# ---- block 1 ----
block_1/final_congestion.png
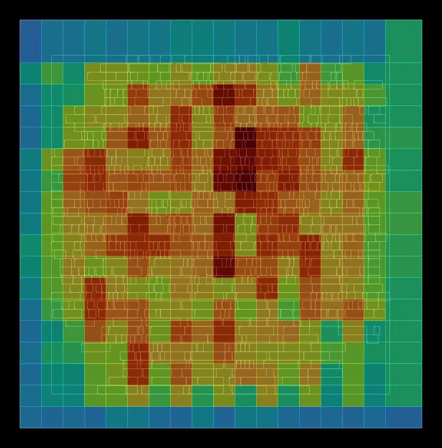

--- src/rtl/cordic_postprocessing_if.sv ---
// Bundled handshake signals of the CORDIC post-processing stage: tag capture,
// core result delivery and the downstream valid/ready output.
interface cordic_postprocessing_if #(
   parameter int W = 16
);
   logic         tag_push;
   logic         d0;
   logic         d1;
   logic         tag_full;
   logic         core_valid;
   logic [W-1:0] Xr;
   logic [W-1:0] Yr;
   logic [W-1:0] Xout;
   logic [W-1:0] Yout;
   logic         out_valid;
   logic         out_ready;
   logic         err_ovf;
   logic         err_unf;

   modport master (
      output tag_push, d0, d1, core_valid, Xr, Yr, out_ready,
      input  tag_full, Xout, Yout, out_valid, err_ovf, err_unf
   );

   modport slave (
      input  tag_push, d0, d1, core_valid, Xr, Yr, out_ready,
      output tag_full, Xout, Yout, out_valid, err_ovf, err_unf
   );
endinterface

--- src/rtl/cordic_postprocessing.sv ---
// CORDIC post-processing: quadrant tag FIFO, saturating remap and output skid.
// Define GAIN_COMP_EN to insert the K = 0.60725 gain-compensation stage.
module cordic_postprocessing #(
   parameter int DEPTH = 16,
   parameter int W     = 16
) (
   input logic                     clk,
   input logic                     rst,
   cordic_postprocessing_if.slave  bus
);
   localparam int           AW       = $clog2(DEPTH);
   localparam logic [AW:0]  FULL_CNT = (AW+1)'(DEPTH);
   localparam logic [AW:0]  ZERO_CNT = {(AW+1){1'b0}};
   localparam logic [AW:0]  ONE_CNT  = {{AW{1'b0}}, 1'b1};
   localparam logic [AW-1:0] ONE_PTR = {{(AW-1){1'b0}}, 1'b1};
   localparam logic [W-1:0] SMAX     = {1'b0, {(W-1){1'b1}}};
   localparam logic [W-1:0] SMIN     = {1'b1, {(W-1){1'b0}}};
   localparam logic [W-1:0] ONE_W    = {{(W-1){1'b0}}, 1'b1};

   function automatic logic [W-1:0] sat_neg(input logic [W-1:0] v);
      return (v == SMIN) ? SMAX : (~v + ONE_W);
   endfunction

   function automatic logic [2*W-1:0] remap(input logic [1:0] d,
                                            input logic [W-1:0] xr,
                                            input logic [W-1:0] yr);
      logic [W-1:0] x;
      logic [W-1:0] y;
      logic [W-1:0] t;
      if (d[0]) begin
         x = sat_neg(yr);
         y = xr;
      end else begin
         x = xr;
         y = yr;
      end
      if (d[1]) begin
         t = sat_neg(x);
         y = sat_neg(y);
         x = t;
      end else begin
         t = x;
      end
      return {x, y};
   endfunction

`ifdef GAIN_COMP_EN
   localparam logic [2*W-1:0] GAIN_K = {{(2*W-16){1'b0}}, 16'h4DBA};
   localparam logic [2*W-1:0] ROUND  = {{(2*W-15){1'b0}}, 15'h4000};

   // Q1.15 multiply with round-half-up; |K| < 1 so the result always fits W bits
   function automatic logic [W-1:0] gain(input logic [W-1:0] v);
      logic signed [2*W-1:0] p;
      p = $signed({{W{v[W-1]}}, v}) * $signed(GAIN_K);
      p = p + $signed(ROUND);
      return p[W+14:15];
   endfunction
`endif

   logic [1:0]    tag_mem_r [DEPTH];
   logic [AW-1:0] wptr_r;
   logic [AW-1:0] rptr_r;
   logic [AW:0]   count_r;
   logic          tag_full_r;
   logic          err_ovf_r;
   logic          err_unf_r;
   logic          a_valid_r;
   logic [W-1:0]  ax_r;
   logic [W-1:0]  ay_r;
   logic          out_valid_r;
   logic [W-1:0]  xout_r;
   logic [W-1:0]  yout_r;

   logic [AW:0]   count_nxt_s;
   logic          empty_s;
   logic          full_s;
   logic          pop_s;
   logic          push_s;
   logic          push_err_s;
   logic          out_free_s;
   logic          drop_s;
   logic [W-1:0]  rx_s;
   logic [W-1:0]  ry_s;
`ifdef GAIN_COMP_EN
   logic [W-1:0]  gx_s;
   logic [W-1:0]  gy_s;
`endif

   // FIFO status, handshake qualifiers and the combinational remap of the head tag
   always_comb begin
      empty_s     = (count_r == ZERO_CNT);
      full_s      = (count_r == FULL_CNT);
      pop_s       = bus.core_valid && !empty_s;
      push_s      = bus.tag_push && (!full_s || pop_s);
      push_err_s  = bus.tag_push && full_s && !pop_s;
      out_free_s  = !out_valid_r || bus.out_ready;
      drop_s      = pop_s && a_valid_r && !out_free_s;
      count_nxt_s = count_r;
      case ({push_s, pop_s})
         2'b10:   count_nxt_s = count_r + ONE_CNT;
         2'b01:   count_nxt_s = count_r - ONE_CNT;
         default: count_nxt_s = count_r;
      endcase
      {rx_s, ry_s} = remap(tag_mem_r[rptr_r], bus.Xr, bus.Yr);
`ifdef GAIN_COMP_EN
      gx_s = gain(ax_r);
      gy_s = gain(ay_r);
`endif
   end

   // Tag storage; pointers and occupancy live in the reset domain below
   always_ff @(posedge clk) begin
      if (push_s) begin
         tag_mem_r[wptr_r] <= {bus.d1, bus.d0};
      end
   end

   // FIFO pointers, sticky errors and the stage A / output pipeline
   always_ff @(posedge clk or posedge rst) begin
      if (rst) begin
         wptr_r      <= {AW{1'b0}};
         rptr_r      <= {AW{1'b0}};
         count_r     <= ZERO_CNT;
         tag_full_r  <= 1'b0;
         err_ovf_r   <= 1'b0;
         err_unf_r   <= 1'b0;
         a_valid_r   <= 1'b0;
         ax_r        <= {W{1'b0}};
         ay_r        <= {W{1'b0}};
         out_valid_r <= 1'b0;
         xout_r      <= {W{1'b0}};
         yout_r      <= {W{1'b0}};
      end else begin
         if (push_s) begin
            wptr_r <= wptr_r + ONE_PTR;
         end
         if (pop_s) begin
            rptr_r <= rptr_r + ONE_PTR;
         end
         count_r    <= count_nxt_s;
         tag_full_r <= (count_nxt_s == FULL_CNT);
         if (push_err_s || drop_s) begin
            err_ovf_r <= 1'b1;
         end
         if (bus.core_valid && empty_s) begin
            err_unf_r <= 1'b1;
         end

         if (out_free_s) begin
`ifdef GAIN_COMP_EN
            out_valid_r <= a_valid_r;
            if (a_valid_r) begin
               xout_r <= gx_s;
               yout_r <= gy_s;
            end
            a_valid_r <= pop_s;
            if (pop_s) begin
               ax_r <= rx_s;
               ay_r <= ry_s;
            end
`else
            // Stage A only holds data while the output is stalled; otherwise bypass it
            if (a_valid_r) begin
               out_valid_r <= 1'b1;
               xout_r      <= ax_r;
               yout_r      <= ay_r;
               a_valid_r   <= pop_s;
               if (pop_s) begin
                  ax_r <= rx_s;
                  ay_r <= ry_s;
               end
            end else begin
               out_valid_r <= pop_s;
               if (pop_s) begin
                  xout_r <= rx_s;
                  yout_r <= ry_s;
               end
            end
`endif
         end else if (pop_s && !a_valid_r) begin
            a_valid_r <= 1'b1;
            ax_r      <= rx_s;
            ay_r      <= ry_s;
         end
      end
   end

   assign bus.tag_full  = tag_full_r;
   assign bus.Xout      = xout_r;
   assign bus.Yout      = yout_r;
   assign bus.out_valid = out_valid_r;
   assign bus.err_ovf   = err_ovf_r;
   assign bus.err_unf   = err_unf_r;

endmodule

--- src/flat_wrapper.sv ---
// flat-port wrapper written by rule: the top's interface ports become plain ports
module cordic_postprocessing_flat 
#(
   parameter int DEPTH = 16,
   parameter int W     = 16
)
  (clk, rst, bus_tag_push, bus_d0, bus_d1, bus_core_valid, bus_Xr, bus_Yr, bus_out_ready, bus_tag_full, bus_Xout, bus_Yout, bus_out_valid, bus_err_ovf, bus_err_unf);
  cordic_postprocessing_if #(.W(W)) bus_i ();
  input logic clk;
  input logic rst;
  input wire logic [$bits(bus_i.tag_push)-1:0] bus_tag_push;
  input wire logic [$bits(bus_i.d0)-1:0] bus_d0;
  input wire logic [$bits(bus_i.d1)-1:0] bus_d1;
  input wire logic [$bits(bus_i.core_valid)-1:0] bus_core_valid;
  input wire logic [$bits(bus_i.Xr)-1:0] bus_Xr;
  input wire logic [$bits(bus_i.Yr)-1:0] bus_Yr;
  input wire logic [$bits(bus_i.out_ready)-1:0] bus_out_ready;
  output wire logic [$bits(bus_i.tag_full)-1:0] bus_tag_full;
  output wire logic [$bits(bus_i.Xout)-1:0] bus_Xout;
  output wire logic [$bits(bus_i.Yout)-1:0] bus_Yout;
  output wire logic [$bits(bus_i.out_valid)-1:0] bus_out_valid;
  output wire logic [$bits(bus_i.err_ovf)-1:0] bus_err_ovf;
  output wire logic [$bits(bus_i.err_unf)-1:0] bus_err_unf;
  assign bus_i.tag_push = bus_tag_push;
  assign bus_i.d0 = bus_d0;
  assign bus_i.d1 = bus_d1;
  assign bus_i.core_valid = bus_core_valid;
  assign bus_i.Xr = bus_Xr;
  assign bus_i.Yr = bus_Yr;
  assign bus_i.out_ready = bus_out_ready;
  assign bus_tag_full = bus_i.tag_full;
  assign bus_Xout = bus_i.Xout;
  assign bus_Yout = bus_i.Yout;
  assign bus_out_valid = bus_i.out_valid;
  assign bus_err_ovf = bus_i.err_ovf;
  assign bus_err_unf = bus_i.err_unf;
  cordic_postprocessing #(.DEPTH(DEPTH), .W(W)) u_core (.clk(clk), .rst(rst), .bus(bus_i));
endmodule
--- config.mk ---
export PLATFORM = sky130hd
export DESIGN_NAME = cordic_postprocessing_flat
export DESIGN_NICKNAME = d
export VERILOG_FILES = /design/src/rtl/cordic_postprocessing_if.sv /design/src/rtl/cordic_postprocessing.sv /design/src/flat_wrapper.sv
export SDC_FILE = /design/constraint.sdc
export NUM_CORES = 1
export LEC_CHECK = 0
export CORE_AREA = 10 10 119 121
export DETAILED_ROUTE_END_ITERATION = 10
export DIE_AREA = 0 0 129 131
export GPL_ROUTABILITY_DRIVEN = 0
export PLACE_DENSITY = 0.8
export REMOVE_ABC_BUFFERS = 1
export SLEW_MARGIN = 20
export SYNTH_ARGS = -nofsm -noshare
export SYNTH_HDL_FRONTEND = slang
export SYNTH_SLANG_ARGS = --single-unit
--- constraint.sdc ---
create_clock -name clk -period 10.15 [get_ports clk]
set_clock_uncertainty 0.05 [all_clocks]
set_input_delay 2.03 -clock clk [delete_from_list [all_inputs] [get_ports clk]]
set_output_delay 2.03 -clock clk [all_outputs]
set_load 0.01 [all_outputs]
# ---- block 2 ----
File: config.mk
export PLATFORM = sky130hd
export DESIGN_NAME = q_update
export DESIGN_NICKNAME = d
export VERILOG_FILES = /design/src/rtl/q_update.sv
export SDC_FILE = /design/constraint.sdc
export NUM_CORES = 1
export LEC_CHECK = 0
export ABC_AREA = 1
export CAP_MARGIN = 0
export CORE_UTILIZATION = 30
export CTS_BUF_LIST = sky130_fd_sc_hd__clkbuf_4
export DETAILED_ROUTE_END_ITERATION = 8
export GPL_ROUTABILITY_DRIVEN = 1
export GPL_TIMING_DRIVEN = 0
export PLACE_DENSITY = 0.62
export SYNTH_ARGS = -nofsm -noshare
export SYNTH_HDL_FRONTEND = slang
export SYNTH_SLANG_ARGS = --single-unit
File: constraint.sdc
create_clock -name clk -period 6.8 [get_ports clk]
set_input_delay 1.36 -clock clk [delete_from_list [all_inputs] [get_ports clk]]
set_output_delay 1.36 -clock clk [all_outputs]
set_load 0.05 [all_outputs]
File: src/rtl/q_update.sv
// Q-table writer: reads Q(s,a), scans Q(s',0..N-1) for its signed maximum and
// writes back Q(s,a) + alpha*(r + gamma*max - Q(s,a)), saturated to Q_WIDTH.
module q_update #(
  parameter int Q_WIDTH     = 8,
  parameter int STATE_WIDTH = 18,
  parameter int ACT_WIDTH   = 4,
  parameter int N_ACTIONS   = 9,
  parameter int ALPHA_SHIFT = 2,
  parameter int GAMMA_SHIFT = 2
) (
  input  logic                      clk,
  input  logic                      rst,
  input  logic                      start,
  input  logic [STATE_WIDTH-1:0]    state,
  input  logic [ACT_WIDTH-1:0]      action,
  input  logic signed [Q_WIDTH-1:0] reward,
  input  logic [STATE_WIDTH-1:0]    next_state,
  input  logic                      terminal,
  output logic                      busy,
  output logic                      done,
  output logic                      err,
  output logic                      mem_rd_en,
  output logic [STATE_WIDTH-1:0]    mem_rd_state,
  output logic [ACT_WIDTH-1:0]      mem_rd_action,
  input  logic signed [Q_WIDTH-1:0] mem_rd_data,
  output logic                      mem_wr_en,
  output logic [STATE_WIDTH-1:0]    mem_wr_state,
  output logic [ACT_WIDTH-1:0]      mem_wr_action,
  output logic signed [Q_WIDTH-1:0] mem_wr_data
);

  localparam int W1 = Q_WIDTH + 1;
  localparam int W2 = Q_WIDTH + 2;
  localparam int W3 = Q_WIDTH + 3;
  localparam int W4 = Q_WIDTH + 4;
  localparam logic [ACT_WIDTH-1:0] LAST_ACT = ACT_WIDTH'(N_ACTIONS - 1);
  localparam logic signed [W4-1:0] SAT_HI = W4'((1 << (Q_WIDTH - 1)) - 1);
  localparam logic signed [W4-1:0] SAT_LO = W4'(-(1 << (Q_WIDTH - 1)));

  typedef enum logic [2:0] {S_IDLE, S_RD_CUR, S_SCAN, S_DRAIN, S_WRITE} fsm_e;

  fsm_e                      fsm_q;
  logic [STATE_WIDTH-1:0]    state_q, next_state_q;
  logic [ACT_WIDTH-1:0]      action_q, cnt_q;
  logic signed [Q_WIDTH-1:0] reward_q, q_cur_q, q_max_q;
  logic                      terminal_q;

  // Values folded in during DRAIN: the last read reply lands in that cycle.
  logic signed [Q_WIDTH-1:0] q_cur_d, q_max_d, new_d;
  logic signed [W1-1:0]      q_max_x, g;
  logic signed [W2-1:0]      target;
  logic signed [W3-1:0]      delta, step;
  logic signed [W4-1:0]      sum;

  // NOTE: always_comb assigns every output on every path, so no latch is inferred.
  always_comb begin
    q_cur_d = terminal_q ? mem_rd_data : q_cur_q;
    if (terminal_q)
      q_max_d = '0;
    else if (cnt_q == '0)
      q_max_d = mem_rd_data;
    else
      q_max_d = (mem_rd_data > q_max_q) ? mem_rd_data : q_max_q;

    q_max_x = W1'(q_max_d);
    g       = q_max_x - (q_max_x >>> GAMMA_SHIFT);
    target  = W2'(reward_q) + W2'(g);
    delta   = W3'(target) - W3'(q_cur_d);
    step    = delta >>> ALPHA_SHIFT;
    sum     = W4'(q_cur_d) + W4'(step);

    if (sum > SAT_HI)
      new_d = SAT_HI[Q_WIDTH-1:0];
    else if (sum < SAT_LO)
      new_d = SAT_LO[Q_WIDTH-1:0];
    else
      new_d = sum[Q_WIDTH-1:0];
  end

  // NOTE: sequential state uses non-blocking (<=) so every branch sees pre-edge values.
  always_ff @(posedge clk) begin
    if (rst) begin
      fsm_q         <= S_IDLE;
      state_q       <= '0;
      next_state_q  <= '0;
      action_q      <= '0;
      reward_q      <= '0;
      terminal_q    <= 1'b0;
      cnt_q         <= '0;
      q_cur_q       <= '0;
      q_max_q       <= '0;
      busy          <= 1'b0;
      done          <= 1'b0;
      err           <= 1'b0;
      mem_rd_en     <= 1'b0;
      mem_rd_state  <= '0;
      mem_rd_action <= '0;
      mem_wr_en     <= 1'b0;
      mem_wr_state  <= '0;
      mem_wr_action <= '0;
      mem_wr_data   <= '0;
    end else begin
      done          <= 1'b0;
      err           <= 1'b0;
      mem_rd_en     <= 1'b0;
      mem_rd_state  <= '0;
      mem_rd_action <= '0;
      mem_wr_en     <= 1'b0;
      mem_wr_state  <= '0;
      mem_wr_action <= '0;
      mem_wr_data   <= '0;

      unique case (fsm_q)
        S_IDLE: begin
          if (start && action <= LAST_ACT) begin
            state_q       <= state;
            action_q      <= action;
            reward_q      <= reward;
            next_state_q  <= next_state;
            terminal_q    <= terminal;
            busy          <= 1'b1;
            mem_rd_en     <= 1'b1;
            mem_rd_state  <= state;
            mem_rd_action <= action;
            fsm_q         <= S_RD_CUR;
          end else if (start) begin
            err <= 1'b1;
          end
        end

        S_RD_CUR: begin
          cnt_q <= '0;
          if (terminal_q) begin
            fsm_q <= S_DRAIN;
          end else begin
            mem_rd_en     <= 1'b1;
            mem_rd_state  <= next_state_q;
            mem_rd_action <= '0;
            fsm_q         <= S_SCAN;
          end
        end

        // Reply in this cycle belongs to the read issued one cycle earlier.
        S_SCAN: begin
          if (cnt_q == '0)
            q_cur_q <= mem_rd_data;
          else if (cnt_q == ACT_WIDTH'(1))
            q_max_q <= mem_rd_data;
          else if (mem_rd_data > q_max_q)
            q_max_q <= mem_rd_data;

          if (cnt_q == LAST_ACT) begin
            fsm_q <= S_DRAIN;
          end else begin
            cnt_q         <= cnt_q + ACT_WIDTH'(1);
            mem_rd_en     <= 1'b1;
            mem_rd_state  <= next_state_q;
            mem_rd_action <= cnt_q + ACT_WIDTH'(1);
          end
        end

        S_DRAIN: begin
          q_cur_q       <= q_cur_d;
          q_max_q       <= q_max_d;
          mem_wr_en     <= 1'b1;
          mem_wr_state  <= state_q;
          mem_wr_action <= action_q;
          mem_wr_data   <= new_d;
          done          <= 1'b1;
          fsm_q         <= S_WRITE;
        end

        S_WRITE: begin
          busy  <= 1'b0;
          fsm_q <= S_IDLE;
        end

        default: fsm_q <= S_IDLE;
      endcase
    end
  end

endmodule

# ---- block 3 ----
[src/rtl/mmss_stopwatch.sv]
// rtl/mmss_stopwatch.sv - MM:SS stopwatch: prescaler, run/pause/clear FSM, saturating digit chain.
// Optional lap/hold snapshot display is built when STOPWATCH_LAP_EN is defined.
module mmss_stopwatch #(
  parameter int TICK_DIV = 100_000_000
) (
  input  logic       clk,
  input  logic       reset,
  input  logic       start_stop,
  input  logic       clear,
`ifdef STOPWATCH_LAP_EN
  input  logic       lap,
  output logic       held,
`endif
  output logic [3:0] sec_ones,
  output logic [2:0] sec_tens,
  output logic [3:0] min_ones,
  output logic [2:0] min_tens,
  output logic       running,
  output logic       wrap
);

  localparam int PW = (TICK_DIV > 2) ? $clog2(TICK_DIV) : 1;
  localparam logic [PW-1:0] PRESC_LAST = PW'(TICK_DIV - 1);

  typedef enum logic [1:0] {
    IDLE    = 2'd0,
    RUN     = 2'd1,
    PAUSED  = 2'd2
  } state_t;

  state_t        state;
  logic [PW-1:0] presc;
  logic          start_prev;
  logic [3:0]    cnt_so;
  logic [2:0]    cnt_st;
  logic [3:0]    cnt_mo;
  logic [2:0]    cnt_mt;

  logic          start_edge;
  logic          tick;
  logic [4:0]    s0, s1, s2, s3;

  // {carry, digit}: any value+ci at or beyond the limit restarts at 0 and carries
  function automatic logic [4:0] sat_inc(input logic [3:0] v, input logic ci, input logic [4:0] lim);
    logic [4:0] sum;
    sum = {1'b0, v} + {4'b0000, ci};
    if (sum >= lim) return 5'b10000;
    else            return {1'b0, sum[3:0]};
  endfunction

  always_comb begin
    start_edge = start_stop & ~start_prev;
    tick       = (state == RUN) && (presc == PRESC_LAST);
    s0         = sat_inc(cnt_so, tick, 5'd10);
    s1         = sat_inc({1'b0, cnt_st}, s0[4], 5'd6);
    s2         = sat_inc(cnt_mo, s1[4], 5'd10);
    s3         = sat_inc({1'b0, cnt_mt}, s2[4], 5'd6);
  end

`ifdef STOPWATCH_LAP_EN
  logic       lap_prev;
  logic       lap_edge;
  logic [3:0] snap_so;
  logic [2:0] snap_st;
  logic [3:0] snap_mo;
  logic [2:0] snap_mt;

  assign lap_edge = lap & ~lap_prev;

  always_ff @(posedge clk) begin
    if (reset) begin
      lap_prev <= 1'b0;
      held     <= 1'b0;
      snap_so  <= 4'd0;
      snap_st  <= 3'd0;
      snap_mo  <= 4'd0;
      snap_mt  <= 3'd0;
    end else begin
      lap_prev <= lap;
      if (clear) begin
        held <= 1'b0;
      end else if (state == RUN && lap_edge) begin
        held <= ~held;
        // capture the pre-count value when entering hold
        if (!held) begin
          snap_so <= cnt_so;
          snap_st <= cnt_st;
          snap_mo <= cnt_mo;
          snap_mt <= cnt_mt;
        end
      end
    end
  end

  assign sec_ones = held ? snap_so : cnt_so;
  assign sec_tens = held ? snap_st : cnt_st;
  assign min_ones = held ? snap_mo : cnt_mo;
  assign min_tens = held ? snap_mt : cnt_mt;
`else
  assign sec_ones = cnt_so;
  assign sec_tens = cnt_st;
  assign min_ones = cnt_mo;
  assign min_tens = cnt_mt;
`endif

  always_ff @(posedge clk) begin
    if (reset) begin
      state      <= IDLE;
      presc      <= '0;
      start_prev <= 1'b0;
      cnt_so     <= 4'd0;
      cnt_st     <= 3'd0;
      cnt_mo     <= 4'd0;
      cnt_mt     <= 3'd0;
      running    <= 1'b0;
      wrap       <= 1'b0;
    end else begin
      start_prev <= start_stop;
      wrap       <= 1'b0;
      if (clear) begin
        state   <= IDLE;
        presc   <= '0;
        cnt_so  <= 4'd0;
        cnt_st  <= 3'd0;
        cnt_mo  <= 4'd0;
        cnt_mt  <= 3'd0;
        running <= 1'b0;
      end else begin
        case (state)
          IDLE: begin
            if (start_edge) begin
              state   <= RUN;
              presc   <= '0;
              running <= 1'b1;
            end
          end
          RUN: begin
            if (tick) begin
              presc  <= '0;
              cnt_so <= s0[3:0];
              cnt_st <= s1[2:0];
              cnt_mo <= s2[3:0];
              cnt_mt <= s3[2:0];
              wrap   <= s3[4];
            end else begin
              presc <= presc + 1'b1;
            end
            if (start_edge) begin
              state   <= PAUSED;
              running <= 1'b0;
            end
          end
          PAUSED: begin
            if (start_edge) begin
              state   <= RUN;
              running <= 1'b1;
            end
          end
          default: begin
            state   <= IDLE;
            running <= 1'b0;
          end
        endcase
      end
    end
  end

endmodule

[config.mk]
export PLATFORM = sky130hd
export DESIGN_NAME = mmss_stopwatch
export DESIGN_NICKNAME = d
export VERILOG_FILES = /design/src/rtl/mmss_stopwatch.sv
export SDC_FILE = /design/constraint.sdc
export NUM_CORES = 1
export LEC_CHECK = 0
export CAP_MARGIN = 20
export CORE_UTILIZATION = 35
export DETAILED_ROUTE_END_ITERATION = 8
export GPL_ROUTABILITY_DRIVEN = 0
export PLACE_DENSITY = 0.49
export SLEW_MARGIN = 40
export SYNTH_ARGS = -nofsm -noshare
export SYNTH_HDL_FRONTEND = slang
export SYNTH_SLANG_ARGS = --single-unit
[constraint.sdc]
create_clock -name clk -period 8.65 [get_ports clk]
set_input_delay 0.865 -clock clk [delete_from_list [all_inputs] [get_ports clk]]
set_output_delay 0.865 -clock clk [all_outputs]
set_load 0.02 [all_outputs]
block_2/final_congestion.png
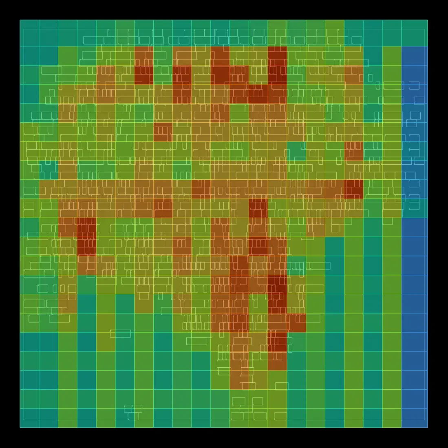
M3 GR Usage: 3.86%
Final Util: 39.8%
busiest layer in global routing: met2
DR WL/cell: 13.5 um
GR Layer Usage met2: 25.4%

==> flow_summary.toml, block 2 <==
# generated from flow reports
[route]
vias_per_cell = 4.49
drc = 0
ant_nets = 0
first_pass_iters = 5

[pwr]
irDropWorstVdd_mv = 0.399
p_leak_uw = 0.00344

[grt]
grtUsageTotal_pct = 16.1

[yosys]
synth-seq-cells = 128
ys_cells = 833
synth-edff-count = 0
top_cells_by_count = "nand2_1 (182), dfxtp_1 (128), inv_1 (121), a21oi_1 (100), o21ai_0 (46)"
syn_area_per_cell_um2 = 7.62
netlist_instances = 833
top_cell = "nand2_1"

[run_status]
status = "complete, no violations"

[finish]
inverters = 134
fin_cells = 1252
flops = 128

[clock_tree]
clk-insertion-delay-late_ns = 0.54
numCtsBuffers = 17

[placement]
dpl.cell_count = 1219

[sta]
drv_slew = 0

[worst_setup_path]
slowest_delay_ns = 0.54
r2r_start = "q_max_q[3]"
block 2: cell usage in the layout (no fill, tap or decap), types with 12 or more instances in the layout:
master	count
nand2_1	182
clkbuf_1	12
dfxtp_1	128
inv_1	120
nor2_1	41
ha_1	30
a21oi_1	100
buf_2	12
inv_2	13
clkbuf_4	18
nand3_1	31
o21ai_0	46
clkdlybuf4s50_1	109
fa_1	16
block 2: metal layers:
| metal | global-route usage (%) | part of all wire, % |
|---|---|---|
| met3 | 3.86 | 5.7 |
| met5 | 0 | 0 |
| met2 | 25.4 | 46 |
| met4 | 4.59 | 1.2 |
| met1 | 21.9 | 47 |
block 2: power by group through the flow:
stage / registers, uW / logic, uW / clock network [uW]
4_1_cts: 839 / 1660 / 497
3_3_place_gp: 855 / 1630 / 0
2_1_floorplan: 916 / 1230 / 0
3_5_place_dp: 856 / 1640 / 0
5_1_grt: 846 / 1930 / 532
6_report: 839 / 1690 / 484
block 2: cell families (layout without fill, tap and decap cells):
group,count (synthesis),after routing,share of synthesized area [%]
DFF,128,128,40.4
buffers and inverters,162,310,10.0
adders and majority gates,47,47,11.2
other,0,1,0
xor gates and xnor gates,16,16,2.21
and+or+nand+nor,318,318,22.9
AOI/OAI and AO/OA,162,162,13.3
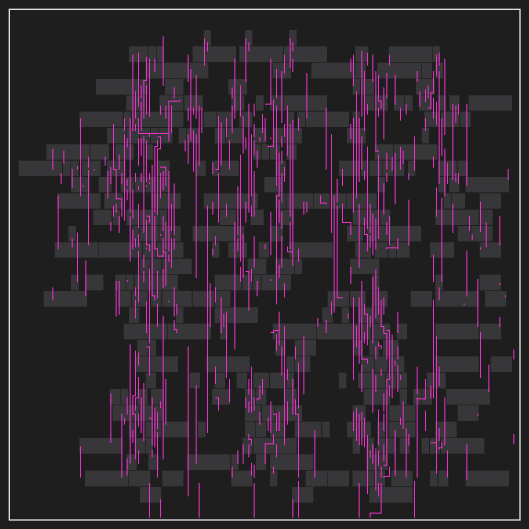
block_3/met2.png
(6 px per um) Cells faint in the background.
share of all routed wire: 41%
longest straight run: 37.7 um
GR Layer Usage met2: 24.3%
WL final: 5590 um

==> flow_summary.toml, block 3 <==
# generated from flow reports
[floorplanning]
ios = 20
die_h_um = 84.9

[finish]
nonClockBufferCount = 20
n_fill_cell = 640
postLayoutCoreUtil_pct = 42.3
buffer_area_share_pct = 7.19

[clock_tree]
clk-insertion-delay-late_ns = 0.29
cts_hold_buffers = 0
cts_buffer_depth = 2
cts_root_buf = "clkbuf_8"

[worst_setup_path]
path_max_fanout = 9
cp_num_buf_inv = 4
slowest_delay_ns = 0.48
ff2ff_setup_slack_ns = 2.65
arrival_ns = 6.22

[yosys]
yosysUniqueCellTypes = 41
syn_area_per_cell_um2 = 8.04
area_leaders = "dfxtp_1 (37%), nand3_1 (5.6%), a21oi_1 (5.4%), nand2_1 (4.8%), nor2_1 (4.8%)"
top_area_cell = "dfxtp_1"

[run_status]
violations = "DRC"
status = "finished, violations left"

[placement]
dpl_worst_slack_ns = 2.70

[route]
drc = 4
first_pass_iters = 6

[sta]
holdWs_ns = 0.477

[run]
warnings = 26
[block 3: power breakdown]
group | internal, uW | leakage [uW] | switching, uW
clock network | 63.6 | 0.0000443 | 70.7
registers | 208 | 0.000363 | 0.404
logic | 4.22 | 0.000524 | 9.92
total | 275 | 0.000931 | 81.0
[block 3: cell families after synthesis]
family          count (synthesis)  share of synthesized area (%)
simple gates                  154                           35.0
xor+xnor                       16                           5.83
fa+ha+maj                       9                           4.69
compound gates                 51                           12.0
flops                          45                           37.5
buf+inv                        20                           3.33
mux                             4                           1.72
[block 3: metal layers]
layer | global-route usage, % | wire length (um) | up-vias
met5 | 0 | 0 | -
met4 | 4.62 | 49 | 0
met3 | 3.31 | 257 | 4
met2 | 24.3 | 2290 | 41
met1 | 24.6 | 2990 | 971
li1 | - | - | 1109
[block 3: placed cells by master (no fill, tap or decap), types with 6 or more instances in the layout]
cell type        netlist  layout
nand3_1               27      27
nor2_1                31      31
ha_1                   9       9
and4_1                 8       8
dfxtp_1               45      45
inv_1                  9       9
nand2b_1               6       6
xnor2_1               11      11
a21oi_1               26      26
nand2_1               31      31
clkbuf_8               0       6
clkdlybuf4s50_1        0      19
o21ai_0                7       7
nand4_1                7       7
nor4_1                 8       8
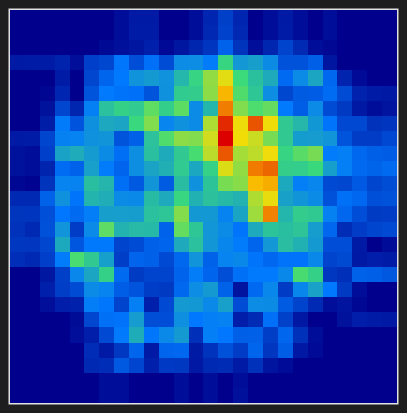
block_1/wire_density.png
(3 px per um) The die is cut into 26 by 26 equal tiles; dark blue is low, red is high, scaled to the fullest tile. Values are wire area over tile area, all layers added.
mean over tiles: 0.20
densest ninth of the die: middle
nearly empty tiles: 23%
tiles over half the peak: 7.4%
emptiest ninth of the die: bottom right
fullest tile: 1.0

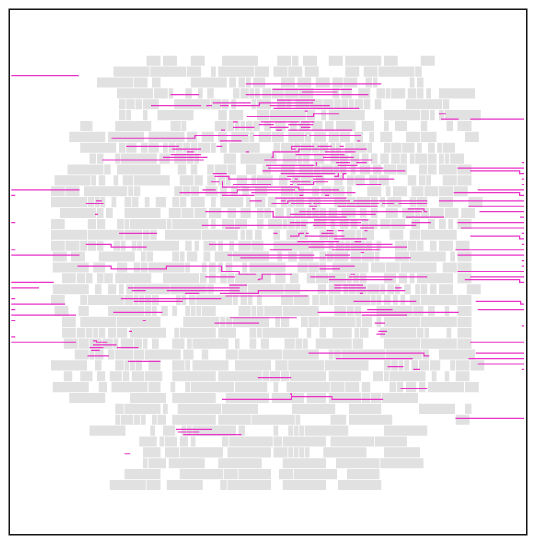
block_1/met3.png
(4 px per um) Cells faint in the background.
nets with wire on the layer: 154
longest straight run: 45.5 um
share of all routed wire: 12%
vias post-DR: 6388
M3 GR Usage: 9.91%
WL final: 19900 um

About block_1/final_congestion.png:
DR WL/cell: 20.6 um
Final Util: 70.7%
GRT Total Usage: 24.2%

==> flow_summary.toml, block 1 <==
# generated from flow reports
[run_status]
status = "complete, no violations"

[sta]
fin_crit_sh_pct = 55.1
fin_crit_ns = 5.60
holdWs_ns = 0.417

[grt]
met2_usage_pct = 36.7
use_met1_pct = 30.5

[finish]
regMostFlops = "u_core.tag_mem_r"
diodes = 0
buffer_area_share_pct = 9.59
regArea_um2 = 3010

[route]
top_layer_used = "met4"

[yosys]
yosysUniqueCellTypes = 63
ys_sh_mux_pct = 7.64
synth-edff-count = 32
syn-cell-area_um2 = 6930

[worst_setup_path]
critPathSlowestCell = "clkdlybuf4s50_1"
setup.worst_path.end_class = "flop"
==> block 1: final timing paths <==
kind / startpoint / end / slack (ns) / cells past startpoint
max in group asynchronous: rst / u_core.bus.Xout[7] / 7.10 / 3
min in group asynchronous: rst / u_core.ay_r[8] / 1.86 / 2
hold reg to reg: u_core.ay_r[7] / u_core.ay_r[7] / 0.42 / 2
setup / recovery: bus_Yr[11] / u_core.bus.Xout[6] / 4.55 / 13
hold / removal: u_core.ay_r[7] / u_core.ay_r[7] / 0.42 / 2
setup reg to reg: u_core.rptr_r[0] / u_core.bus.Yout[11] / 5.13 / 13
==> block 1: cells in the final DEF, fill, tap and decap left out, types with 14 or more instances in the layout <==
master / instances
nand2_1: 84
dfrtp_1: 82
clkdlybuf4s50_1: 74
nor2_1: 66
o21ai_0: 60
a21oi_1: 48
edfxtp_1: 32
xnor2_1: 31
nand3_1: 28
mux2i_1: 27
nor3_1: 22
clkbuf_16: 19
xor2_1: 14
a31oi_1: 14
==> block 1: report_power, final <==
group,internal [uW],switching [uW],total [uW],leakage [uW]
clock,429,219,648,0.000313
combinational,639,913,1550,0.00165
sequential,649,145,794,0.00127

# ---- block 4 ----
==> src/rtl/gb_pkg.sv <==
// Shared Game Boy definitions: IO register addresses, OAM geometry, DMA state encoding.
// Latency: n/a (package only).
// Backpressure: n/a (package only).
package gb_pkg;

  // IO register addresses decoded by the IO select logic
  localparam logic [15:0] ADR_P1   = 16'hff00;
  localparam logic [15:0] ADR_SB   = 16'hff01;
  localparam logic [15:0] ADR_SC   = 16'hff02;
  localparam logic [15:0] ADR_DIV  = 16'hff04;
  localparam logic [15:0] ADR_TIMA = 16'hff05;
  localparam logic [15:0] ADR_IF   = 16'hff0f;
  localparam logic [15:0] ADR_LCDC = 16'hff40;
  localparam logic [15:0] ADR_STAT = 16'hff41;
  localparam logic [15:0] ADR_LY   = 16'hff44;
  localparam logic [15:0] ADR_DMA  = 16'hff46;
  localparam logic [15:0] ADR_BGP  = 16'hff47;
  localparam logic [15:0] ADR_IE   = 16'hffff;

  // OAM is 40 sprites x 4 bytes
  localparam int OAM_LEN = 160;

  // OAM DMA engine states
  typedef enum logic [1:0] {
    DMA_IDLE  = 2'd0,
    DMA_START = 2'd1,
    DMA_XFER  = 2'd2,
    DMA_DRAIN = 2'd3
  } dma_state_t;

endpackage

==> src/rtl/gb_oam_dma.sv <==
// OAM DMA engine behind 0xff46: copies LEN bytes from XX00.. into OAM 0x00.., one byte per M-cycle.
// Latency: active the M-cycle after the write, first read START_DELAY M-cycles later, each byte lands in OAM 1 M-cycle after its read.
// Backpressure: none; the arbiter grants this master outright while active, and ce=0 freezes all state and outputs.
module gb_oam_dma
  import gb_pkg::*;
#(
  parameter int LEN         = OAM_LEN,
  parameter int START_DELAY = 1
) (
  input  logic        clk,
  input  logic        reset,
  input  logic        ce,
  input  logic        sel,
  input  logic        wr,
  input  logic [7:0]  din,
  output logic [7:0]  dout,
  output logic        active,
  output logic [15:0] bus_adr,
  output logic        bus_rd,
  input  logic [7:0]  bus_din,
  output logic [7:0]  oam_adr,
  output logic        oam_wr,
  output logic [7:0]  oam_dout
);

  localparam logic [7:0] LAST_IDX   = 8'(LEN - 1);
  localparam logic [7:0] DELAY_INIT = 8'(START_DELAY);

  // Echo RAM (E000-FDFF) mirrors C000-DDFF, so high pages fold down by 0x20.
  function automatic logic [7:0] fold(input logic [7:0] h);
    return (h >= 8'hE0) ? (h - 8'h20) : h;
  endfunction

  dma_state_t  state_q;
  logic [7:0]  src_hi_q;
  logic [7:0]  dout_q;
  logic [7:0]  idx_q;
  logic [7:0]  idx_d;
  logic [7:0]  dly_q;
  logic [7:0]  dly_d;
  logic [7:0]  data_q;
  logic        active_q;
  logic        bus_rd_q;
  logic [15:0] bus_adr_q;
  logic        oam_wr_q;
  logic [7:0]  oam_adr_q;
  logic        start;

  // A register write wins over whatever the engine is doing this M-cycle.
  assign start = sel & wr;
  assign idx_d = idx_q + 8'd1;
  assign dly_d = dly_q - 8'd1;

  // Engine FSM; every output register is loaded with the value for the state being entered.
  always_ff @(posedge clk) begin
    if (!reset) begin
      state_q   <= DMA_IDLE;
      src_hi_q  <= 8'h00;
      dout_q    <= 8'h00;
      idx_q     <= 8'h00;
      dly_q     <= 8'h00;
      data_q    <= 8'h00;
      active_q  <= 1'b0;
      bus_rd_q  <= 1'b0;
      bus_adr_q <= 16'h0000;
      oam_wr_q  <= 1'b0;
      oam_adr_q <= 8'h00;
    end else if (ce) begin
      if (start) begin
        // (Re)start: any capture or OAM write of an older transfer is dropped here.
        src_hi_q <= din;
        dout_q   <= din;
        idx_q    <= 8'h00;
        dly_q    <= DELAY_INIT;
        active_q <= 1'b1;
        oam_wr_q <= 1'b0;
        if (START_DELAY == 0) begin
          state_q   <= DMA_XFER;
          bus_rd_q  <= 1'b1;
          bus_adr_q <= {fold(din), 8'h00};
        end else begin
          state_q  <= DMA_START;
          bus_rd_q <= 1'b0;
        end
      end else begin
        case (state_q)
          DMA_IDLE: begin
            active_q <= 1'b0;
            bus_rd_q <= 1'b0;
            oam_wr_q <= 1'b0;
          end
          DMA_START: begin
            dly_q <= dly_d;
            if (dly_d == 8'h00) begin
              state_q   <= DMA_XFER;
              bus_rd_q  <= 1'b1;
              bus_adr_q <= {fold(src_hi_q), 8'h00};
            end
          end
          DMA_XFER: begin
            // The byte read now is written to OAM in the following M-cycle.
            data_q    <= bus_din;
            oam_wr_q  <= 1'b1;
            oam_adr_q <= idx_q;
            if (idx_q == LAST_IDX) begin
              state_q  <= DMA_DRAIN;
              bus_rd_q <= 1'b0;
            end else begin
              idx_q     <= idx_d;
              bus_adr_q <= {fold(src_hi_q), idx_d};
            end
          end
          DMA_DRAIN: begin
            state_q  <= DMA_IDLE;
            active_q <= 1'b0;
            oam_wr_q <= 1'b0;
          end
          default: begin
            state_q  <= DMA_IDLE;
            active_q <= 1'b0;
            bus_rd_q <= 1'b0;
            oam_wr_q <= 1'b0;
          end
        endcase
      end
    end
  end

  assign dout     = dout_q;
  assign active   = active_q;
  assign bus_adr  = bus_adr_q;
  assign bus_rd   = bus_rd_q;
  assign oam_adr  = oam_adr_q;
  assign oam_wr   = oam_wr_q;
  assign oam_dout = data_q;

endmodule

==> config.mk <==
export PLATFORM = sky130hd
export DESIGN_NAME = gb_oam_dma
export DESIGN_NICKNAME = d
export VERILOG_FILES = /design/src/rtl/gb_pkg.sv /design/src/rtl/gb_oam_dma.sv
export SDC_FILE = /design/constraint.sdc
export NUM_CORES = 1
export LEC_CHECK = 0
export ABC_AREA = 1
export CAP_MARGIN = 10
export CORE_AREA = 3 3 93 86
export CTS_CLUSTER_DIAMETER = 50
export CTS_CLUSTER_SIZE = 8
export DETAILED_ROUTE_END_ITERATION = 16
export DIE_AREA = 0 0 96 89
export PLACE_DENSITY = 0.65
export SLEW_MARGIN = 20
export SYNTH_ARGS = -nofsm -noshare
export SYNTH_HDL_FRONTEND = slang
export SYNTH_SLANG_ARGS = --single-unit
==> constraint.sdc <==
create_clock -name clk -period 2 [get_ports clk]
set_input_delay 0.4 -clock clk [delete_from_list [all_inputs] [get_ports clk]]
set_output_delay 0.4 -clock clk [all_outputs]
set_load 0.005 [all_outputs]
# ---- block 5 ----
**config.mk**
```make
export PLATFORM = sky130hd
export DESIGN_NAME = sync_fifo_param
export DESIGN_NICKNAME = d
export VERILOG_FILES = /design/src/rtl/sync_fifo_param.sv
export SDC_FILE = /design/constraint.sdc
export NUM_CORES = 1
export LEC_CHECK = 0
export ABC_AREA = 1
export CORE_MARGIN = 2
export CORE_UTILIZATION = 35
export CTS_BUF_LIST = sky130_fd_sc_hd__clkbuf_16
export DETAILED_ROUTE_END_ITERATION = 10
export GPL_ROUTABILITY_DRIVEN = 0
export PLACE_DENSITY_LB_ADDON = 0.25
export SYNTH_ARGS = -nofsm -noshare
export SYNTH_HDL_FRONTEND = slang
export SYNTH_SLANG_ARGS = --single-unit
```
**constraint.sdc**
```tcl
create_clock -name clk -period 2.6 [get_ports clk]
set_input_delay 0.52 -clock clk [delete_from_list [all_inputs] [get_ports clk]]
set_output_delay 0.52 -clock clk [all_outputs]
set_load 0.02 [all_outputs]
```
**src/rtl/sync_fifo_param.sv**
```systemverilog
// -----------------------------------------------------------------------------
// sync_fifo_param
//
// Parametrised single-clock FIFO with registered read data, occupancy count,
// programmable almost-full / almost-empty thresholds and optional sticky
// overflow / underflow debug flags.
//
// Configuration macro:
//   SYNC_FIFO_ERR_EN  - when defined, overflow/underflow sticky flags and the
//                       err_clr input are live; otherwise the flags are tied
//                       to 0 and err_clr is ignored. Port list is identical.
//
// Parameters:
//   DATA_WIDTH  word width (>= 1)
//   DEPTH       number of entries (power of 2, >= 2)
//   AF_LEVEL    almost_full  when fifo_cnt >= AF_LEVEL (1..DEPTH)
//   AE_LEVEL    almost_empty when fifo_cnt <= AE_LEVEL (0..DEPTH-1)
//   CW          count width, $clog2(DEPTH)+1 (derived)
//
// Ports:
//   clk           clock, all state updates on rising edge
//   rst           asynchronous active-low reset
//   writeEnable   write request
//   readEnable    read request
//   data_in       write data
//   err_clr       synchronous clear of sticky error flags
//   data_out      registered read data (valid the cycle after an accepted read)
//   full          fifo_cnt == DEPTH
//   empty         fifo_cnt == 0
//   almost_full   fifo_cnt >= AF_LEVEL
//   almost_empty  fifo_cnt <= AE_LEVEL
//   fifo_cnt      current occupancy, 0..DEPTH
//   overflow      sticky: a write was rejected
//   underflow     sticky: a read was rejected
// -----------------------------------------------------------------------------
module sync_fifo_param #(
   parameter int  DATA_WIDTH = 8,
   parameter int  DEPTH      = 16,
   parameter int  AF_LEVEL   = 14,
   parameter int  AE_LEVEL   = 2,
   localparam int CW         = $clog2(DEPTH) + 1
) (
   input  logic                  clk,
   input  logic                  rst,
   input  logic                  writeEnable,
   input  logic                  readEnable,
   input  logic [DATA_WIDTH-1:0] data_in,
   input  logic                  err_clr,
   output logic [DATA_WIDTH-1:0] data_out,
   output logic                  full,
   output logic                  empty,
   output logic                  almost_full,
   output logic                  almost_empty,
   output logic [CW-1:0]         fifo_cnt,
   output logic                  overflow,
   output logic                  underflow
);

   localparam int AW = $clog2(DEPTH);

   logic [DATA_WIDTH-1:0] mem [DEPTH];

   logic [AW-1:0]         wr_ptr_q, wr_ptr_d;
   logic [AW-1:0]         rd_ptr_q, rd_ptr_d;
   logic [CW-1:0]         cnt_q, cnt_d;
   logic [DATA_WIDTH-1:0] data_out_q, data_out_d;

   logic wr_acc;
   logic rd_acc;

   // Status flags decode straight from the registered count, so they only
   // move on a clock edge or reset.
   assign full         = (cnt_q == CW'(DEPTH));
   assign empty        = (cnt_q == '0);
   assign almost_full  = (cnt_q >= CW'(AF_LEVEL));
   assign almost_empty = (cnt_q <= CW'(AE_LEVEL));
   assign fifo_cnt     = cnt_q;
   assign data_out     = data_out_q;

   // A write is allowed at full only when a read frees a slot on the same
   // edge. Reads are never accepted at empty, so there is no fall-through.
   assign wr_acc = writeEnable && (!full || readEnable);
   assign rd_acc = readEnable && !empty;

   // NOTE: every signal driven in always_comb gets a default first, so no
   // path leaves it unassigned and no latch is inferred.
   always_comb begin
      wr_ptr_d   = wr_ptr_q;
      rd_ptr_d   = rd_ptr_q;
      cnt_d      = cnt_q;
      data_out_d = data_out_q;

      if (wr_acc) begin
         wr_ptr_d = wr_ptr_q + AW'(1);
      end
      if (rd_acc) begin
         rd_ptr_d   = rd_ptr_q + AW'(1);
         data_out_d = mem[rd_ptr_q];
      end

      if (wr_acc && !rd_acc) begin
         cnt_d = cnt_q + CW'(1);
      end else if (rd_acc && !wr_acc) begin
         cnt_d = cnt_q - CW'(1);
      end
   end

   // NOTE: sequential state uses non-blocking assignments so all registers
   // sample the pre-edge values; this is also what lets a read and a write to
   // the same slot at full return the old word.
   always_ff @(posedge clk or negedge rst) begin
      if (!rst) begin
         wr_ptr_q   <= '0;
         rd_ptr_q   <= '0;
         cnt_q      <= '0;
         data_out_q <= '0;
      end else begin
         wr_ptr_q   <= wr_ptr_d;
         rd_ptr_q   <= rd_ptr_d;
         cnt_q      <= cnt_d;
         data_out_q <= data_out_d;
      end
   end

   // NOTE: the storage array has no reset; contents are meaningless until
   // written, and leaving it out lets it map onto plain RAM.
   always_ff @(posedge clk) begin
      if (wr_acc) begin
         mem[wr_ptr_q] <= data_in;
      end
   end

`ifdef SYNC_FIFO_ERR_EN
   logic overflow_q, overflow_d;
   logic underflow_q, underflow_d;

   // Set has priority over clear on the same edge.
   always_comb begin
      overflow_d  = overflow_q;
      underflow_d = underflow_q;
      if (err_clr) begin
         overflow_d  = 1'b0;
         underflow_d = 1'b0;
      end
      if (writeEnable && full && !readEnable) begin
         overflow_d = 1'b1;
      end
      if (readEnable && empty) begin
         underflow_d = 1'b1;
      end
   end

   always_ff @(posedge clk or negedge rst) begin
      if (!rst) begin
         overflow_q  <= 1'b0;
         underflow_q <= 1'b0;
      end else begin
         overflow_q  <= overflow_d;
         underflow_q <= underflow_d;
      end
   end

   assign overflow  = overflow_q;
   assign underflow = underflow_q;
`else
   logic unused_err_clr;
   assign unused_err_clr = err_clr;
   assign overflow       = 1'b0;
   assign underflow      = 1'b0;
`endif

endmodule

```
# ---- block 6 ----
**config.mk**
```make
export PLATFORM = sky130hd
export DESIGN_NAME = tk2_lfsr_rewind
export DESIGN_NICKNAME = d
export VERILOG_FILES = /design/src/rtl/tk2_lfsr_rewind.sv
export SDC_FILE = /design/constraint.sdc
export NUM_CORES = 1
export LEC_CHECK = 0
export CORE_AREA = 2 2 164 86
export DETAILED_ROUTE_END_ITERATION = 16
export DIE_AREA = 0 0 166 88
export DONT_BUFFER_PORTS = 1
export GPL_ROUTABILITY_DRIVEN = 0
export PLACE_DENSITY = 0.7
export SETUP_SLACK_MARGIN = 0.05
export SLEW_MARGIN = 20
export SYNTH_ARGS = -nofsm -noshare
export SYNTH_HDL_FRONTEND = slang
export SYNTH_SLANG_ARGS = --single-unit
```
**constraint.sdc**
```tcl
create_clock -name clk -period 1.9 [get_ports clk]
set_clock_uncertainty 0.05 [all_clocks]
set_input_delay 0.285 -clock clk [delete_from_list [all_inputs] [get_ports clk]]
set_output_delay 0.285 -clock clk [all_outputs]
set_load 0.05 [all_outputs]
```
**src/rtl/tk2_lfsr_rewind.sv**
```systemverilog
// Iterative inverse-LFSR2 engine for a 128-bit TK2 tweakey lane.
// Rewinds a lane by N forward LFSR2 steps, applying up to STEPS_PER_CYCLE inverse steps per cycle.
module tk2_lfsr_rewind #(
  parameter int STEPS_PER_CYCLE = 1,
  parameter int CNT_W           = 6
) (
  input  logic             clk,
  input  logic             rst_n,
  input  logic             flush,
  input  logic             in_valid,
  output logic             in_ready,
  input  logic [127:0]     in_lane,
  input  logic [CNT_W-1:0] in_steps,
  output logic             out_valid,
  input  logic             out_ready,
  output logic [127:0]     out_lane,
  output logic             busy
);

  typedef enum logic [1:0] {
    IDLE = 2'd0,
    RUN  = 2'd1,
    DONE = 2'd2
  } state_t;

  localparam logic [CNT_W-1:0] SPC = CNT_W'(STEPS_PER_CYCLE);

  state_t           state, state_next;
  logic [127:0]     lane_q, lane_next, lane_stepped;
  logic [CNT_W-1:0] rem_q, rem_next, step_cnt;

  // Inverse of x -> {x[6:0], x[7]^x[5]}: x[7] of the original is recovered as x[0]^x[6].
  function automatic logic [7:0] inv_byte(input logic [7:0] x);
    return {x[0] ^ x[6], x[7:1]};
  endfunction

  function automatic logic [127:0] inv_lane(input logic [127:0] l);
    logic [127:0] r;
    r = '0;
    for (int i = 0; i < 16; i++) begin
      r[8*i +: 8] = inv_byte(l[8*i +: 8]);
    end
    return r;
  endfunction

  assign step_cnt = (rem_q < SPC) ? rem_q : SPC;

  // Chain of inverse steps; only the first step_cnt of them take effect on the last partial cycle.
  always_comb begin
    lane_stepped = lane_q;
    for (int k = 0; k < STEPS_PER_CYCLE; k++) begin
      if (CNT_W'(k) < step_cnt) begin
        lane_stepped = inv_lane(lane_stepped);
      end
    end
  end

  always_comb begin
    state_next = state;
    lane_next  = lane_q;
    rem_next   = rem_q;
    if (flush) begin
      state_next = IDLE;
      rem_next   = '0;
    end else begin
      case (state)
        IDLE: begin
          if (in_valid) begin
            lane_next  = in_lane;
            rem_next   = in_steps;
            state_next = (in_steps != '0) ? RUN : DONE;
          end
        end
        RUN: begin
          lane_next = lane_stepped;
          rem_next  = rem_q - step_cnt;
          if (rem_q == step_cnt) begin
            state_next = DONE;
          end
        end
        DONE: begin
          if (out_ready) begin
            state_next = IDLE;
          end
        end
        default: begin
          state_next = IDLE;
        end
      endcase
    end
  end

  always_ff @(posedge clk or negedge rst_n) begin
    if (!rst_n) begin
      state  <= IDLE;
      lane_q <= '0;
      rem_q  <= '0;
    end else begin
      state  <= state_next;
      lane_q <= lane_next;
      rem_q  <= rem_next;
    end
  end

  assign in_ready  = (state == IDLE);
  assign out_valid = (state == DONE);
  assign busy      = (state == RUN) || (state == DONE);
  assign out_lane  = lane_q;

endmodule

```
# ---- block 7 ----
==> src/rtl/dec_rr_arbiter_pkg.sv <==
// Shared types and sizes for the round-robin arbiter in front of the 2-to-4 decoder.
package dec_rr_arbiter_pkg;

  localparam int unsigned NUM_REQ = 4;
  localparam int unsigned SEL_W   = 2;

  typedef enum logic [1:0] {
    ST_IDLE  = 2'd0,
    ST_GRANT = 2'd1,
    ST_GAP   = 2'd2
  } arb_state_e;

endpackage

==> src/rtl/dec2to4.sv <==
// 2-to-4 enable decoder: one-hot Z selected by {B,A}, all zero when En is low.
module dec2to4 (
  input  logic       A,
  input  logic       B,
  input  logic       En,
  output logic [3:0] Z
);

  always_comb begin
    Z = 4'b0000;
    if (En) begin
      Z[{B, A}] = 1'b1;
    end
  end

endmodule

==> src/rtl/dec_rr_arbiter.sv <==
// Round-robin owner selection for the shared decoder, with bounded hold and a one-cycle dead gap.
module dec_rr_arbiter
  import dec_rr_arbiter_pkg::*;
#(
  parameter int unsigned HOLD_MAX = 15,
  parameter int unsigned CW       = 4
) (
  input  logic               clk,
  input  logic               rst_n,
  input  logic [NUM_REQ-1:0] req,
  output logic [SEL_W-1:0]   sel,
  output logic               en,
  output logic [NUM_REQ-1:0] grant,
  output logic               busy,
  output logic               timeout
);

  localparam logic [CW-1:0] HOLD_LAST = CW'(HOLD_MAX - 1);

  arb_state_e         state_q, state_d;
  logic [SEL_W-1:0]   sel_q, sel_d;
  logic [SEL_W-1:0]   last_q, last_d;
  logic [CW-1:0]      cnt_q, cnt_d;
  logic               en_q, en_d;
  logic               busy_q, busy_d;
  logic               timeout_q, timeout_d;
  logic [SEL_W-1:0]   winner_c;

  // First set request after the previous owner; the previous owner itself is checked last.
  function automatic logic [SEL_W-1:0] rr_pick(input logic [NUM_REQ-1:0] r,
                                               input logic [SEL_W-1:0]   prev);
    logic [SEL_W-1:0] idx;
    logic [SEL_W-1:0] win;
    logic             found;
    win   = prev;
    found = 1'b0;
    for (int unsigned i = 1; i <= NUM_REQ; i++) begin
      idx = prev + SEL_W'(i);
      if (!found && r[idx]) begin
        win   = idx;
        found = 1'b1;
      end
    end
    return win;
  endfunction

  assign winner_c = rr_pick(req, last_q);

  always_ff @(posedge clk or negedge rst_n) begin
    if (!rst_n) begin
      state_q   <= ST_IDLE;
      sel_q     <= '0;
      last_q    <= SEL_W'(NUM_REQ - 1);
      cnt_q     <= '0;
      en_q      <= 1'b0;
      busy_q    <= 1'b0;
      timeout_q <= 1'b0;
    end else begin
      state_q   <= state_d;
      sel_q     <= sel_d;
      last_q    <= last_d;
      cnt_q     <= cnt_d;
      en_q      <= en_d;
      busy_q    <= busy_d;
      timeout_q <= timeout_d;
    end
  end

  always_comb begin
    state_d   = state_q;
    sel_d     = sel_q;
    last_d    = last_q;
    cnt_d     = cnt_q;
    en_d      = 1'b0;
    busy_d    = 1'b0;
    timeout_d = 1'b0;
    case (state_q)
      ST_IDLE, ST_GAP: begin
        if (|req) begin
          state_d = ST_GRANT;
          sel_d   = winner_c;
          last_d  = winner_c;
          cnt_d   = '0;
          en_d    = 1'b1;
          busy_d  = 1'b1;
        end else begin
          state_d = ST_IDLE;
        end
      end
      ST_GRANT: begin
        cnt_d  = cnt_q + CW'(1);
        en_d   = 1'b1;
        busy_d = 1'b1;
        // Normal release wins over the hold limit when both hit together.
        if (!req[sel_q]) begin
          state_d = ST_GAP;
          en_d    = 1'b0;
          busy_d  = 1'b0;
        end else if (cnt_q == HOLD_LAST) begin
          state_d   = ST_GAP;
          en_d      = 1'b0;
          busy_d    = 1'b0;
          timeout_d = 1'b1;
        end
      end
      default: begin
        state_d = ST_IDLE;
      end
    endcase
  end

  assign sel     = sel_q;
  assign en      = en_q;
  assign busy    = busy_q;
  assign timeout = timeout_q;

  dec2to4 u_dec (
    .A  (sel_q[0]),
    .B  (sel_q[1]),
    .En (en_q),
    .Z  (grant)
  );

endmodule

==> config.mk <==
export PLATFORM = sky130hd
export DESIGN_NAME = dec_rr_arbiter
export DESIGN_NICKNAME = d
export VERILOG_FILES = /design/src/rtl/dec_rr_arbiter_pkg.sv /design/src/rtl/dec2to4.sv /design/src/rtl/dec_rr_arbiter.sv
export SDC_FILE = /design/constraint.sdc
export NUM_CORES = 1
export LEC_CHECK = 0
export ABC_CLOCK_PERIOD_IN_PS = 1800
export CAP_MARGIN = 20
export CORE_MARGIN = 4
export CORE_UTILIZATION = 40
export DETAILED_ROUTE_END_ITERATION = 8
export PLACE_DENSITY = 0.66
export SKIP_CTS_REPAIR_TIMING = 1
export SLEW_MARGIN = 20
export SYNTH_ARGS = -nofsm -noshare
export SYNTH_HDL_FRONTEND = slang
export SYNTH_HIERARCHICAL = 1
export SYNTH_SLANG_ARGS = --single-unit
export TNS_END_PERCENT = 30
==> constraint.sdc <==
create_clock -name clk -period 1.8 [get_ports clk]
set_input_delay 0.45 -clock clk [delete_from_list [all_inputs] [get_ports clk]]
set_output_delay 0.45 -clock clk [all_outputs]
set_load 0.01 [all_outputs]
block_6/final_congestion.png
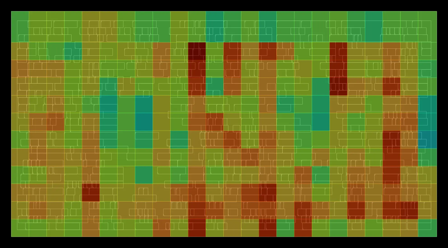
GRT Total Usage: 23.8%
M3 GR Usage: 8.31%

==> flow_summary.toml, block 6 <==
# generated from flow reports
[run_status]
status = "finished, violations left"
violations = "hold timing, setup timing"

[route]
drt_iter0_markers = 412

[sta]
fin_crit_sh_pct = 103
setup_tns_ns = -3.46
setup_ws_ns = -0.0663
holdWs_ns = -0.478
setup_viol = 122
final-hold-violation-count = 136

[clock_tree]
cts_setup_buffers = 6
htreeDepth = 4
cts_root_buf = "clkbuf_16"

[worst_setup_path]
ff2ff_setup_slack_ns = -0.07
rr_endpoint = "out_lane[24]"
arrival_ns = 2.20

[finish]
diodes = 0

[grt]
antenna_found_initial = 0

[yosys]
synth-edff-count = 0
synthFlopType = "dfrtp_1"
-- block 6: cell usage in the layout (no fill, tap or decap), drive strengths merged --
cell type,instances
o21ai,153
nand2,149
dfrtp,136
mux2i,117
buf,51
clkbuf,34
xnor2,16
inv,10
clkinvlp,5
ha,5
or4,3
a21oi,2
o21bai,2
bufinv,2
nor4,2
nor3,2
nor2,1
a311o,1
o22ai,1
a21boi,1
or2,1
xor2,1
nor2b,1
o31ai,1
o41ai,1
or3,1
nand3,1
a211oi,1
o21a,1
nor3b,1
a21o,1
clkinv,1
dlygate4sd3,1
-- block 6: cell families after synthesis --
logic type	after synthesis	synth area share, %
xor+xnor	17	2.18
mux	117	17.1
buf+inv	53	4.34
flops	136	49.8
compound gates	165	14.7
simple gates	162	10.9
fa+ha+maj	5	0.916
-- block 6: final cells by class --
| class | count | area, um^2 | area share, % |
|---|---|---|---|
| sequential | 136 | 3410 | 39.2 |
| multi-input combinational | 466 | 3320 | 38.2 |
| timing repair buffer | 66 | 1120 | 12.9 |
| clock buffer | 20 | 447 | 5.15 |
| tap | 176 | 220 | 2.54 |
| clock inverter | 12 | 141 | 1.63 |
| inverter | 6 | 22.5 | 0.260 |
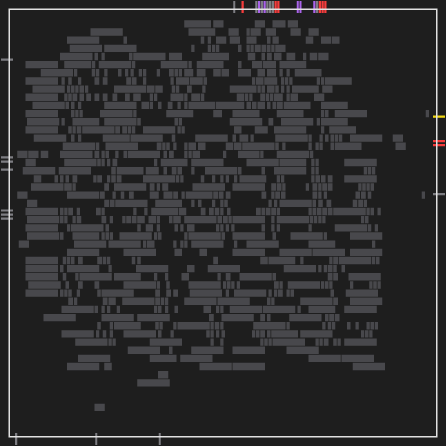
block_5/pins.png
(3 px per um) Pins as bars across the die edge, other pins in gray.
| port | color | pins | direction | edge |
|---|---|---|---|---|
| `overflow` | yellow | 1 | output | right |
| `fifo_cnt` | purple | 5 | output | top |
| `data_out` | red | 8 | output | 6 top, 2 right |
die height: 142 um
die width: 142 um
port bufs: 28

==> flow_summary.toml, block 5 <==
# generated from flow reports
[run_status]
status = "complete, no violations"

[worst_setup_path]
ff2ff_setup_slack_ns = 0.44
critical_path.cell_chain = "nor2_1, inv_1, a211oi_1, clkdlybuf4s50_1"
worstPathRequired_ns = 2.08

[clock_tree]
cts_root_buf = "clkbuf_16"
cts_buffer_depth = 2

[sta]
setup_ws_ns = 0.151
fmax_mhz = 408
grt_setup_unrepaired = "false"
drv_slew = 0
worstMarginPinSlew_ns = 0.759

[finish]
postLayoutCoreUtil_pct = 42.9
fin_area_um2 = 8020
final_cell_mix = "nand2_1 (216), edfxtp_1 (128), inv_1 (113)"
area_growth_pct = 20.3

[yosys]
ys_sh_aoi_pct = 0.845
synth_top_area_share_pct = 57.7
syn_area_per_cell_um2 = 10.0
netlist_instances = 665
top_cell = "nand2_1"

[grt]
grt_pass1_wl_um = 23300
grt_pass1_vias = 4515

[placement]
dpl.cell_count = 934
dp_hpwl_um = 9610
==> block 5: layout make-up <==
class                           count  share of cell area [%]
Timing Repair Buffer               63                    6.81
Multi-Input combinational cell    372                    21.0
Clock buffer                       17                    5.31
Sequential cell                   149                    54.5
Inverter                          116                    5.43
Clock inverter                     15                    3.25
Tap cell                          234                    3.65
==> block 5: per-layer routing <==
layer	GRT usage [%]	routed length, um	part of all wire [%]
met1	19.3	6410	43
met2	26.8	7550	51
met3	3.06	586	3.9
met4	7.05	376	2.5
met5	0	0	0
==> block 5: repair_timing <==
action,4_1_cts,5_1_grt
hold buffers,0,0
endpoints found under the setup margin,0,1
buffers inserted,0,0
gates resized,0,1
==> block 5: cell families (layout without fill, tap and decap cells) <==
group / after synthesis / after routing
and+or+nand+nor: 341 / 341
DFF: 149 / 149
buffers and inverters: 145 / 211
adders and majority gates: 10 / 10
AOI/OAI and AO/OA: 10 / 10
xor gates and xnor gates: 9 / 9
other: 1 / 2
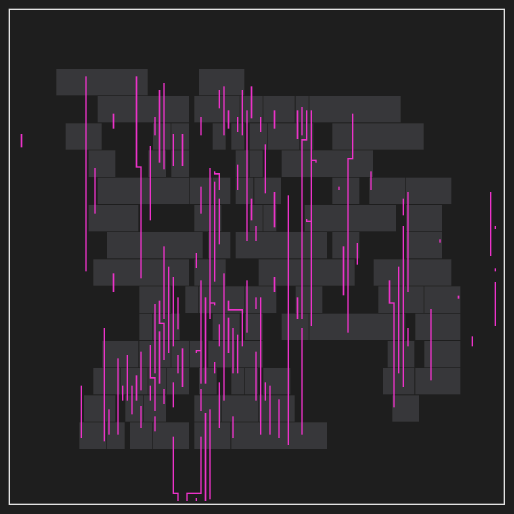
block_7/met2.png
(10 px per um) Cells faint in the background.
share of all routed wire: 47%
main direction: vertical
nets with wire on the layer: 79
wire length on this layer: 588 um
vias post-DR: 567
GR Layer Usage met2: 18.8%

==> flow_summary.toml, block 7 <==
# generated from flow reports
[finish]
drive_gt1_share_pct = 22.8
nClkBuffers = 4
inverters = 3
logic_gates = 51

[run_status]
status = "complete, no violations"

[route]
wl_um = 1250
wl_per_cell_um = 11.5
vias_per_cell = 5.25

[sta]
setup_viol = 0
final-hold-violation-count = 0
fin_crit_ns = 1.67

[clock_tree]
clk-insertion-delay-late_ns = 0.27
clk_pin_slew_ns = 0.07

[yosys]
netlist_instances = 68
syn-cell-area_um2 = 684
top_area_cell = "dfrtp_1"
syn_area_per_cell_um2 = 10.1

[worst_setup_path]
reg2reg_depth = 4
cp-start-kind = "flop"

[placement]
dp_hpwl_um = 994

[floorplanning]
rows = 14
## block 7: through the flow
| step | TNS, ns | instances | utilization (%) | hold WS (ns) |
|---|---|---|---|---|
| 2_1_floorplan | 0 | 68 | - | 0.154 |
| 3_3_place_gp | -0.415 | 102 | 56.3 | 0.521 |
| 3_5_place_dp | -0.503 | 102 | 56.3 | 0.525 |
| 4_1_cts | -0.570 | 106 | 58.6 | 0.527 |
| 5_1_grt | 0 | 108 | 60.4 | 0.559 |
| 6_report | 0 | 108 | 60.4 | 0.515 |
## block 7: path summary, 6_finish.rpt
path | to | slack [ns]
worst max-delay path | busy | 0.13
worst min-delay path | state_q[0] | 0.51
worst max register to register | busy | 0.37
worst min register to register | timeout | 0.53
max in group asynchronous | sel[0] | 0.93
min in group clk | timeout | 0.53
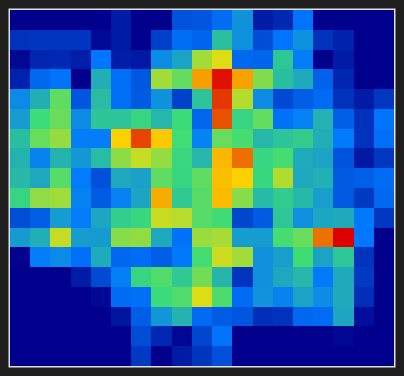
block_4/wire_density.png
(4 px per um) The die is cut into 19 by 18 equal tiles; dark blue is low, red is high, scaled to the fullest tile. Values are wire area over tile area, all layers added.
emptiest ninth of the die: bottom left
tiles over half the peak: 18%
nearly empty tiles: 21%
mean over tiles: 0.13
fullest tile: 0.47

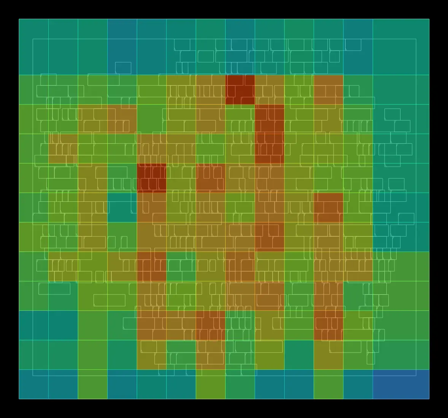
block_4/final_congestion.png
met1 Track Usage GR: 21.7%
busiest layer in global routing: met2
GRT Total Usage: 16.9%
GR Layer Usage met2: 25.6%
Final Util: 55.5%

==> flow_summary.toml, block 4 <==
# generated from flow reports
[finish]
diodes = 0
n_fill_cell = 681

[worst_setup_path]
critical_path.top_delay_family = "simple AND/OR/NAND/NOR gates"
critPathSlowestCell = "dfxtp_2"
crit_start = "dly_q[0]"

[run_status]
status = "complete, no violations"

[worst_hold_path]
holdPathEnd = "bus_adr[5]"
whs_path_depth = 2

[floorplanning]
chipArea_um2 = 8540

[yosys]
synthFlopType = "dfxtp_1"
top_logic_kind = "simple AND/OR/NAND/NOR gates"
syn_nets = 412

[placement]
dpl_cell_area_um2 = 3630
==> block 4: per-stage QoR <==
step	std cells
after floorplan	382
after global placement	537
after detailed placement	537
after CTS	553
after global routing	556
final	556
==> block 4: cells in the final DEF, fill, tap and decap left out, types with 2 or more instances in the layout <==
cell type and count:
a21oi_1 27, a21oi_2 11, buf_12 2, buf_4 11
bufinv_16 2, clkbuf_8 11, clkdlybuf4s50_1 63, clkinv_2 2
dfxtp_1 58, dfxtp_2 3, ha_1 8, inv_1 35
inv_2 3, nand2_1 70, nand2_2 13, nand2_4 2
nand3_1 9, nand3_4 2, nand4_1 17, nor2_1 60
nor2_2 3, nor2_4 3, nor3_1 2, o21ai_0 30
o21ai_1 2, xor2_1 5
==> block 4: metal layers <==
metal	up-vias	global-route usage, %	part of all wire (%)
met3	8	7.07	7.7
met1	1159	21.7	46
met4	0	5.94	1.2
li1	1387	-	-
met2	78	25.6	45
met5	-	0	0
==> block 4: sequential cells by signal, summed over array words and instances (netlist names) <==
register  flops
oam_wr        1
idx_q         8
dly_q         8
dout          8
bus_adr      16
bus_rd        1
oam_adr       8
active        1
state_q       2
oam_dout      8

# ---- block 8 ----
block_8/final_congestion.png
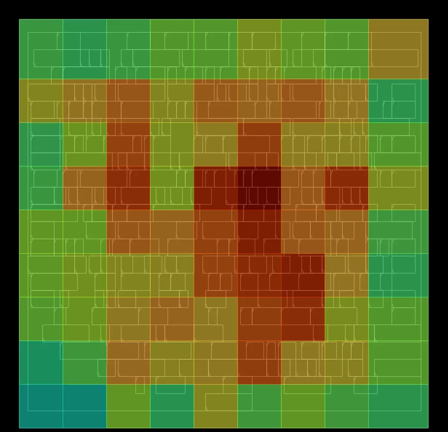

[src/rtl/bcd_pkg.sv]
// Shared BCD definitions used by the digit converter and its downstream consumers.
//   DIGIT_W : width of one BCD digit
//   BCD_MAX : largest legal BCD digit value
//   state_t : frame-assembly state (collect digits / hold result)
//   is_bcd  : true when a 4-bit code is a legal decimal digit
package bcd_pkg;

  localparam int unsigned DIGIT_W = 4;
  localparam logic [DIGIT_W-1:0] BCD_MAX = 4'd9;

  typedef enum logic {
    ST_ACC,
    ST_DONE
  } state_t;

  function automatic logic is_bcd(input logic [DIGIT_W-1:0] d);
    return (d <= BCD_MAX);
  endfunction

endpackage

[src/rtl/bcd_mac10.sv]
// Combinational decimal multiply-accumulate step: acc_out = acc_in*10 + digit (mod 2^OUT_W).
// Ports:
//   acc_in  : running binary value
//   digit   : digit to append (caller guarantees 0..9)
//   acc_out : updated value, truncated to OUT_W bits
module bcd_mac10
  import bcd_pkg::*;
#(
  parameter int unsigned OUT_W = 14
) (
  input  logic [OUT_W-1:0]   acc_in,
  input  logic [DIGIT_W-1:0] digit,
  output logic [OUT_W-1:0]   acc_out
);

  // x*10 = x*8 + x*2. Bits above OUT_W never reach the result, so the sum is formed at OUT_W
  // bits directly; this equals truncating the full-width product.
  logic [OUT_W-1:0] times8;
  logic [OUT_W-1:0] times2;

  always_comb begin
    times8  = acc_in << 3;
    times2  = acc_in << 1;
    acc_out = times8 + times2 + OUT_W'(digit);
  end

endmodule

[src/rtl/bcd_stream_to_binary.sv]
// Collects a serial, MSD-first stream of BCD digits into a binary value and presents it with
// a digit count and an invalid-digit flag.
// Ports:
//   clk, rst  : clock, synchronous active-high reset
//   in_digit  : BCD digit (legal 0..9)
//   in_last   : final digit of a short frame
//   in_valid  : input handshake valid
//   in_ready  : block accepts a digit this cycle
//   out_bin   : binary value of the frame
//   out_count : digits in the frame (1..NUM_DIGITS)
//   out_err   : at least one digit in the frame was > 9
//   out_valid : result handshake valid
//   out_ready : sink accepts the result
module bcd_stream_to_binary
  import bcd_pkg::*;
#(
  parameter int unsigned NUM_DIGITS = 4,
  parameter int unsigned OUT_W      = 14,
  parameter int unsigned CNT_W      = 3
) (
  input  logic               clk,
  input  logic               rst,
  input  logic [DIGIT_W-1:0] in_digit,
  input  logic               in_last,
  input  logic               in_valid,
  output logic               in_ready,
  output logic [OUT_W-1:0]   out_bin,
  output logic [CNT_W-1:0]   out_count,
  output logic               out_err,
  output logic               out_valid,
  input  logic               out_ready
);

  state_t             state_q, state_d;
  logic [OUT_W-1:0]   acc_q, acc_d;
  logic [CNT_W-1:0]   cnt_q, cnt_d;
  logic               err_q, err_d;
  logic [OUT_W-1:0]   bin_q, bin_d;
  logic [CNT_W-1:0]   count_q, count_d;
  logic               oerr_q, oerr_d;

  logic               in_xfer;
  logic               digit_ok;
  logic [DIGIT_W-1:0] digit_eff;
  logic [OUT_W-1:0]   acc_mac;
  logic [CNT_W-1:0]   cnt_inc;
  logic               err_new;
  logic               frame_end;

  assign in_ready  = (state_q == ST_ACC);
  assign out_valid = (state_q == ST_DONE);
  assign out_bin   = bin_q;
  assign out_count = count_q;
  assign out_err   = oerr_q;

  assign in_xfer   = in_valid & in_ready;
  assign digit_ok  = is_bcd(in_digit);
  // Illegal digits contribute zero but poison the frame via the error flag.
  assign digit_eff = digit_ok ? in_digit : '0;
  assign cnt_inc   = cnt_q + 1'b1;
  assign err_new   = err_q | ~digit_ok;
  // in_last on the final allowed digit still closes only one frame.
  assign frame_end = in_xfer & (in_last | (cnt_inc == CNT_W'(NUM_DIGITS)));

  bcd_mac10 #(
    .OUT_W (OUT_W)
  ) u_mac10 (
    .acc_in  (acc_q),
    .digit   (digit_eff),
    .acc_out (acc_mac)
  );

  always_comb begin
    state_d = state_q;
    acc_d   = acc_q;
    cnt_d   = cnt_q;
    err_d   = err_q;
    bin_d   = bin_q;
    count_d = count_q;
    oerr_d  = oerr_q;

    unique case (state_q)
      ST_ACC: begin
        if (in_xfer) begin
          acc_d = acc_mac;
          cnt_d = cnt_inc;
          err_d = err_new;
          if (frame_end) begin
            state_d = ST_DONE;
            bin_d   = acc_mac;
            count_d = cnt_inc;
            oerr_d  = err_new;
          end
        end
      end
      ST_DONE: begin
        // Result registers keep their value after the handshake; only the working state clears.
        if (out_ready) begin
          state_d = ST_ACC;
          acc_d   = '0;
          cnt_d   = '0;
          err_d   = 1'b0;
        end
      end
      default: state_d = ST_ACC;
    endcase
  end

  always_ff @(posedge clk) begin
    if (rst) begin
      state_q <= ST_ACC;
      acc_q   <= '0;
      cnt_q   <= '0;
      err_q   <= 1'b0;
      bin_q   <= '0;
      count_q <= '0;
      oerr_q  <= 1'b0;
    end else begin
      state_q <= state_d;
      acc_q   <= acc_d;
      cnt_q   <= cnt_d;
      err_q   <= err_d;
      bin_q   <= bin_d;
      count_q <= count_d;
      oerr_q  <= oerr_d;
    end
  end

endmodule

[config.mk]
export PLATFORM = sky130hd
export DESIGN_NAME = bcd_stream_to_binary
export DESIGN_NICKNAME = d
export VERILOG_FILES = /design/src/rtl/bcd_pkg.sv /design/src/rtl/bcd_mac10.sv /design/src/rtl/bcd_stream_to_binary.sv
export SDC_FILE = /design/constraint.sdc
export NUM_CORES = 1
export LEC_CHECK = 0
export ABC_AREA = 0
export CORE_UTILIZATION = 54
export DETAILED_ROUTE_END_ITERATION = 7
export GPL_TIMING_DRIVEN = 0
export PLACE_DENSITY = 0.85
export SETUP_SLACK_MARGIN = 0.5
export SLEW_MARGIN = 20
export SYNTH_ARGS = -nofsm -noshare
export SYNTH_HDL_FRONTEND = slang
export SYNTH_SLANG_ARGS = --single-unit
[constraint.sdc]
create_clock -name clk -period 3.9 [get_ports clk]
set_input_delay 0.975 -clock clk [delete_from_list [all_inputs] [get_ports clk]]
set_output_delay 0.975 -clock clk [all_outputs]
set_load 0.005 [all_outputs]
# ---- block 9 ----
==> config.mk <==
export PLATFORM = sky130hd
export DESIGN_NAME = note_sequencer
export DESIGN_NICKNAME = d
export VERILOG_FILES = /design/src/rtl/note_sequencer.sv
export SDC_FILE = /design/constraint.sdc
export NUM_CORES = 1
export LEC_CHECK = 0
export CAP_MARGIN = 20
export CORE_MARGIN = 3
export CORE_UTILIZATION = 42
export CTS_CLUSTER_SIZE = 20
export DETAILED_ROUTE_END_ITERATION = 8
export MAX_ROUTING_LAYER = met4
export PLACE_DENSITY_LB_ADDON = 0.25
export SYNTH_ARGS = -nofsm -noshare
export SYNTH_HDL_FRONTEND = slang
export SYNTH_SLANG_ARGS = --single-unit
==> constraint.sdc <==
create_clock -name clk -period 1.8 [get_ports clk]
set_input_delay 0.27 -clock clk [delete_from_list [all_inputs] [get_ports clk]]
set_output_delay 0.27 -clock clk [all_outputs]
set_load 0.03 [all_outputs]
==> src/rtl/note_sequencer.sv <==
// note_sequencer: walks a song held in a synchronous-read memory and drives
// the 27-bit three-voice notes bus for a programmed number of tempo ticks per
// event. Handles tempo timing, event fetch, end-of-song/loop and play/stop.
// Optional build macro NOTE_SEQUENCER_GAP_EN inserts a one-tick articulation
// gap (note bits zeroed, waveform bits kept) after every held event.
module note_sequencer #(
  parameter int ADDR_W     = 10,
  parameter int TICK_DIV   = 12500,
  parameter int START_ADDR = 0
) (
  input  logic              clk,
  input  logic              reset,
  input  logic              play,
  input  logic              stop,
  input  logic              loop,
  output logic              mem_en,
  output logic [ADDR_W-1:0] mem_addr,
  input  logic [31:0]       mem_data,
  output logic [26:0]       notes,
  output logic              playing,
  output logic              song_done
);

  localparam int TICK_W = (TICK_DIV > 1) ? $clog2(TICK_DIV) : 1;
  localparam logic [TICK_W-1:0] TICK_LAST  = TICK_W'(TICK_DIV - 1);
  localparam logic [ADDR_W-1:0] START      = ADDR_W'(START_ADDR);
`ifdef NOTE_SEQUENCER_GAP_EN
  // Waveform-select bits of the three voices; note bits are cleared.
  localparam logic [26:0]       GAP_MASK   = 27'h6030180;
`endif

  typedef enum logic [2:0] {
    S_IDLE,
    S_FETCH,
    S_DECODE,
    S_HOLD
`ifdef NOTE_SEQUENCER_GAP_EN
    , S_GAP
`endif
  } state_t;

  state_t              state_q, state_d;
  logic [ADDR_W-1:0]   addr_q, addr_d;
  logic [TICK_W-1:0]   tick_q, tick_d;
  logic [4:0]          dur_q, dur_d;
  logic [26:0]         notes_d;
  logic                song_done_d;
  logic [4:0]          duration;

  assign duration = mem_data[31:27];
  assign mem_addr = addr_q;

  // Next-state and next-register-value logic for the sequencer FSM.
  always_comb begin
    // NOTE: every signal written here gets a default first, so no latch is inferred.
    state_d     = state_q;
    addr_d      = addr_q;
    tick_d      = tick_q;
    dur_d       = dur_q;
    notes_d     = notes;
    song_done_d = 1'b0;

    case (state_q)
      S_IDLE: begin
        notes_d = '0;
        if (play && !stop) state_d = S_FETCH;
      end

      S_FETCH: state_d = S_DECODE;

      S_DECODE: begin
        if (duration != 5'd0) begin
          notes_d = mem_data[26:0];
          dur_d   = duration;
          tick_d  = '0;
          addr_d  = addr_q + 1'b1;  // wraps modulo 2^ADDR_W
          state_d = S_HOLD;
        end else if (loop) begin
          // Restart the song; the last event keeps sounding across the refetch.
          addr_d  = START;
          state_d = S_FETCH;
        end else begin
          notes_d     = '0;
          song_done_d = 1'b1;
          addr_d      = START;
          state_d     = S_IDLE;
        end
      end

      S_HOLD: begin
        if (tick_q == TICK_LAST) begin
          tick_d = '0;
          dur_d  = dur_q - 1'b1;
          if (dur_q == 5'd1) begin
`ifdef NOTE_SEQUENCER_GAP_EN
            notes_d = notes & GAP_MASK;
            state_d = S_GAP;
`else
            state_d = S_FETCH;
`endif
          end
        end else begin
          tick_d = tick_q + 1'b1;
        end
      end

`ifdef NOTE_SEQUENCER_GAP_EN
      S_GAP: begin
        if (tick_q == TICK_LAST) begin
          tick_d  = '0;
          state_d = S_FETCH;
        end else begin
          tick_d = tick_q + 1'b1;
        end
      end
`endif

      default: state_d = S_IDLE;
    endcase

    // stop overrides every other decision made above in the same cycle.
    if (stop && (state_q != S_IDLE)) begin
      state_d     = S_IDLE;
      notes_d     = '0;
      addr_d      = START;
      tick_d      = '0;
      dur_d       = '0;
      song_done_d = 1'b0;
    end
  end

  // State and output registers; outputs derive from next-state so none is combinational.
  always_ff @(posedge clk) begin
    // NOTE: non-blocking assignments here so every register samples pre-edge values.
    if (reset) begin
      state_q   <= S_IDLE;
      addr_q    <= START;
      tick_q    <= '0;
      dur_q     <= '0;
      notes     <= '0;
      mem_en    <= 1'b0;
      playing   <= 1'b0;
      song_done <= 1'b0;
    end else begin
      state_q   <= state_d;
      addr_q    <= addr_d;
      tick_q    <= tick_d;
      dur_q     <= dur_d;
      notes     <= notes_d;
      mem_en    <= (state_d == S_FETCH);
      playing   <= (state_d != S_IDLE);
      song_done <= song_done_d;
    end
  end

endmodule

# ---- block 10 ----
**src/rtl/pc_label_unit.sv**
```systemverilog
// rtl/pc_label_unit.sv - registered PC with programmable label table and return stack
module pc_label_unit #(
    parameter int PC_W        = 8,
    parameter int NUM_LABELS  = 8,
    parameter int IDX_W       = $clog2(NUM_LABELS),
    parameter int STACK_DEPTH = 4,
    parameter int PC_STEP     = 4,
    parameter int RESET_PC    = 0,
    localparam int CNT_W      = $clog2(STACK_DEPTH + 1)
) (
    input  logic             clk,
    input  logic             rst_n,
    input  logic             stall,
    input  logic [2:0]       op,
    input  logic [IDX_W-1:0] label_idx,
    input  logic [PC_W-1:0]  abs_target,
    input  logic             cond,
    input  logic             lbl_we,
    input  logic [IDX_W-1:0] lbl_waddr,
    input  logic [PC_W-1:0]  lbl_wdata,
    output logic [PC_W-1:0]  pc,
    output logic             err,
    output logic [1:0]       err_code,
    output logic [CNT_W-1:0] stack_cnt
);

    localparam logic [2:0] OP_SEQ     = 3'b000;
    localparam logic [2:0] OP_JMP_LBL = 3'b001;
    localparam logic [2:0] OP_BR_LBL  = 3'b010;
    localparam logic [2:0] OP_JMP_ABS = 3'b011;
    localparam logic [2:0] OP_CALL    = 3'b100;
    localparam logic [2:0] OP_RET     = 3'b101;

    localparam logic [1:0] ERR_NONE  = 2'b00;
    localparam logic [1:0] ERR_LABEL = 2'b01;
    localparam logic [1:0] ERR_STACK = 2'b10;
    localparam logic [1:0] ERR_OP    = 2'b11;

    localparam logic [CNT_W-1:0] CNT_FULL = CNT_W'(STACK_DEPTH);
    localparam logic [CNT_W-1:0] CNT_ONE  = CNT_W'(1);

    logic [PC_W-1:0]       pc_q, pc_d;
    logic                  err_q, err_d;
    logic [1:0]            code_q, code_d;
    logic [CNT_W-1:0]      cnt_q, cnt_d;
    logic [NUM_LABELS-1:0] vld_q, vld_d;
    logic [PC_W-1:0]       tab_q [NUM_LABELS];
    logic [PC_W-1:0]       tab_d [NUM_LABELS];
    logic [PC_W-1:0]       stk_q [STACK_DEPTH];
    logic [PC_W-1:0]       stk_d [STACK_DEPTH];

    logic [PC_W-1:0] seq;
    logic [PC_W-1:0] top;
    logic            lbl_hit;
    logic [PC_W-1:0] lbl_val;
    logic            push;

    // Label writes land regardless of stall; lookups see only the registered table.
    always_comb begin
        vld_d = vld_q;
        tab_d = tab_q;
        if (lbl_we) begin
            vld_d[lbl_waddr] = 1'b1;
            tab_d[lbl_waddr] = lbl_wdata;
        end
    end

    // Next-PC resolution, stack push/pop and error classification.
    always_comb begin
        seq     = pc_q + PC_W'(PC_STEP);
        lbl_hit = vld_q[label_idx];
        lbl_val = tab_q[label_idx];
        top     = '0;
        for (int i = 0; i < STACK_DEPTH; i++) begin
            if (int'(cnt_q) == i + 1) top = stk_q[i];
        end
        pc_d   = pc_q;
        cnt_d  = cnt_q;
        err_d  = 1'b0;
        code_d = ERR_NONE;
        push   = 1'b0;
        if (!stall) begin
            pc_d = seq;
            case (op)
                OP_SEQ: ;
                OP_JMP_LBL, OP_BR_LBL: begin
                    if (op == OP_JMP_LBL || cond) begin
                        if (lbl_hit) begin
                            pc_d = lbl_val;
                        end else begin
                            err_d  = 1'b1;
                            code_d = ERR_LABEL;
                        end
                    end
                end
                OP_JMP_ABS: pc_d = abs_target;
                OP_CALL: begin
                    // An unknown label is reported ahead of a full stack.
                    if (!lbl_hit) begin
                        err_d  = 1'b1;
                        code_d = ERR_LABEL;
                    end else if (cnt_q == CNT_FULL) begin
                        err_d  = 1'b1;
                        code_d = ERR_STACK;
                    end else begin
                        push  = 1'b1;
                        pc_d  = lbl_val;
                        cnt_d = cnt_q + CNT_ONE;
                    end
                end
                OP_RET: begin
                    if (cnt_q != '0) begin
                        pc_d  = top;
                        cnt_d = cnt_q - CNT_ONE;
                    end else begin
                        err_d  = 1'b1;
                        code_d = ERR_STACK;
                    end
                end
                default: begin
                    err_d  = 1'b1;
                    code_d = ERR_OP;
                end
            endcase
        end
        stk_d = stk_q;
        for (int i = 0; i < STACK_DEPTH; i++) begin
            if (push && int'(cnt_q) == i) stk_d[i] = seq;
        end
    end

    // State registers; reset clears PC, errors, stack depth and label validity.
    always_ff @(posedge clk or negedge rst_n) begin
        if (!rst_n) begin
            pc_q   <= PC_W'(RESET_PC);
            err_q  <= 1'b0;
            code_q <= ERR_NONE;
            cnt_q  <= '0;
            vld_q  <= '0;
            for (int i = 0; i < NUM_LABELS; i++) tab_q[i] <= '0;
            for (int i = 0; i < STACK_DEPTH; i++) stk_q[i] <= '0;
        end else begin
            pc_q   <= pc_d;
            err_q  <= err_d;
            code_q <= code_d;
            cnt_q  <= cnt_d;
            vld_q  <= vld_d;
            tab_q  <= tab_d;
            stk_q  <= stk_d;
        end
    end

    assign pc        = pc_q;
    assign err       = err_q;
    assign err_code  = code_q;
    assign stack_cnt = cnt_q;

endmodule

```
**config.mk**
```make
export PLATFORM = sky130hd
export DESIGN_NAME = pc_label_unit
export DESIGN_NICKNAME = d
export VERILOG_FILES = /design/src/rtl/pc_label_unit.sv
export SDC_FILE = /design/constraint.sdc
export NUM_CORES = 1
export LEC_CHECK = 0
export ABC_AREA = 1
export CORE_UTILIZATION = 25
export CTS_CLUSTER_SIZE = 10
export DETAILED_ROUTE_END_ITERATION = 7
export DONT_BUFFER_PORTS = 1
export GPL_ROUTABILITY_DRIVEN = 0
export GPL_TIMING_DRIVEN = 0
export HOLD_SLACK_MARGIN = 0.03
export PLACE_DENSITY_LB_ADDON = 0.1
export SETUP_SLACK_MARGIN = 0.2
export SLEW_MARGIN = 20
export SYNTH_ARGS = -nofsm -noshare
export SYNTH_HDL_FRONTEND = slang
export SYNTH_SLANG_ARGS = --single-unit
```
**constraint.sdc**
```tcl
create_clock -name clk -period 2.14 [get_ports clk]
set_input_delay 0.535 -clock clk [delete_from_list [all_inputs] [get_ports clk]]
set_output_delay 0.535 -clock clk [all_outputs]
set_load 0.02 [all_outputs]
```
# ---- block 11 ----
### config.mk
export PLATFORM = sky130hd
export DESIGN_NAME = store_buffer
export DESIGN_NICKNAME = d
export VERILOG_FILES = /design/src/rtl/store_buffer.sv
export SDC_FILE = /design/constraint.sdc
export NUM_CORES = 1
export LEC_CHECK = 0
export CAP_MARGIN = 15
export CORE_MARGIN = 2
export CORE_UTILIZATION = 62
export DETAILED_ROUTE_END_ITERATION = 12
export GPL_TIMING_DRIVEN = 0
export PLACE_DENSITY = 0.91
export SYNTH_ARGS = -nofsm -noshare
export SYNTH_HDL_FRONTEND = slang
export SYNTH_SLANG_ARGS = --single-unit
### constraint.sdc
create_clock -name clk -period 8.4 [get_ports clk]
set_clock_uncertainty 0.1 [all_clocks]
set_input_delay 2.1 -clock clk [delete_from_list [all_inputs] [get_ports clk]]
set_output_delay 2.1 -clock clk [all_outputs]
set_load 0.005 [all_outputs]
### src/rtl/store_buffer.sv
// store_buffer
//   Write buffer between the memory stage and a word-addressed data memory
//   with a single address port. Stores are accepted in one cycle into a small
//   circular FIFO and drained one per cycle into the memory write port, oldest
//   first. A load is answered from the youngest matching buffered store when
//   one exists. Otherwise the load takes the memory address port for that cycle
//   and draining pauses.
//
// Parameters
//   DEPTH   number of store entries (power of two, >= 2)
//   ADDR_W  word address width
//   DATA_W  data width
//
// Ports
//   clk, rst                rising-edge clock, synchronous active-high reset
//   storeReq/Addr/Data      store request from the pipeline
//   storeReady              buffer has a free entry this cycle
//   loadReq/loadAddr        load request from the pipeline
//   loadData, loadHit       load result (forwarded entry or memRdata) and hit flag
//   memWrite, memAddress,   memory write strobe, address and write data
//   memDataIn
//   memRdata                combinational memory read data
//   empty                   no stores pending
module store_buffer #(
  parameter int DEPTH  = 4,
  parameter int ADDR_W = 32,
  parameter int DATA_W = 32
) (
  input  logic              clk,
  input  logic              rst,
  input  logic              storeReq,
  input  logic [ADDR_W-1:0] storeAddr,
  input  logic [DATA_W-1:0] storeData,
  output logic              storeReady,
  input  logic              loadReq,
  input  logic [ADDR_W-1:0] loadAddr,
  output logic [DATA_W-1:0] loadData,
  output logic              loadHit,
  output logic              memWrite,
  output logic [ADDR_W-1:0] memAddress,
  output logic [DATA_W-1:0] memDataIn,
  input  logic [DATA_W-1:0] memRdata,
  output logic              empty
);

  localparam int PTR_W = $clog2(DEPTH);
  localparam logic [PTR_W:0] FULL_COUNT = (PTR_W+1)'(DEPTH);

  logic [ADDR_W-1:0] entryAddr [DEPTH];
  logic [DATA_W-1:0] entryData [DEPTH];

  logic [PTR_W-1:0] head;
  logic [PTR_W-1:0] tail;
  logic [PTR_W:0]   count;

  logic              enq;
  logic              drain;
  logic              conflict;
  logic              hitAny;
  logic [DATA_W-1:0] fwdData;
  logic [PTR_W-1:0]  searchIdx;

  assign storeReady = (count < FULL_COUNT);
  assign empty      = (count == '0);
  assign enq        = storeReq && storeReady;

  // Forwarding search. Entries are walked from oldest (head) to youngest,
  // and a later match overwrites an earlier one, so the youngest matching
  // store wins. Walking by offset from head handles the pointer wrap without
  // any special case. A store enqueued this cycle is not yet in the array,
  // so the load cannot see it.
  always_comb begin
    hitAny    = 1'b0;
    fwdData   = '0;
    searchIdx = '0;
    for (int i = 0; i < DEPTH; i++) begin
      searchIdx = head + PTR_W'(i);
      if (((PTR_W+1)'(i) < count) && (entryAddr[searchIdx] == loadAddr)) begin
        hitAny  = 1'b1;
        fwdData = entryData[searchIdx];
      end
    end
  end

  // Port arbitration. A missing load needs the memory address port, so it
  // wins that cycle and the drain waits. A hitting load never touches memory,
  // so draining continues alongside it. The write strobe is also held low
  // while in reset.
  always_comb begin
    loadHit    = loadReq && hitAny;
    loadData   = loadHit ? fwdData : memRdata;
    conflict   = loadReq && !hitAny;
    drain      = !rst && (count != '0) && !conflict;
    memWrite   = drain;
    memAddress = conflict ? loadAddr : entryAddr[head];
    memDataIn  = entryData[head];
  end

  // Entry storage holds no reset. Validity comes only from head/count, so
  // stale contents are never observed.
  always_ff @(posedge clk) begin
    if (enq) begin
      entryAddr[tail] <= storeAddr;
      entryData[tail] <= storeData;
    end
  end

  // Pointer and occupancy bookkeeping. The pointers wrap naturally at their
  // width. An enqueue and a drain on the same edge leave the count unchanged.
  // This keeps one store per cycle of throughput in steady state.
  always_ff @(posedge clk) begin
    if (rst) begin
      head  <= '0;
      tail  <= '0;
      count <= '0;
    end else begin
      if (enq) begin
        tail <= tail + 1'b1;
      end
      if (drain) begin
        head <= head + 1'b1;
      end
      case ({enq, drain})
        2'b10:   count <= count + 1'b1;
        2'b01:   count <= count - 1'b1;
        default: count <= count;
      endcase
    end
  end

endmodule

# ---- block 12 ----
**src/rtl/fft_frame_arbiter.sv**
```systemverilog
// fft_frame_arbiter
// Time-shares one fft_core between NUM_CH real-sample ADC streams, one whole
// frame at a time. The winning channel's FFT_SIZE samples are passed straight
// through to the core. The core's FFT_SIZE results are then passed straight
// through to a single output stream, tagged with the owning channel.
//
// Ports
//   clk_i, rst_ni          clock; asynchronous active-low reset
//   enable_i               allows new grants (a started frame always completes)
//   ch_data_i/_valid_i     per-channel samples (ch k at [k*DW +: DW])
//   ch_ready_o             per-channel ready; only the granted channel, only in FEED
//   fft_adc_*              sample handshake towards fft_core
//   fft_res_*              result handshake from fft_core ({re,im})
//   out_data_o/_ch_o       tagged result stream
//   out_last_o/_valid_o    end-of-frame marker and valid
//   out_ready_i            downstream ready
//   busy_o                 frame in progress (FEED or DRAIN)
//   err_o                  core presented a result outside DRAIN (that cycle)
module fft_frame_arbiter #(
    parameter int NUM_CH     = 4,
    parameter int FFT_SIZE   = 1024,
    parameter int DATA_WIDTH = 16,
    localparam int CH_W      = (NUM_CH > 1) ? $clog2(NUM_CH) : 1
) (
    input  logic                         clk_i,
    input  logic                         rst_ni,
    input  logic                         enable_i,
    input  logic [NUM_CH*DATA_WIDTH-1:0] ch_data_i,
    input  logic [NUM_CH-1:0]            ch_valid_i,
    output logic [NUM_CH-1:0]            ch_ready_o,
    output logic [DATA_WIDTH-1:0]        fft_adc_data_o,
    output logic                         fft_adc_valid_o,
    input  logic                         fft_adc_ready_i,
    input  logic [2*DATA_WIDTH-1:0]      fft_res_data_i,
    input  logic                         fft_res_valid_i,
    output logic                         fft_res_ready_o,
    output logic [2*DATA_WIDTH-1:0]      out_data_o,
    output logic [CH_W-1:0]              out_ch_o,
    output logic                         out_last_o,
    output logic                         out_valid_o,
    input  logic                         out_ready_i,
    output logic                         busy_o,
    output logic                         err_o
);

    localparam int CNT_W = (FFT_SIZE > 1) ? $clog2(FFT_SIZE) : 1;
    localparam logic [CNT_W-1:0] CNT_MAX = CNT_W'(FFT_SIZE - 1);

    typedef enum logic [1:0] {
        IDLE  = 2'd0,
        FEED  = 2'd1,
        DRAIN = 2'd2
    } state_t;

    state_t                state;
    logic [CH_W-1:0]       grant;
    logic [CH_W-1:0]       last_grant;
    logic [CNT_W-1:0]      in_cnt;
    logic [CNT_W-1:0]      out_cnt;

    logic [CH_W-1:0]       pick_idx;
    logic                  pick_found;
    int                    cand;
    logic                  in_feed;
    logic                  in_drain;
    logic                  in_hs;
    logic                  out_hs;
    logic [DATA_WIDTH-1:0] ch_sample [NUM_CH];

    // Split the flat sample bus so the granted channel can be selected by index.
    for (genvar gi = 0; gi < NUM_CH; gi++) begin : g_ch
        assign ch_sample[gi]  = ch_data_i[gi*DATA_WIDTH +: DATA_WIDTH];
        assign ch_ready_o[gi] = in_feed && (grant == CH_W'(gi)) && fft_adc_ready_i;
    end

    // Round-robin search starting just after last_grant. The loop runs from
    // the farthest offset to the nearest so the nearest valid channel wins.
    always_comb begin
        pick_found = 1'b0;
        pick_idx   = '0;
        cand       = 0;
        for (int i = NUM_CH; i >= 1; i--) begin
            cand = int'(last_grant) + i;
            if (cand >= NUM_CH) begin
                cand = cand - NUM_CH;
            end
            if (ch_valid_i[CH_W'(cand)]) begin
                pick_found = 1'b1;
                pick_idx   = CH_W'(cand);
            end
        end
    end

    assign in_feed  = (state == FEED);
    assign in_drain = (state == DRAIN);

    // Zero-latency pass-through in both directions, gated by state.
    assign fft_adc_data_o  = in_feed ? ch_sample[grant] : '0;
    assign fft_adc_valid_o = in_feed && ch_valid_i[grant];
    assign in_hs           = fft_adc_valid_o && fft_adc_ready_i;

    assign out_valid_o     = in_drain && fft_res_valid_i;
    assign fft_res_ready_o = in_drain && out_ready_i;
    assign out_data_o      = in_drain ? fft_res_data_i : '0;
    assign out_ch_o        = in_drain ? grant : '0;
    assign out_last_o      = out_valid_o && (out_cnt == CNT_MAX);
    assign out_hs          = out_valid_o && out_ready_i;

    assign busy_o = (state != IDLE);
    assign err_o  = !in_drain && fft_res_valid_i;

    always_ff @(posedge clk_i or negedge rst_ni) begin
        if (!rst_ni) begin
            state      <= IDLE;
            grant      <= '0;
            last_grant <= CH_W'(NUM_CH - 1);
            in_cnt     <= '0;
            out_cnt    <= '0;
        end else begin
            unique case (state)
                IDLE: begin
                    if (enable_i && pick_found) begin
                        grant <= pick_idx;
                        state <= FEED;
                    end
                end
                FEED: begin
                    if (in_hs) begin
                        if (in_cnt == CNT_MAX) begin
                            in_cnt <= '0;
                            state  <= DRAIN;
                        end else begin
                            in_cnt <= in_cnt + 1'b1;
                        end
                    end
                end
                DRAIN: begin
                    if (out_hs) begin
                        if (out_cnt == CNT_MAX) begin
                            out_cnt    <= '0;
                            in_cnt     <= '0;
                            last_grant <= grant;
                            state      <= IDLE;
                        end else begin
                            out_cnt <= out_cnt + 1'b1;
                        end
                    end
                end
                default: state <= IDLE;
            endcase
        end
    end

endmodule

```
**config.mk**
```make
export PLATFORM = sky130hd
export DESIGN_NAME = fft_frame_arbiter
export DESIGN_NICKNAME = d
export VERILOG_FILES = /design/src/rtl/fft_frame_arbiter.sv
export SDC_FILE = /design/constraint.sdc
export NUM_CORES = 1
export LEC_CHECK = 0
export CORE_ASPECT_RATIO = 1.1
export CORE_UTILIZATION = 30
export CTS_CLUSTER_SIZE = 40
export DETAILED_ROUTE_END_ITERATION = 6
export GPL_TIMING_DRIVEN = 0
export PLACE_DENSITY_LB_ADDON = 0.1
export RECOVER_POWER = 50
export SKIP_CTS_REPAIR_TIMING = 1
export SLEW_MARGIN = 20
export SYNTH_ARGS = -nofsm -noshare
export SYNTH_HDL_FRONTEND = slang
export SYNTH_SLANG_ARGS = --single-unit
```
**constraint.sdc**
```tcl
create_clock -name clk_i -period 2.4 [get_ports clk_i]
set_clock_uncertainty 0.15 [all_clocks]
set_input_delay 0.48 -clock clk_i [delete_from_list [all_inputs] [get_ports clk_i]]
set_output_delay 0.48 -clock clk_i [all_outputs]
set_load 0.05 [all_outputs]
```
block_10/met3.png
(3 px per um) Cells faint in the background.
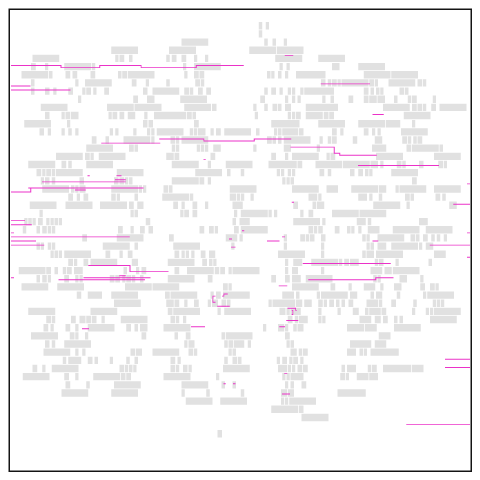
longest straight run: 39.3 um
wire length on this layer: 639 um
M3 GR Usage: 3.47%
WL final: 18200 um
vias post-DR: 4818

==> flow_summary.toml, block 10 <==
# generated from flow reports
[pwr]
p_sw_share_pct = 34.2
switching_power_uw = 2730

[grt]
grt_pass1_vias = 5008
grtUsageTotal_pct = 16.3
overflow = 0
busiest_layer = "met2"

[yosys]
top_cells_by_count = "nand2_1 (215), dfrtp_1 (118), o21ai_0 (109), nor2_1 (58), inv_1 (51)"
ys_area_um2 = 5740
top_cell = "nand2_1"
post_synth_xor_area_fraction_pct = 1.07
synth-seq-cells = 118
ys_sh_adder_pct = 0.567
netlist_instances = 717
synth_top_area_share_pct = 51.5

[floorplanning]
initCoreUtil_pct = 25.4

[sta]
holdWs_ns = -0.192
setup_ws_ns = 0.327
fin_crit_sh_pct = 84.7
slew_headroom_pct = 49.5
grt_setup_unrepaired = "true"
final-hold-violation-count = 118
setup_tns_ns = 0

[placement]
dp_hpwl_um = 12700
port_buffers = 0

[run_status]
status = "finished, violations left"
violations = "hold timing"

[clock_tree]
cts_tree = "built"
clk_pin_slew_ns = 0.06

[worst_setup_path]
critical_path.cell_chain = "nand4_1, nor2_1, xor2_1, nand2_1, nand3_1, nand2_1, inv_1"
-- block 10: layer usage --
layer | routed length [um] | vias to the layer above
met5 | 0 | -
met2 | 8740 | 83
li1 | - | 2398
met4 | 410 | 0
met1 | 8430 | 2314
met3 | 639 | 23
-- block 10: registers in the layout, summed over array words and instances, names as in the netlist --
name / count
stk_q: 32
tab_q: 64
err: 1
stack_cnt: 3
pc: 8
vld_q: 8
err_code: 2
-- block 10: kinds of logic after synthesis --
| group | Yosys count |
|---|---|
| flops | 118 |
| compound gates | 185 |
| buf+inv | 88 |
| xor+xnor | 7 |
| simple gates | 317 |
| fa+ha+maj | 2 |
-- block 10: area by class of cell --
| class | count | area (um^2) |
|---|---|---|
| Inverter | 59 | 224 |
| Buffer | 29 | 181 |
| Multi-Input combinational cell | 511 | 2520 |
| Fill cell | 2463 | 15700 |
| Clock buffer | 21 | 470 |
| Sequential cell | 118 | 2960 |
| Timing Repair Buffer | 5 | 35.0 |
| Clock inverter | 11 | 125 |
| Tap cell | 285 | 357 |
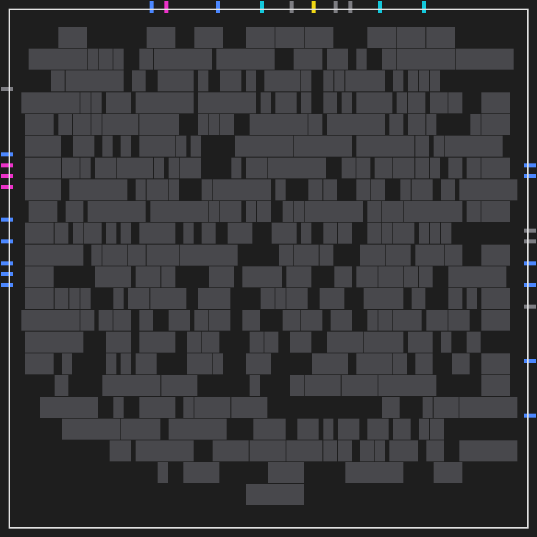
block_8/pins.png
(8 px per um) Pins as bars across the die edge, other pins in gray.
| port | color | pins | direction | edge |
|---|---|---|---|---|
| `in_digit` | magenta | 4 | input | 3 left, 1 top |
| `out_count` | cyan | 3 | output | top |
| `out_valid` | yellow | 1 | output | top |
| `out_bin` | blue | 14 | output | 6 right, 6 left, 2 top |
all pins by edge: 10 left, 10 top, 9 right
port bufs: 28
die width: 64.6 um

## Picture notes: block_8/final_congestion.png
M3 GR Usage: 7.75%
DR WL/cell: 16.4 um
busiest layer in global routing: met2
GR Layer Usage met2: 47.1%
met1 Track Usage GR: 35.9%

==> flow_summary.toml, block 8 <==
# generated from flow reports
[worst_setup_path]
ff2ff_setup_slack_ns = 1.31
path_max_fanout = 5

[pwr]
p_sw_share_pct = 28.8
clock_power_share_pct = 34.2

[yosys]
yosysUniqueCellTypes = 37

[clock_tree]
clk_pin_slew_ns = 0.08
cts_setup_buffers = 2
cts_tree = "built"

[finish]
seq_area_share_pct = 27.8
sh_comb_area_pct = 50.8
clock_cell_area_share_pct = 3.48

[run_status]
status = "complete, no violations"

[sta]
skew_ns = 0.0112
final-hold-violation-count = 0

[run]
warnings = 27

[placement]
dpl.cell_count = 331

[route]
drc = 0
block 8: registers in the layout, indices dropped and copies added, names as in the netlist:
signal and flops:
acc_q 13, err_q 1, cnt_q 3, out_err 1, out_count 3, out_bin 14, out_valid 1
block 8: power by group through the flow:
stage               registers, uW  logic [uW]  clock network (uW)
floorplan                     403        90.7                   0
global route                  398         167                 301
CTS                           397         149                 283
global placement              404         141                   0
finish                        397         151                 284
detailed placement            405         146                   0
block 8: kinds of logic after synthesis:
kind of cell             after synthesis
flip-flops                            36
AND-OR/OR-AND                         66
AND/OR/NAND/NOR                       97
multiplexers                           3
buffers and inverters                 23
XOR/XNOR                               4
adder cells (fa/ha/maj)               26
block 8: critical path, stage by stage:
cell and delay (ns):
dlymetal6s2s_1 0.15, nor2_2 0.12, nand2_1 0.07, fa_1 0.54, inv_1 0.06, ha_1 0.28, a21o_1 0.13, and4_4 0.26
o211ai_1 0.14, or4_1 0.54, nand3_1 0.09
block 8: layer usage:
metal  GRT usage (%)  up-vias  share of wire, %
li1                -     1010                 -
met1            35.9      948                44
met2            47.1       86                47
met3            7.75       15               6.6
met4            12.8        0               2.2
met5               0        -                 0
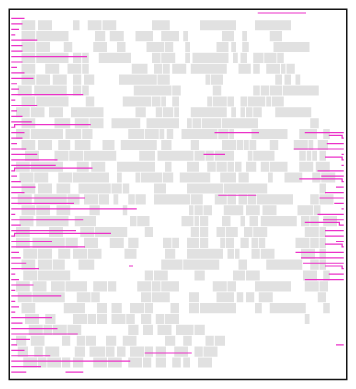
block_12/met3.png
(4 px per um) Cells faint in the background.
nets with wire on the layer: 100
share of all routed wire: 9.3%
longest straight run: 31.1 um

==> flow_summary.toml, block 12 <==
# generated from flow reports
[run_status]
status = "finished, violations left"
violations = "DRC, setup timing"

[placement]
dp_hpwl_um = 5960

[floorplanning]
ios = 166
die_h_um = 92.2

[worst_setup_path]
setup.worst_path.end_class = "output port"
cp_num_buf_inv = 3

[pwr]
p_clk_uw = 371
pwr-share-comb_pct = 33.1
power.group.top = "sequential cells"
powerDensity_nw_per_um2 = 322

[yosys]
synthArstFlopShare_pct = 100
ys_sh_adder_pct = 1.13
syn_nets = 342
yosysUniqueCellTypes = 39
netlist_instances = 234

[finish]
fin_nets = 519

[route]
num_vias = 2460
wl_per_cell_um = 14.7
drc = 13

[sta]
setup_viol = 3
fin_crit_ns = 2.40
setup_ws_ns = -0.00430
block 12: cell type report:
cell class | count | area, um^2 | share of cell area [%]
repair buffers | 172 | 1630 | 39.7
multi-input cells | 189 | 1520 | 36.9
flip-flops and latches | 26 | 654 | 15.9
plain buffers | 13 | 111 | 2.70
well taps | 85 | 106 | 2.58
clock buffers | 3 | 41.3 | 1.00
clock inverters | 1 | 30.0 | 0.729
inverters | 6 | 22.5 | 0.547
block 12: sequential cells by signal, indices dropped and copies added, names as in the netlist:
| name | count |
|---|---|
| in_cnt | 10 |
| out_cnt | 10 |
| state | 2 |
| grant | 2 |
| last_grant | 2 |
block 12: path summary, 6_finish.rpt:
check,startpoint,endpoint,depth (start not counted)
min in group asynchronous,rst_ni,in_cnt[1],1
hold / removal,out_cnt[6],out_cnt[6],1
setup reg to reg,grant[0],in_cnt[7],6
setup / recovery,grant[0],fft_adc_data_o[8],5
hold reg to reg,out_cnt[6],out_cnt[6],1
max in group asynchronous,rst_ni,grant[0],1
block 12: worst reg2reg max path, cell delays in order, from the launching register on:
cell and delay (ns):
dfrtp_2 0.43, buf_4 0.13, mux4_2 0.53, buf_4 0.17, a31oi_4 0.28, inv_1 0.15, a221o_1 0.33
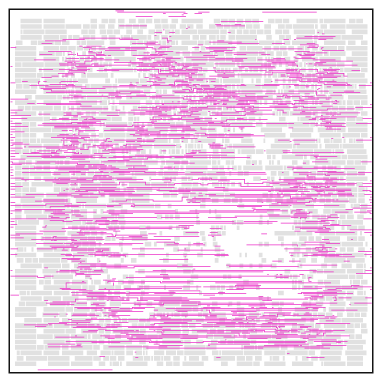
block_11/met3.png
(2 px per um) Cells faint in the background.
wire length on this layer: 13800 um
longest straight run: 93.1 um
share of all routed wire: 17%
main direction: horizontal
nets with wire on the layer: 704
WL final: 79700 um
M3 GR Usage: 17.2%

==> flow_summary.toml, block 11 <==
# generated from flow reports
[worst_hold_path]
holdPathEnd = "tail[0]"

[sta]
setup_ws_ns = -0.0728
setup_viol = 2

[run_status]
violations = "setup timing"
status = "finished, violations left"

[yosys]
top_cell = "edfxtp_1"
synthArstFlopShare_pct = 0

[floorplanning]
ios = 232

[run]
warnings = 34

[clock_tree]
cts_setup_buffers = 6
cts_tree = "built"
clk-insertion-delay-late_ns = 0.61

[worst_setup_path]
worstPathRequired_ns = 6.20
critical_path.cell_chain = "clkbuf_1, buf_2, buf_2, buf_2, buf_2, buf_2, buf_1, buf_1, nor2_1, a21oi_1, a211oi_1, a2111oi_1, o2bb2ai_1, clkdlybuf4s50_1"
cp-start-kind = "flop"
reg2reg_depth = 17

[grt]
grtUsageTotal_pct = 48.1
block 11: registers in the layout (all words and copies together) (netlist names), named ones only:
signal,cells
count,3
entryAddr,128
entryData,128
head,2
tail,2
block 11: layer usage:
layer  vias up  global-route usage [%]
met5         -                       0
met4         0                    21.2
met2      2154                    69.5
met1      8567                    65.9
li1       6675                       -
met3       467                    17.2
block 11: power by group through the flow:
stage,Clock (uW),Sequential [uW],Combinational [uW]
finish,1340,1640,2960
global route,1380,1650,3000
CTS,1330,1630,2810
detailed placement,0,1660,2780
global placement,0,1660,2730
floorplan,0,1630,1750
block 11: cell families (layout without fill, tap and decap cells):
logic type,count (synthesis),after routing,share of synthesized area (%)
compound gates,319,319,11.6
xor+xnor,111,111,5.01
fa+ha+maj,9,9,0.580
buf+inv,178,447,4.29
flops,265,265,40.5
mux,350,350,29.7
other cells,0,2,0
simple gates,292,292,8.31
block 11: final cells by class:
cell class                 instances  area (um^2)
buffer                           156          788
fill                            1845         7410
inverter                          21         78.8
timing repair buffer             215         2220
multi-input combinational       1081        10900
antenna                            2         5.00
tap                              396          495
clock buffer                      32          758
clock inverter                    23          228
sequential                       265         7870
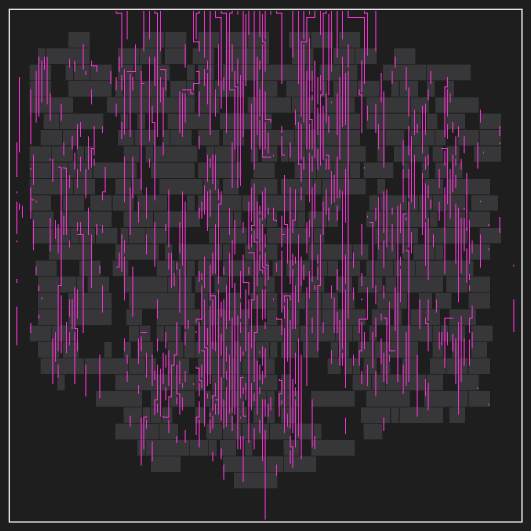
block_9/met2.png
(6 px per um) Cells faint in the background.
main direction: vertical
longest straight run: 41.1 um
nets with wire on the layer: 392
GR Layer Usage met2: 31.5%
WL final: 7020 um

==> flow_summary.toml, block 9 <==
# generated from flow reports
[worst_setup_path]
worstPathRequired_ns = 1.53

[route]
top_layer_used = "met4"
wl_met3_um = 455

[run_status]
status = "complete, no violations"

[yosys]
syn_nets = 346
top_cells_by_count = "dfxtp_1 (62), nor2_1 (61), a22oi_1 (28), nand2_1 (20), nand3_1 (14)"

[finish]
area_growth_pct = 50.5
buffer_area_share_pct = 27.0
fin_area_um2 = 3970
nonClockBufferCount = 115
logic_area_um2 = 1360

[floorplanning]
nWellTaps = 75
chipArea_um2 = 7260

[grt]
antenna_found_initial = 0
grt_pass1_vias = 2532

[pwr]
p_total_uw = 2780

[run]
warnings = 27
block 9: logic make-up (layout without fill, tap and decap cells):
family          count (synthesis)  count (layout)  synth area share [%]
compound gates                 68              68                  18.2
xor+xnor                       15              15                  4.99
fa+ha+maj                       4               4                  1.90
buf+inv                        18             133                  3.09
flops                          62              62                  47.1
mux                             1               1                 0.427
other cells                     1               1                 0.142
simple gates                  136             136                  24.1
block 9: state kept, by name, indices dropped and copies added, names as in the netlist:
name,count
dur_q,5
mem_addr,10
mem_en,1
notes,27
playing,1
song_done,1
state_q,3
tick_q,14
block 9: tightest hold or removal path, cell delays in order (launching register included):
cell,delay (ns)
dfxtp_1,0.32
o21ai_0,0.07
a21oi_1,0.06
block 9: cell usage in the layout (no fill, tap or decap), types with 4 or more instances in the layout:
master / instances
buf_4: 38
nand2_1: 20
dfxtp_1: 61
clkdlybuf4s50_1: 74
or3_1: 4
clkbuf_8: 9
a22oi_1: 28
xnor2_1: 4
a21oi_1: 13
nand4_1: 7
xor2_1: 11
nor3_1: 12
o21ai_0: 9
nand3_1: 14
nor2_1: 60

# ---- block 13 ----
## src/rtl/note_sched_pkg.sv

```systemverilog
// ============================================================================
// Module      : note_sched_pkg
// Description : Shared types and default geometry for the note scheduler.
// Revision    : 1.0 - initial release
// ============================================================================
`default_nettype none

package note_sched_pkg;

    localparam int c_num_lanes = 5;
    localparam int c_y_w       = 10;
    localparam int c_y_top     = 35;
    localparam int c_y_bottom  = 500;
    localparam int c_speed     = 5;
    localparam int c_note_h    = 35;

    typedef enum logic [2:0] {
        ST_IDLE  = 3'd0,
        ST_PLAY  = 3'd1,
        ST_FETCH = 3'd2,
        ST_SPAWN = 3'd3,
        ST_DRAIN = 3'd4,
        ST_DONE  = 3'd5
    } state_t;

    // Slot mask width is fixed here; the top-level NUM_LANES must match it.
    typedef struct packed {
        logic                   valid;
        logic [c_num_lanes-1:0] mask;
        logic [c_y_w-1:0]       y;
    } slot_t;

endpackage

`default_nettype wire

```

## src/rtl/note_slot.sv

```systemverilog
// ============================================================================
// Module      : note_slot
// Description : One falling-note slot: load, advance/retire, row coverage.
// Revision    : 1.0 - initial release
// ============================================================================
`default_nettype none

module note_slot
    import note_sched_pkg::*;
#(
    parameter int Y_BOTTOM = c_y_bottom,
    parameter int SPEED    = c_speed,
    parameter int NOTE_H   = c_note_h
) (
    input  logic                   clk,
    input  logic                   rst,
    input  logic                   i_advance,
    input  logic                   i_load,
    input  logic [c_num_lanes-1:0] i_load_mask,
    input  logic [c_y_w-1:0]       i_load_y,
    input  logic [c_y_w-1:0]       i_row,
    output logic                   o_valid,
    output logic [c_num_lanes-1:0] o_hit
);

    slot_t       r_slot;
    logic [10:0] w_sum;
    logic        w_cover;

    assign w_sum = {1'b0, r_slot.y} + 11'(SPEED);

    always_ff @(posedge clk or posedge rst) begin
        if (rst) begin
            r_slot <= '0;
        end else if (i_load) begin
            r_slot.valid <= 1'b1;
            r_slot.mask  <= i_load_mask;
            r_slot.y     <= i_load_y;
        end else if (i_advance && r_slot.valid) begin
            if (w_sum >= 11'(Y_BOTTOM)) begin
                r_slot.valid <= 1'b0;
            end else begin
                r_slot.y <= w_sum[c_y_w-1:0];
            end
        end
    end

    // (y - NOTE_H) < row rearranged as y < row + NOTE_H so nothing underflows.
    assign w_cover = r_slot.valid
                   && ({1'b0, i_row} <= {1'b0, r_slot.y})
                   && ({1'b0, r_slot.y} < ({1'b0, i_row} + 11'(NOTE_H)));

    assign o_valid = r_slot.valid;
    assign o_hit   = w_cover ? r_slot.mask : '0;

endmodule

`default_nettype wire

```

## src/rtl/note_scheduler.sv

```systemverilog
// ============================================================================
// Module      : note_scheduler
// Description : Chart sequencer and slot table for the falling-note display.
//               Define NOTE_SCHED_LOOP_EN to loop the chart forever.
// Revision    : 1.0 - initial release
// ============================================================================
`default_nettype none

module note_scheduler
    import note_sched_pkg::*;
#(
    parameter int NUM_LANES       = c_num_lanes,
    parameter int NUM_SLOTS       = 8,
    parameter int CHART_LEN       = 64,
    parameter int ADDR_W          = 6,
    parameter int FRAMES_PER_STEP = 8,
    parameter int Y_TOP           = c_y_top,
    parameter int Y_BOTTOM        = c_y_bottom,
    parameter int SPEED           = c_speed,
    parameter int NOTE_H          = c_note_h
) (
    input  logic                           clk,
    input  logic                           reset,
    input  logic                           start,
    input  logic                           frame_tick,
    output logic [ADDR_W-1:0]              chart_addr,
    input  logic [NUM_LANES-1:0]           chart_data,
    input  logic [9:0]                     row,
    output logic [NUM_LANES-1:0]           lane_hit,
    output logic                           busy,
    output logic                           done,
    output logic                           overflow,
    output logic [$clog2(NUM_SLOTS+1)-1:0] live_count
);

    localparam int CNT_W  = $clog2(NUM_SLOTS + 1);
    localparam int STEP_W = (FRAMES_PER_STEP > 1) ? $clog2(FRAMES_PER_STEP) : 1;

    state_t                     r_state;
    state_t                     w_next;
    logic [ADDR_W-1:0]          r_chart_addr;
    logic [STEP_W-1:0]          r_step_cnt;
    logic                       r_overflow;
    logic                       w_busy;
    logic                       w_advance;
    logic                       w_spawn;
    logic                       w_last_row;
    logic                       w_free_found;
    logic [NUM_SLOTS-1:0]       w_valid;
    logic [NUM_SLOTS-1:0]       w_load;
    logic [NUM_LANES-1:0]       w_hit [NUM_SLOTS];
    logic [NUM_LANES-1:0]       w_hit_or;
    logic [CNT_W-1:0]           w_live;

    assign w_last_row = (r_chart_addr == ADDR_W'(CHART_LEN - 1));

    // State register
    always_ff @(posedge clk or posedge reset) begin
        if (reset) begin
            r_state <= ST_IDLE;
        end else begin
            r_state <= w_next;
        end
    end

    // Next-state logic
    always_comb begin
        w_next = r_state;
        case (r_state)
            ST_IDLE:  if (start) w_next = ST_PLAY;
            ST_PLAY:  if (frame_tick && (r_step_cnt == '0)) w_next = ST_FETCH;
            ST_FETCH: w_next = ST_SPAWN;
            ST_SPAWN: begin
`ifdef NOTE_SCHED_LOOP_EN
                w_next = ST_PLAY;
`else
                w_next = w_last_row ? ST_DRAIN : ST_PLAY;
`endif
            end
            ST_DRAIN: if (w_live == '0) w_next = ST_DONE;
            ST_DONE:  if (start) w_next = ST_PLAY;
            default:  w_next = ST_IDLE;
        endcase
    end

    // Output decode
    always_comb begin
        w_busy    = (r_state != ST_IDLE) && (r_state != ST_DONE);
        done      = (r_state == ST_DONE);
        w_advance = w_busy && frame_tick;
        w_spawn   = (r_state == ST_SPAWN) && (chart_data != '0);
    end

    // Chart position, step divider and sticky overflow
    always_ff @(posedge clk or posedge reset) begin
        if (reset) begin
            r_chart_addr <= '0;
            r_step_cnt   <= '0;
            r_overflow   <= 1'b0;
        end else begin
            case (r_state)
                ST_IDLE, ST_DONE: begin
                    if (start) begin
                        r_chart_addr <= '0;
                        r_step_cnt   <= '0;
                        r_overflow   <= 1'b0;
                    end
                end
                ST_PLAY: begin
                    if (frame_tick) begin
                        r_step_cnt <= (r_step_cnt == STEP_W'(FRAMES_PER_STEP - 1))
                                    ? '0 : r_step_cnt + 1'b1;
                    end
                end
                ST_SPAWN: begin
                    if (w_spawn && !w_free_found) begin
                        r_overflow <= 1'b1;
                    end
                    if (!w_last_row) begin
                        r_chart_addr <= r_chart_addr + 1'b1;
                    end else begin
`ifdef NOTE_SCHED_LOOP_EN
                        r_chart_addr <= '0;
`else
                        r_chart_addr <= r_chart_addr;
`endif
                    end
                end
                default: ;
            endcase
        end
    end

    // Lowest-index free slot takes the new row; also counts live slots
    always_comb begin
        w_free_found = 1'b0;
        w_load       = '0;
        w_live       = '0;
        w_hit_or     = '0;
        for (int i = 0; i < NUM_SLOTS; i++) begin
            if (!w_valid[i] && !w_free_found) begin
                w_load[i]    = w_spawn;
                w_free_found = 1'b1;
            end
            w_live   = w_live + CNT_W'(w_valid[i]);
            w_hit_or = w_hit_or | w_hit[i];
        end
    end

    generate
        for (genvar g = 0; g < NUM_SLOTS; g++) begin : g_slot
            note_slot #(
                .Y_BOTTOM (Y_BOTTOM),
                .SPEED    (SPEED),
                .NOTE_H   (NOTE_H)
            ) u_slot (
                .clk         (clk),
                .rst         (reset),
                .i_advance   (w_advance),
                .i_load      (w_load[g]),
                .i_load_mask (chart_data),
                .i_load_y    (c_y_w'(Y_TOP)),
                .i_row       (row),
                .o_valid     (w_valid[g]),
                .o_hit       (w_hit[g])
            );
        end
    endgenerate

    assign chart_addr = r_chart_addr;
    assign overflow   = r_overflow;
    assign busy       = w_busy;
    assign live_count = w_live;
    assign lane_hit   = w_hit_or;

endmodule

`default_nettype wire
```

## config.mk

```make
export PLATFORM = sky130hd
export DESIGN_NAME = note_scheduler
export DESIGN_NICKNAME = d
export VERILOG_FILES = /design/src/rtl/note_sched_pkg.sv /design/src/rtl/note_slot.sv /design/src/rtl/note_scheduler.sv
export SDC_FILE = /design/constraint.sdc
export NUM_CORES = 1
export LEC_CHECK = 0
export CAP_MARGIN = 20
export CORE_UTILIZATION = 50
export DETAILED_ROUTE_END_ITERATION = 6
export GPL_TIMING_DRIVEN = 0
export PLACE_DENSITY = 0.69
export SYNTH_ARGS = -nofsm -noshare
export SYNTH_HDL_FRONTEND = slang
export SYNTH_SLANG_ARGS = --single-unit
```

## constraint.sdc

```tcl
create_clock -name clk -period 7 [get_ports clk]
set_clock_uncertainty 0.1 [all_clocks]
set_input_delay 1.4 -clock clk [delete_from_list [all_inputs] [get_ports clk]]
set_output_delay 1.4 -clock clk [all_outputs]
set_load 0.02 [all_outputs]
```

==> flow_summary.toml <==
# generated from flow reports
[finish]
nClkBuffers = 19
buffer_area_share_pct = 4.64
flops = 141
drive_gt1_share_pct = 6.68
dominant_cells = "combinational gates"

[sta]
final-hold-violation-count = 0
grt_setup_unrepaired = "false"

[yosys]
post_synth_xor_area_fraction_pct = 2.96
synth_top_area_share_pct = 30.2
yosysUniqueCellTypes = 89

[clock_tree]
htreeDepth = 4

[floorplanning]
die_x_um = 155
nWellTaps = 313

[route]
top_layer_used = "met4"
wl_met2_um = 15500

[worst_setup_path]
setup.worst_path.end_class = "output port"

[pwr]
internal_power_uw = 2170
seq-power_uw = 1210

[placement]
dpl_worst_slack_ns = -1.94
gp_congestion = 0.928

[run_status]
status = "complete, no violations"

[worst_hold_path]
hold_path.class = "flop to flop"

[run]
warnings = 37
## Yosys cell counts, types with 7 or more instances
library cell / instances
o21ai_0: 96
or3_1: 19
and3_1: 8
ha_1: 162
inv_1: 137
nand3b_1: 8
a221oi_1: 7
nand3_1: 39
o31ai_1: 13
a211oi_1: 8
a21oi_1: 92
a31oi_1: 10
o211ai_1: 17
mux2i_1: 9
and2_1: 10
nor3_1: 43
nor2_1: 84
a32o_1: 7
nand2_1: 154
clkbuf_1: 37
dfrtp_1: 141
nand4_1: 24
nor2b_1: 18
o21a_1: 8
a21o_1: 21
xnor2_1: 28
xor2_1: 7
nor4_1: 11
o2111ai_1: 19
o32ai_1: 10
## worst paths after layout
check | start | to | slack [ns] | cells after the start
setup reg to reg | r_state[2] | g_slot[7].u_slot.r_slot[12] | 3.07 | 9
max in group asynchronous | reset | g_slot[4].u_slot.r_slot[0] | 4.66 | 3
hold / removal | g_slot[4].u_slot.r_slot[11] | g_slot[4].u_slot.r_slot[11] | 0.38 | 2
setup / recovery | row[0] | lane_hit[0] | 0.09 | 14
hold reg to reg | g_slot[4].u_slot.r_slot[11] | g_slot[4].u_slot.r_slot[11] | 0.38 | 2
min in group asynchronous | reset | chart_addr[5] | 1.28 | 2
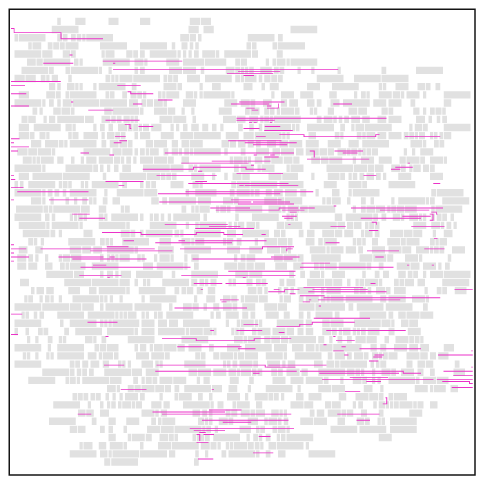
block_13/met3.png
(3 px per um) Cells faint in the background.
nets with wire on the layer: 155
main direction: horizontal
wire length on this layer: 2670 um
longest straight run: 74.8 um
M3 GR Usage: 4.96%
WL final: 34500 um
vias post-DR: 10856

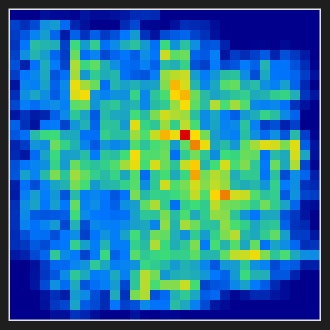
block_13/wire_density.png
(2 px per um) The die is cut into 31 by 31 equal tiles; dark blue is low, red is high, scaled to the fullest tile. Values are wire area over tile area, all layers added.
mean over tiles: 0.24
fullest tile: 0.80
nearly empty tiles: 13%
densest ninth of the die: middle



==> screenshots <==
Signal metal coverage by tile.
picture 1
(6 px per um) The die is cut into 13 by 13 equal tiles; dark blue is low, red is high, scaled to the fullest tile. Values are wire area over tile area, all layers added.
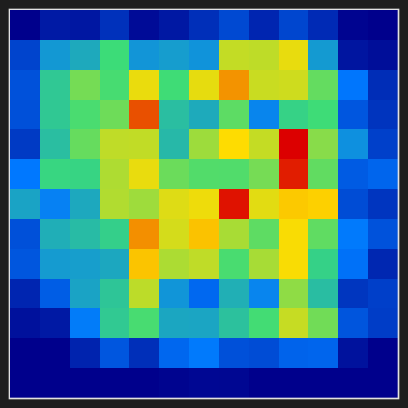
picture 2
(4 px per um) The die is cut into 17 by 17 equal tiles; dark blue is low, red is high, scaled to the fullest tile. Values are wire area over tile area, all layers added.
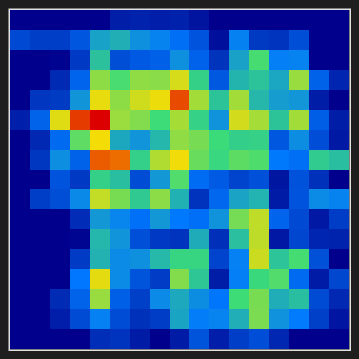
picture 3
(2 px per um) The die is cut into 31 by 31 equal tiles; dark blue is low, red is high, scaled to the fullest tile. Values are wire area over tile area, all layers added.
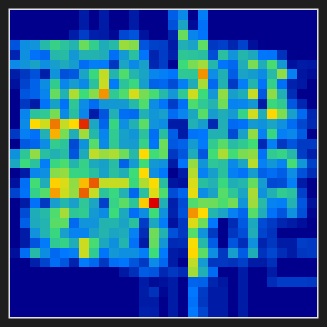
picture 4
(2 px per um) The die is cut into 36 by 36 equal tiles; dark blue is low, red is high, scaled to the fullest tile. Values are wire area over tile area, all layers added.
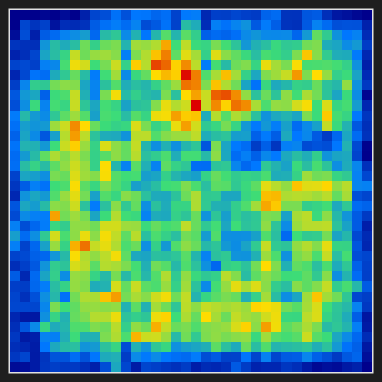
picture 5
(2 px per um) The die is cut into 29 by 29 equal tiles; dark blue is low, red is high, scaled to the fullest tile. Values are wire area over tile area, all layers added.
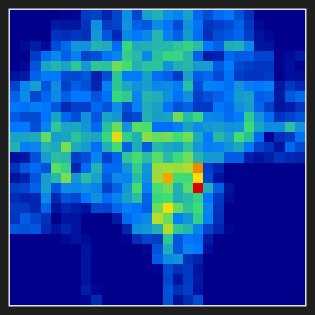
picture 6
(4 px per um) The die is cut into 17 by 17 equal tiles; dark blue is low, red is high, scaled to the fullest tile. Values are wire area over tile area, all layers added.
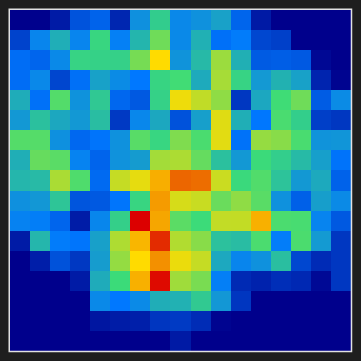
picture 3 -> block 10
picture 5 -> block 2
picture 1 -> block 8
picture 6 -> block 9
picture 2 -> block 3
picture 4 -> block 11


## Gallery

M3 wires.
shot_01.png
(6 px per um) Cells faint in the background.
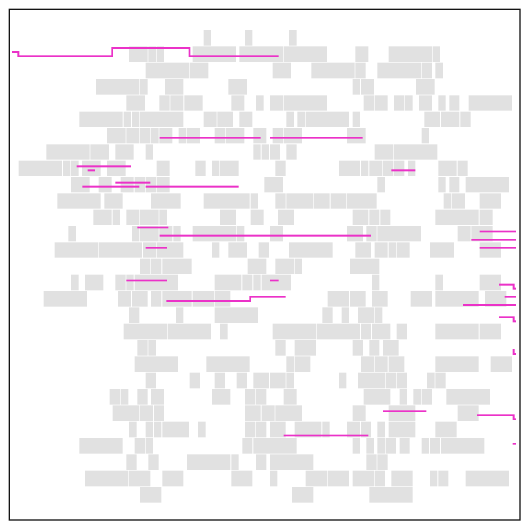
shot_02.png
(4 px per um) Cells faint in the background.
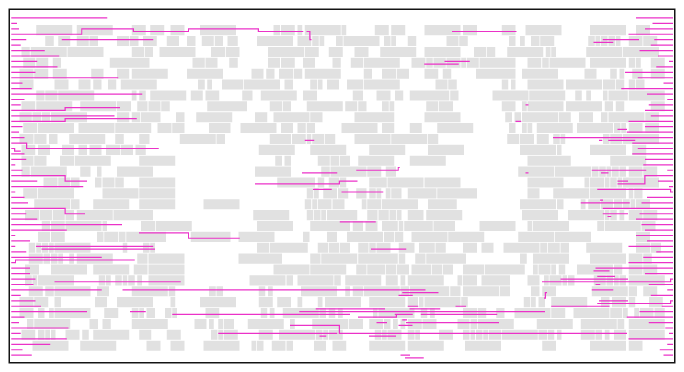
shot_03.png
(3 px per um) Cells faint in the background.
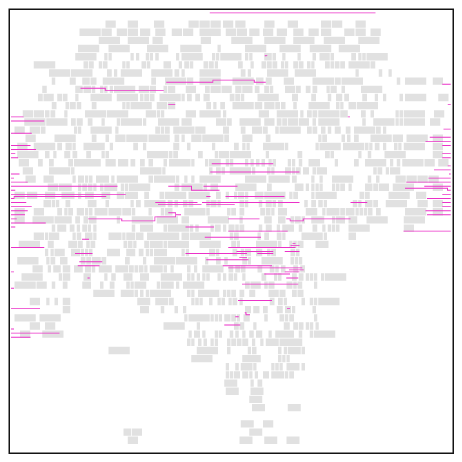
shot_04.png
(4 px per um) Cells faint in the background.
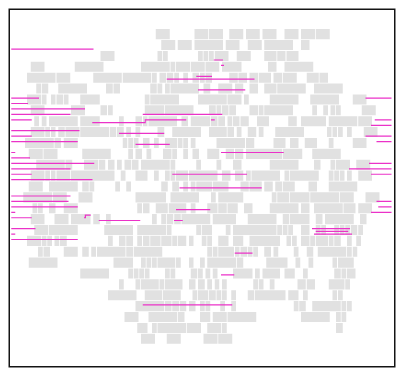
shot_05.png
(3 px per um) Cells faint in the background.
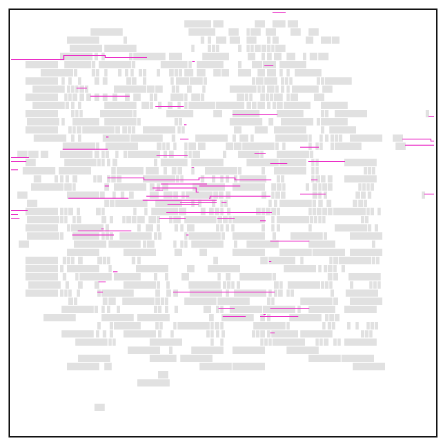
shot_06.png
(10 px per um) Cells faint in the background.
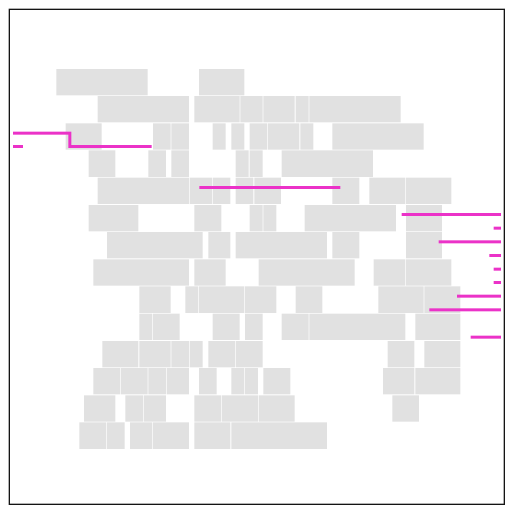
- smallest die: shot_06.png
shot_06.png comes from block 7.
shot_02.png comes from block 6.
shot_03.png comes from block 2.
shot_01.png comes from block 3.
shot_05.png comes from block 5.
shot_04.png comes from block 4.

Power and IR drop assume default switching activity.
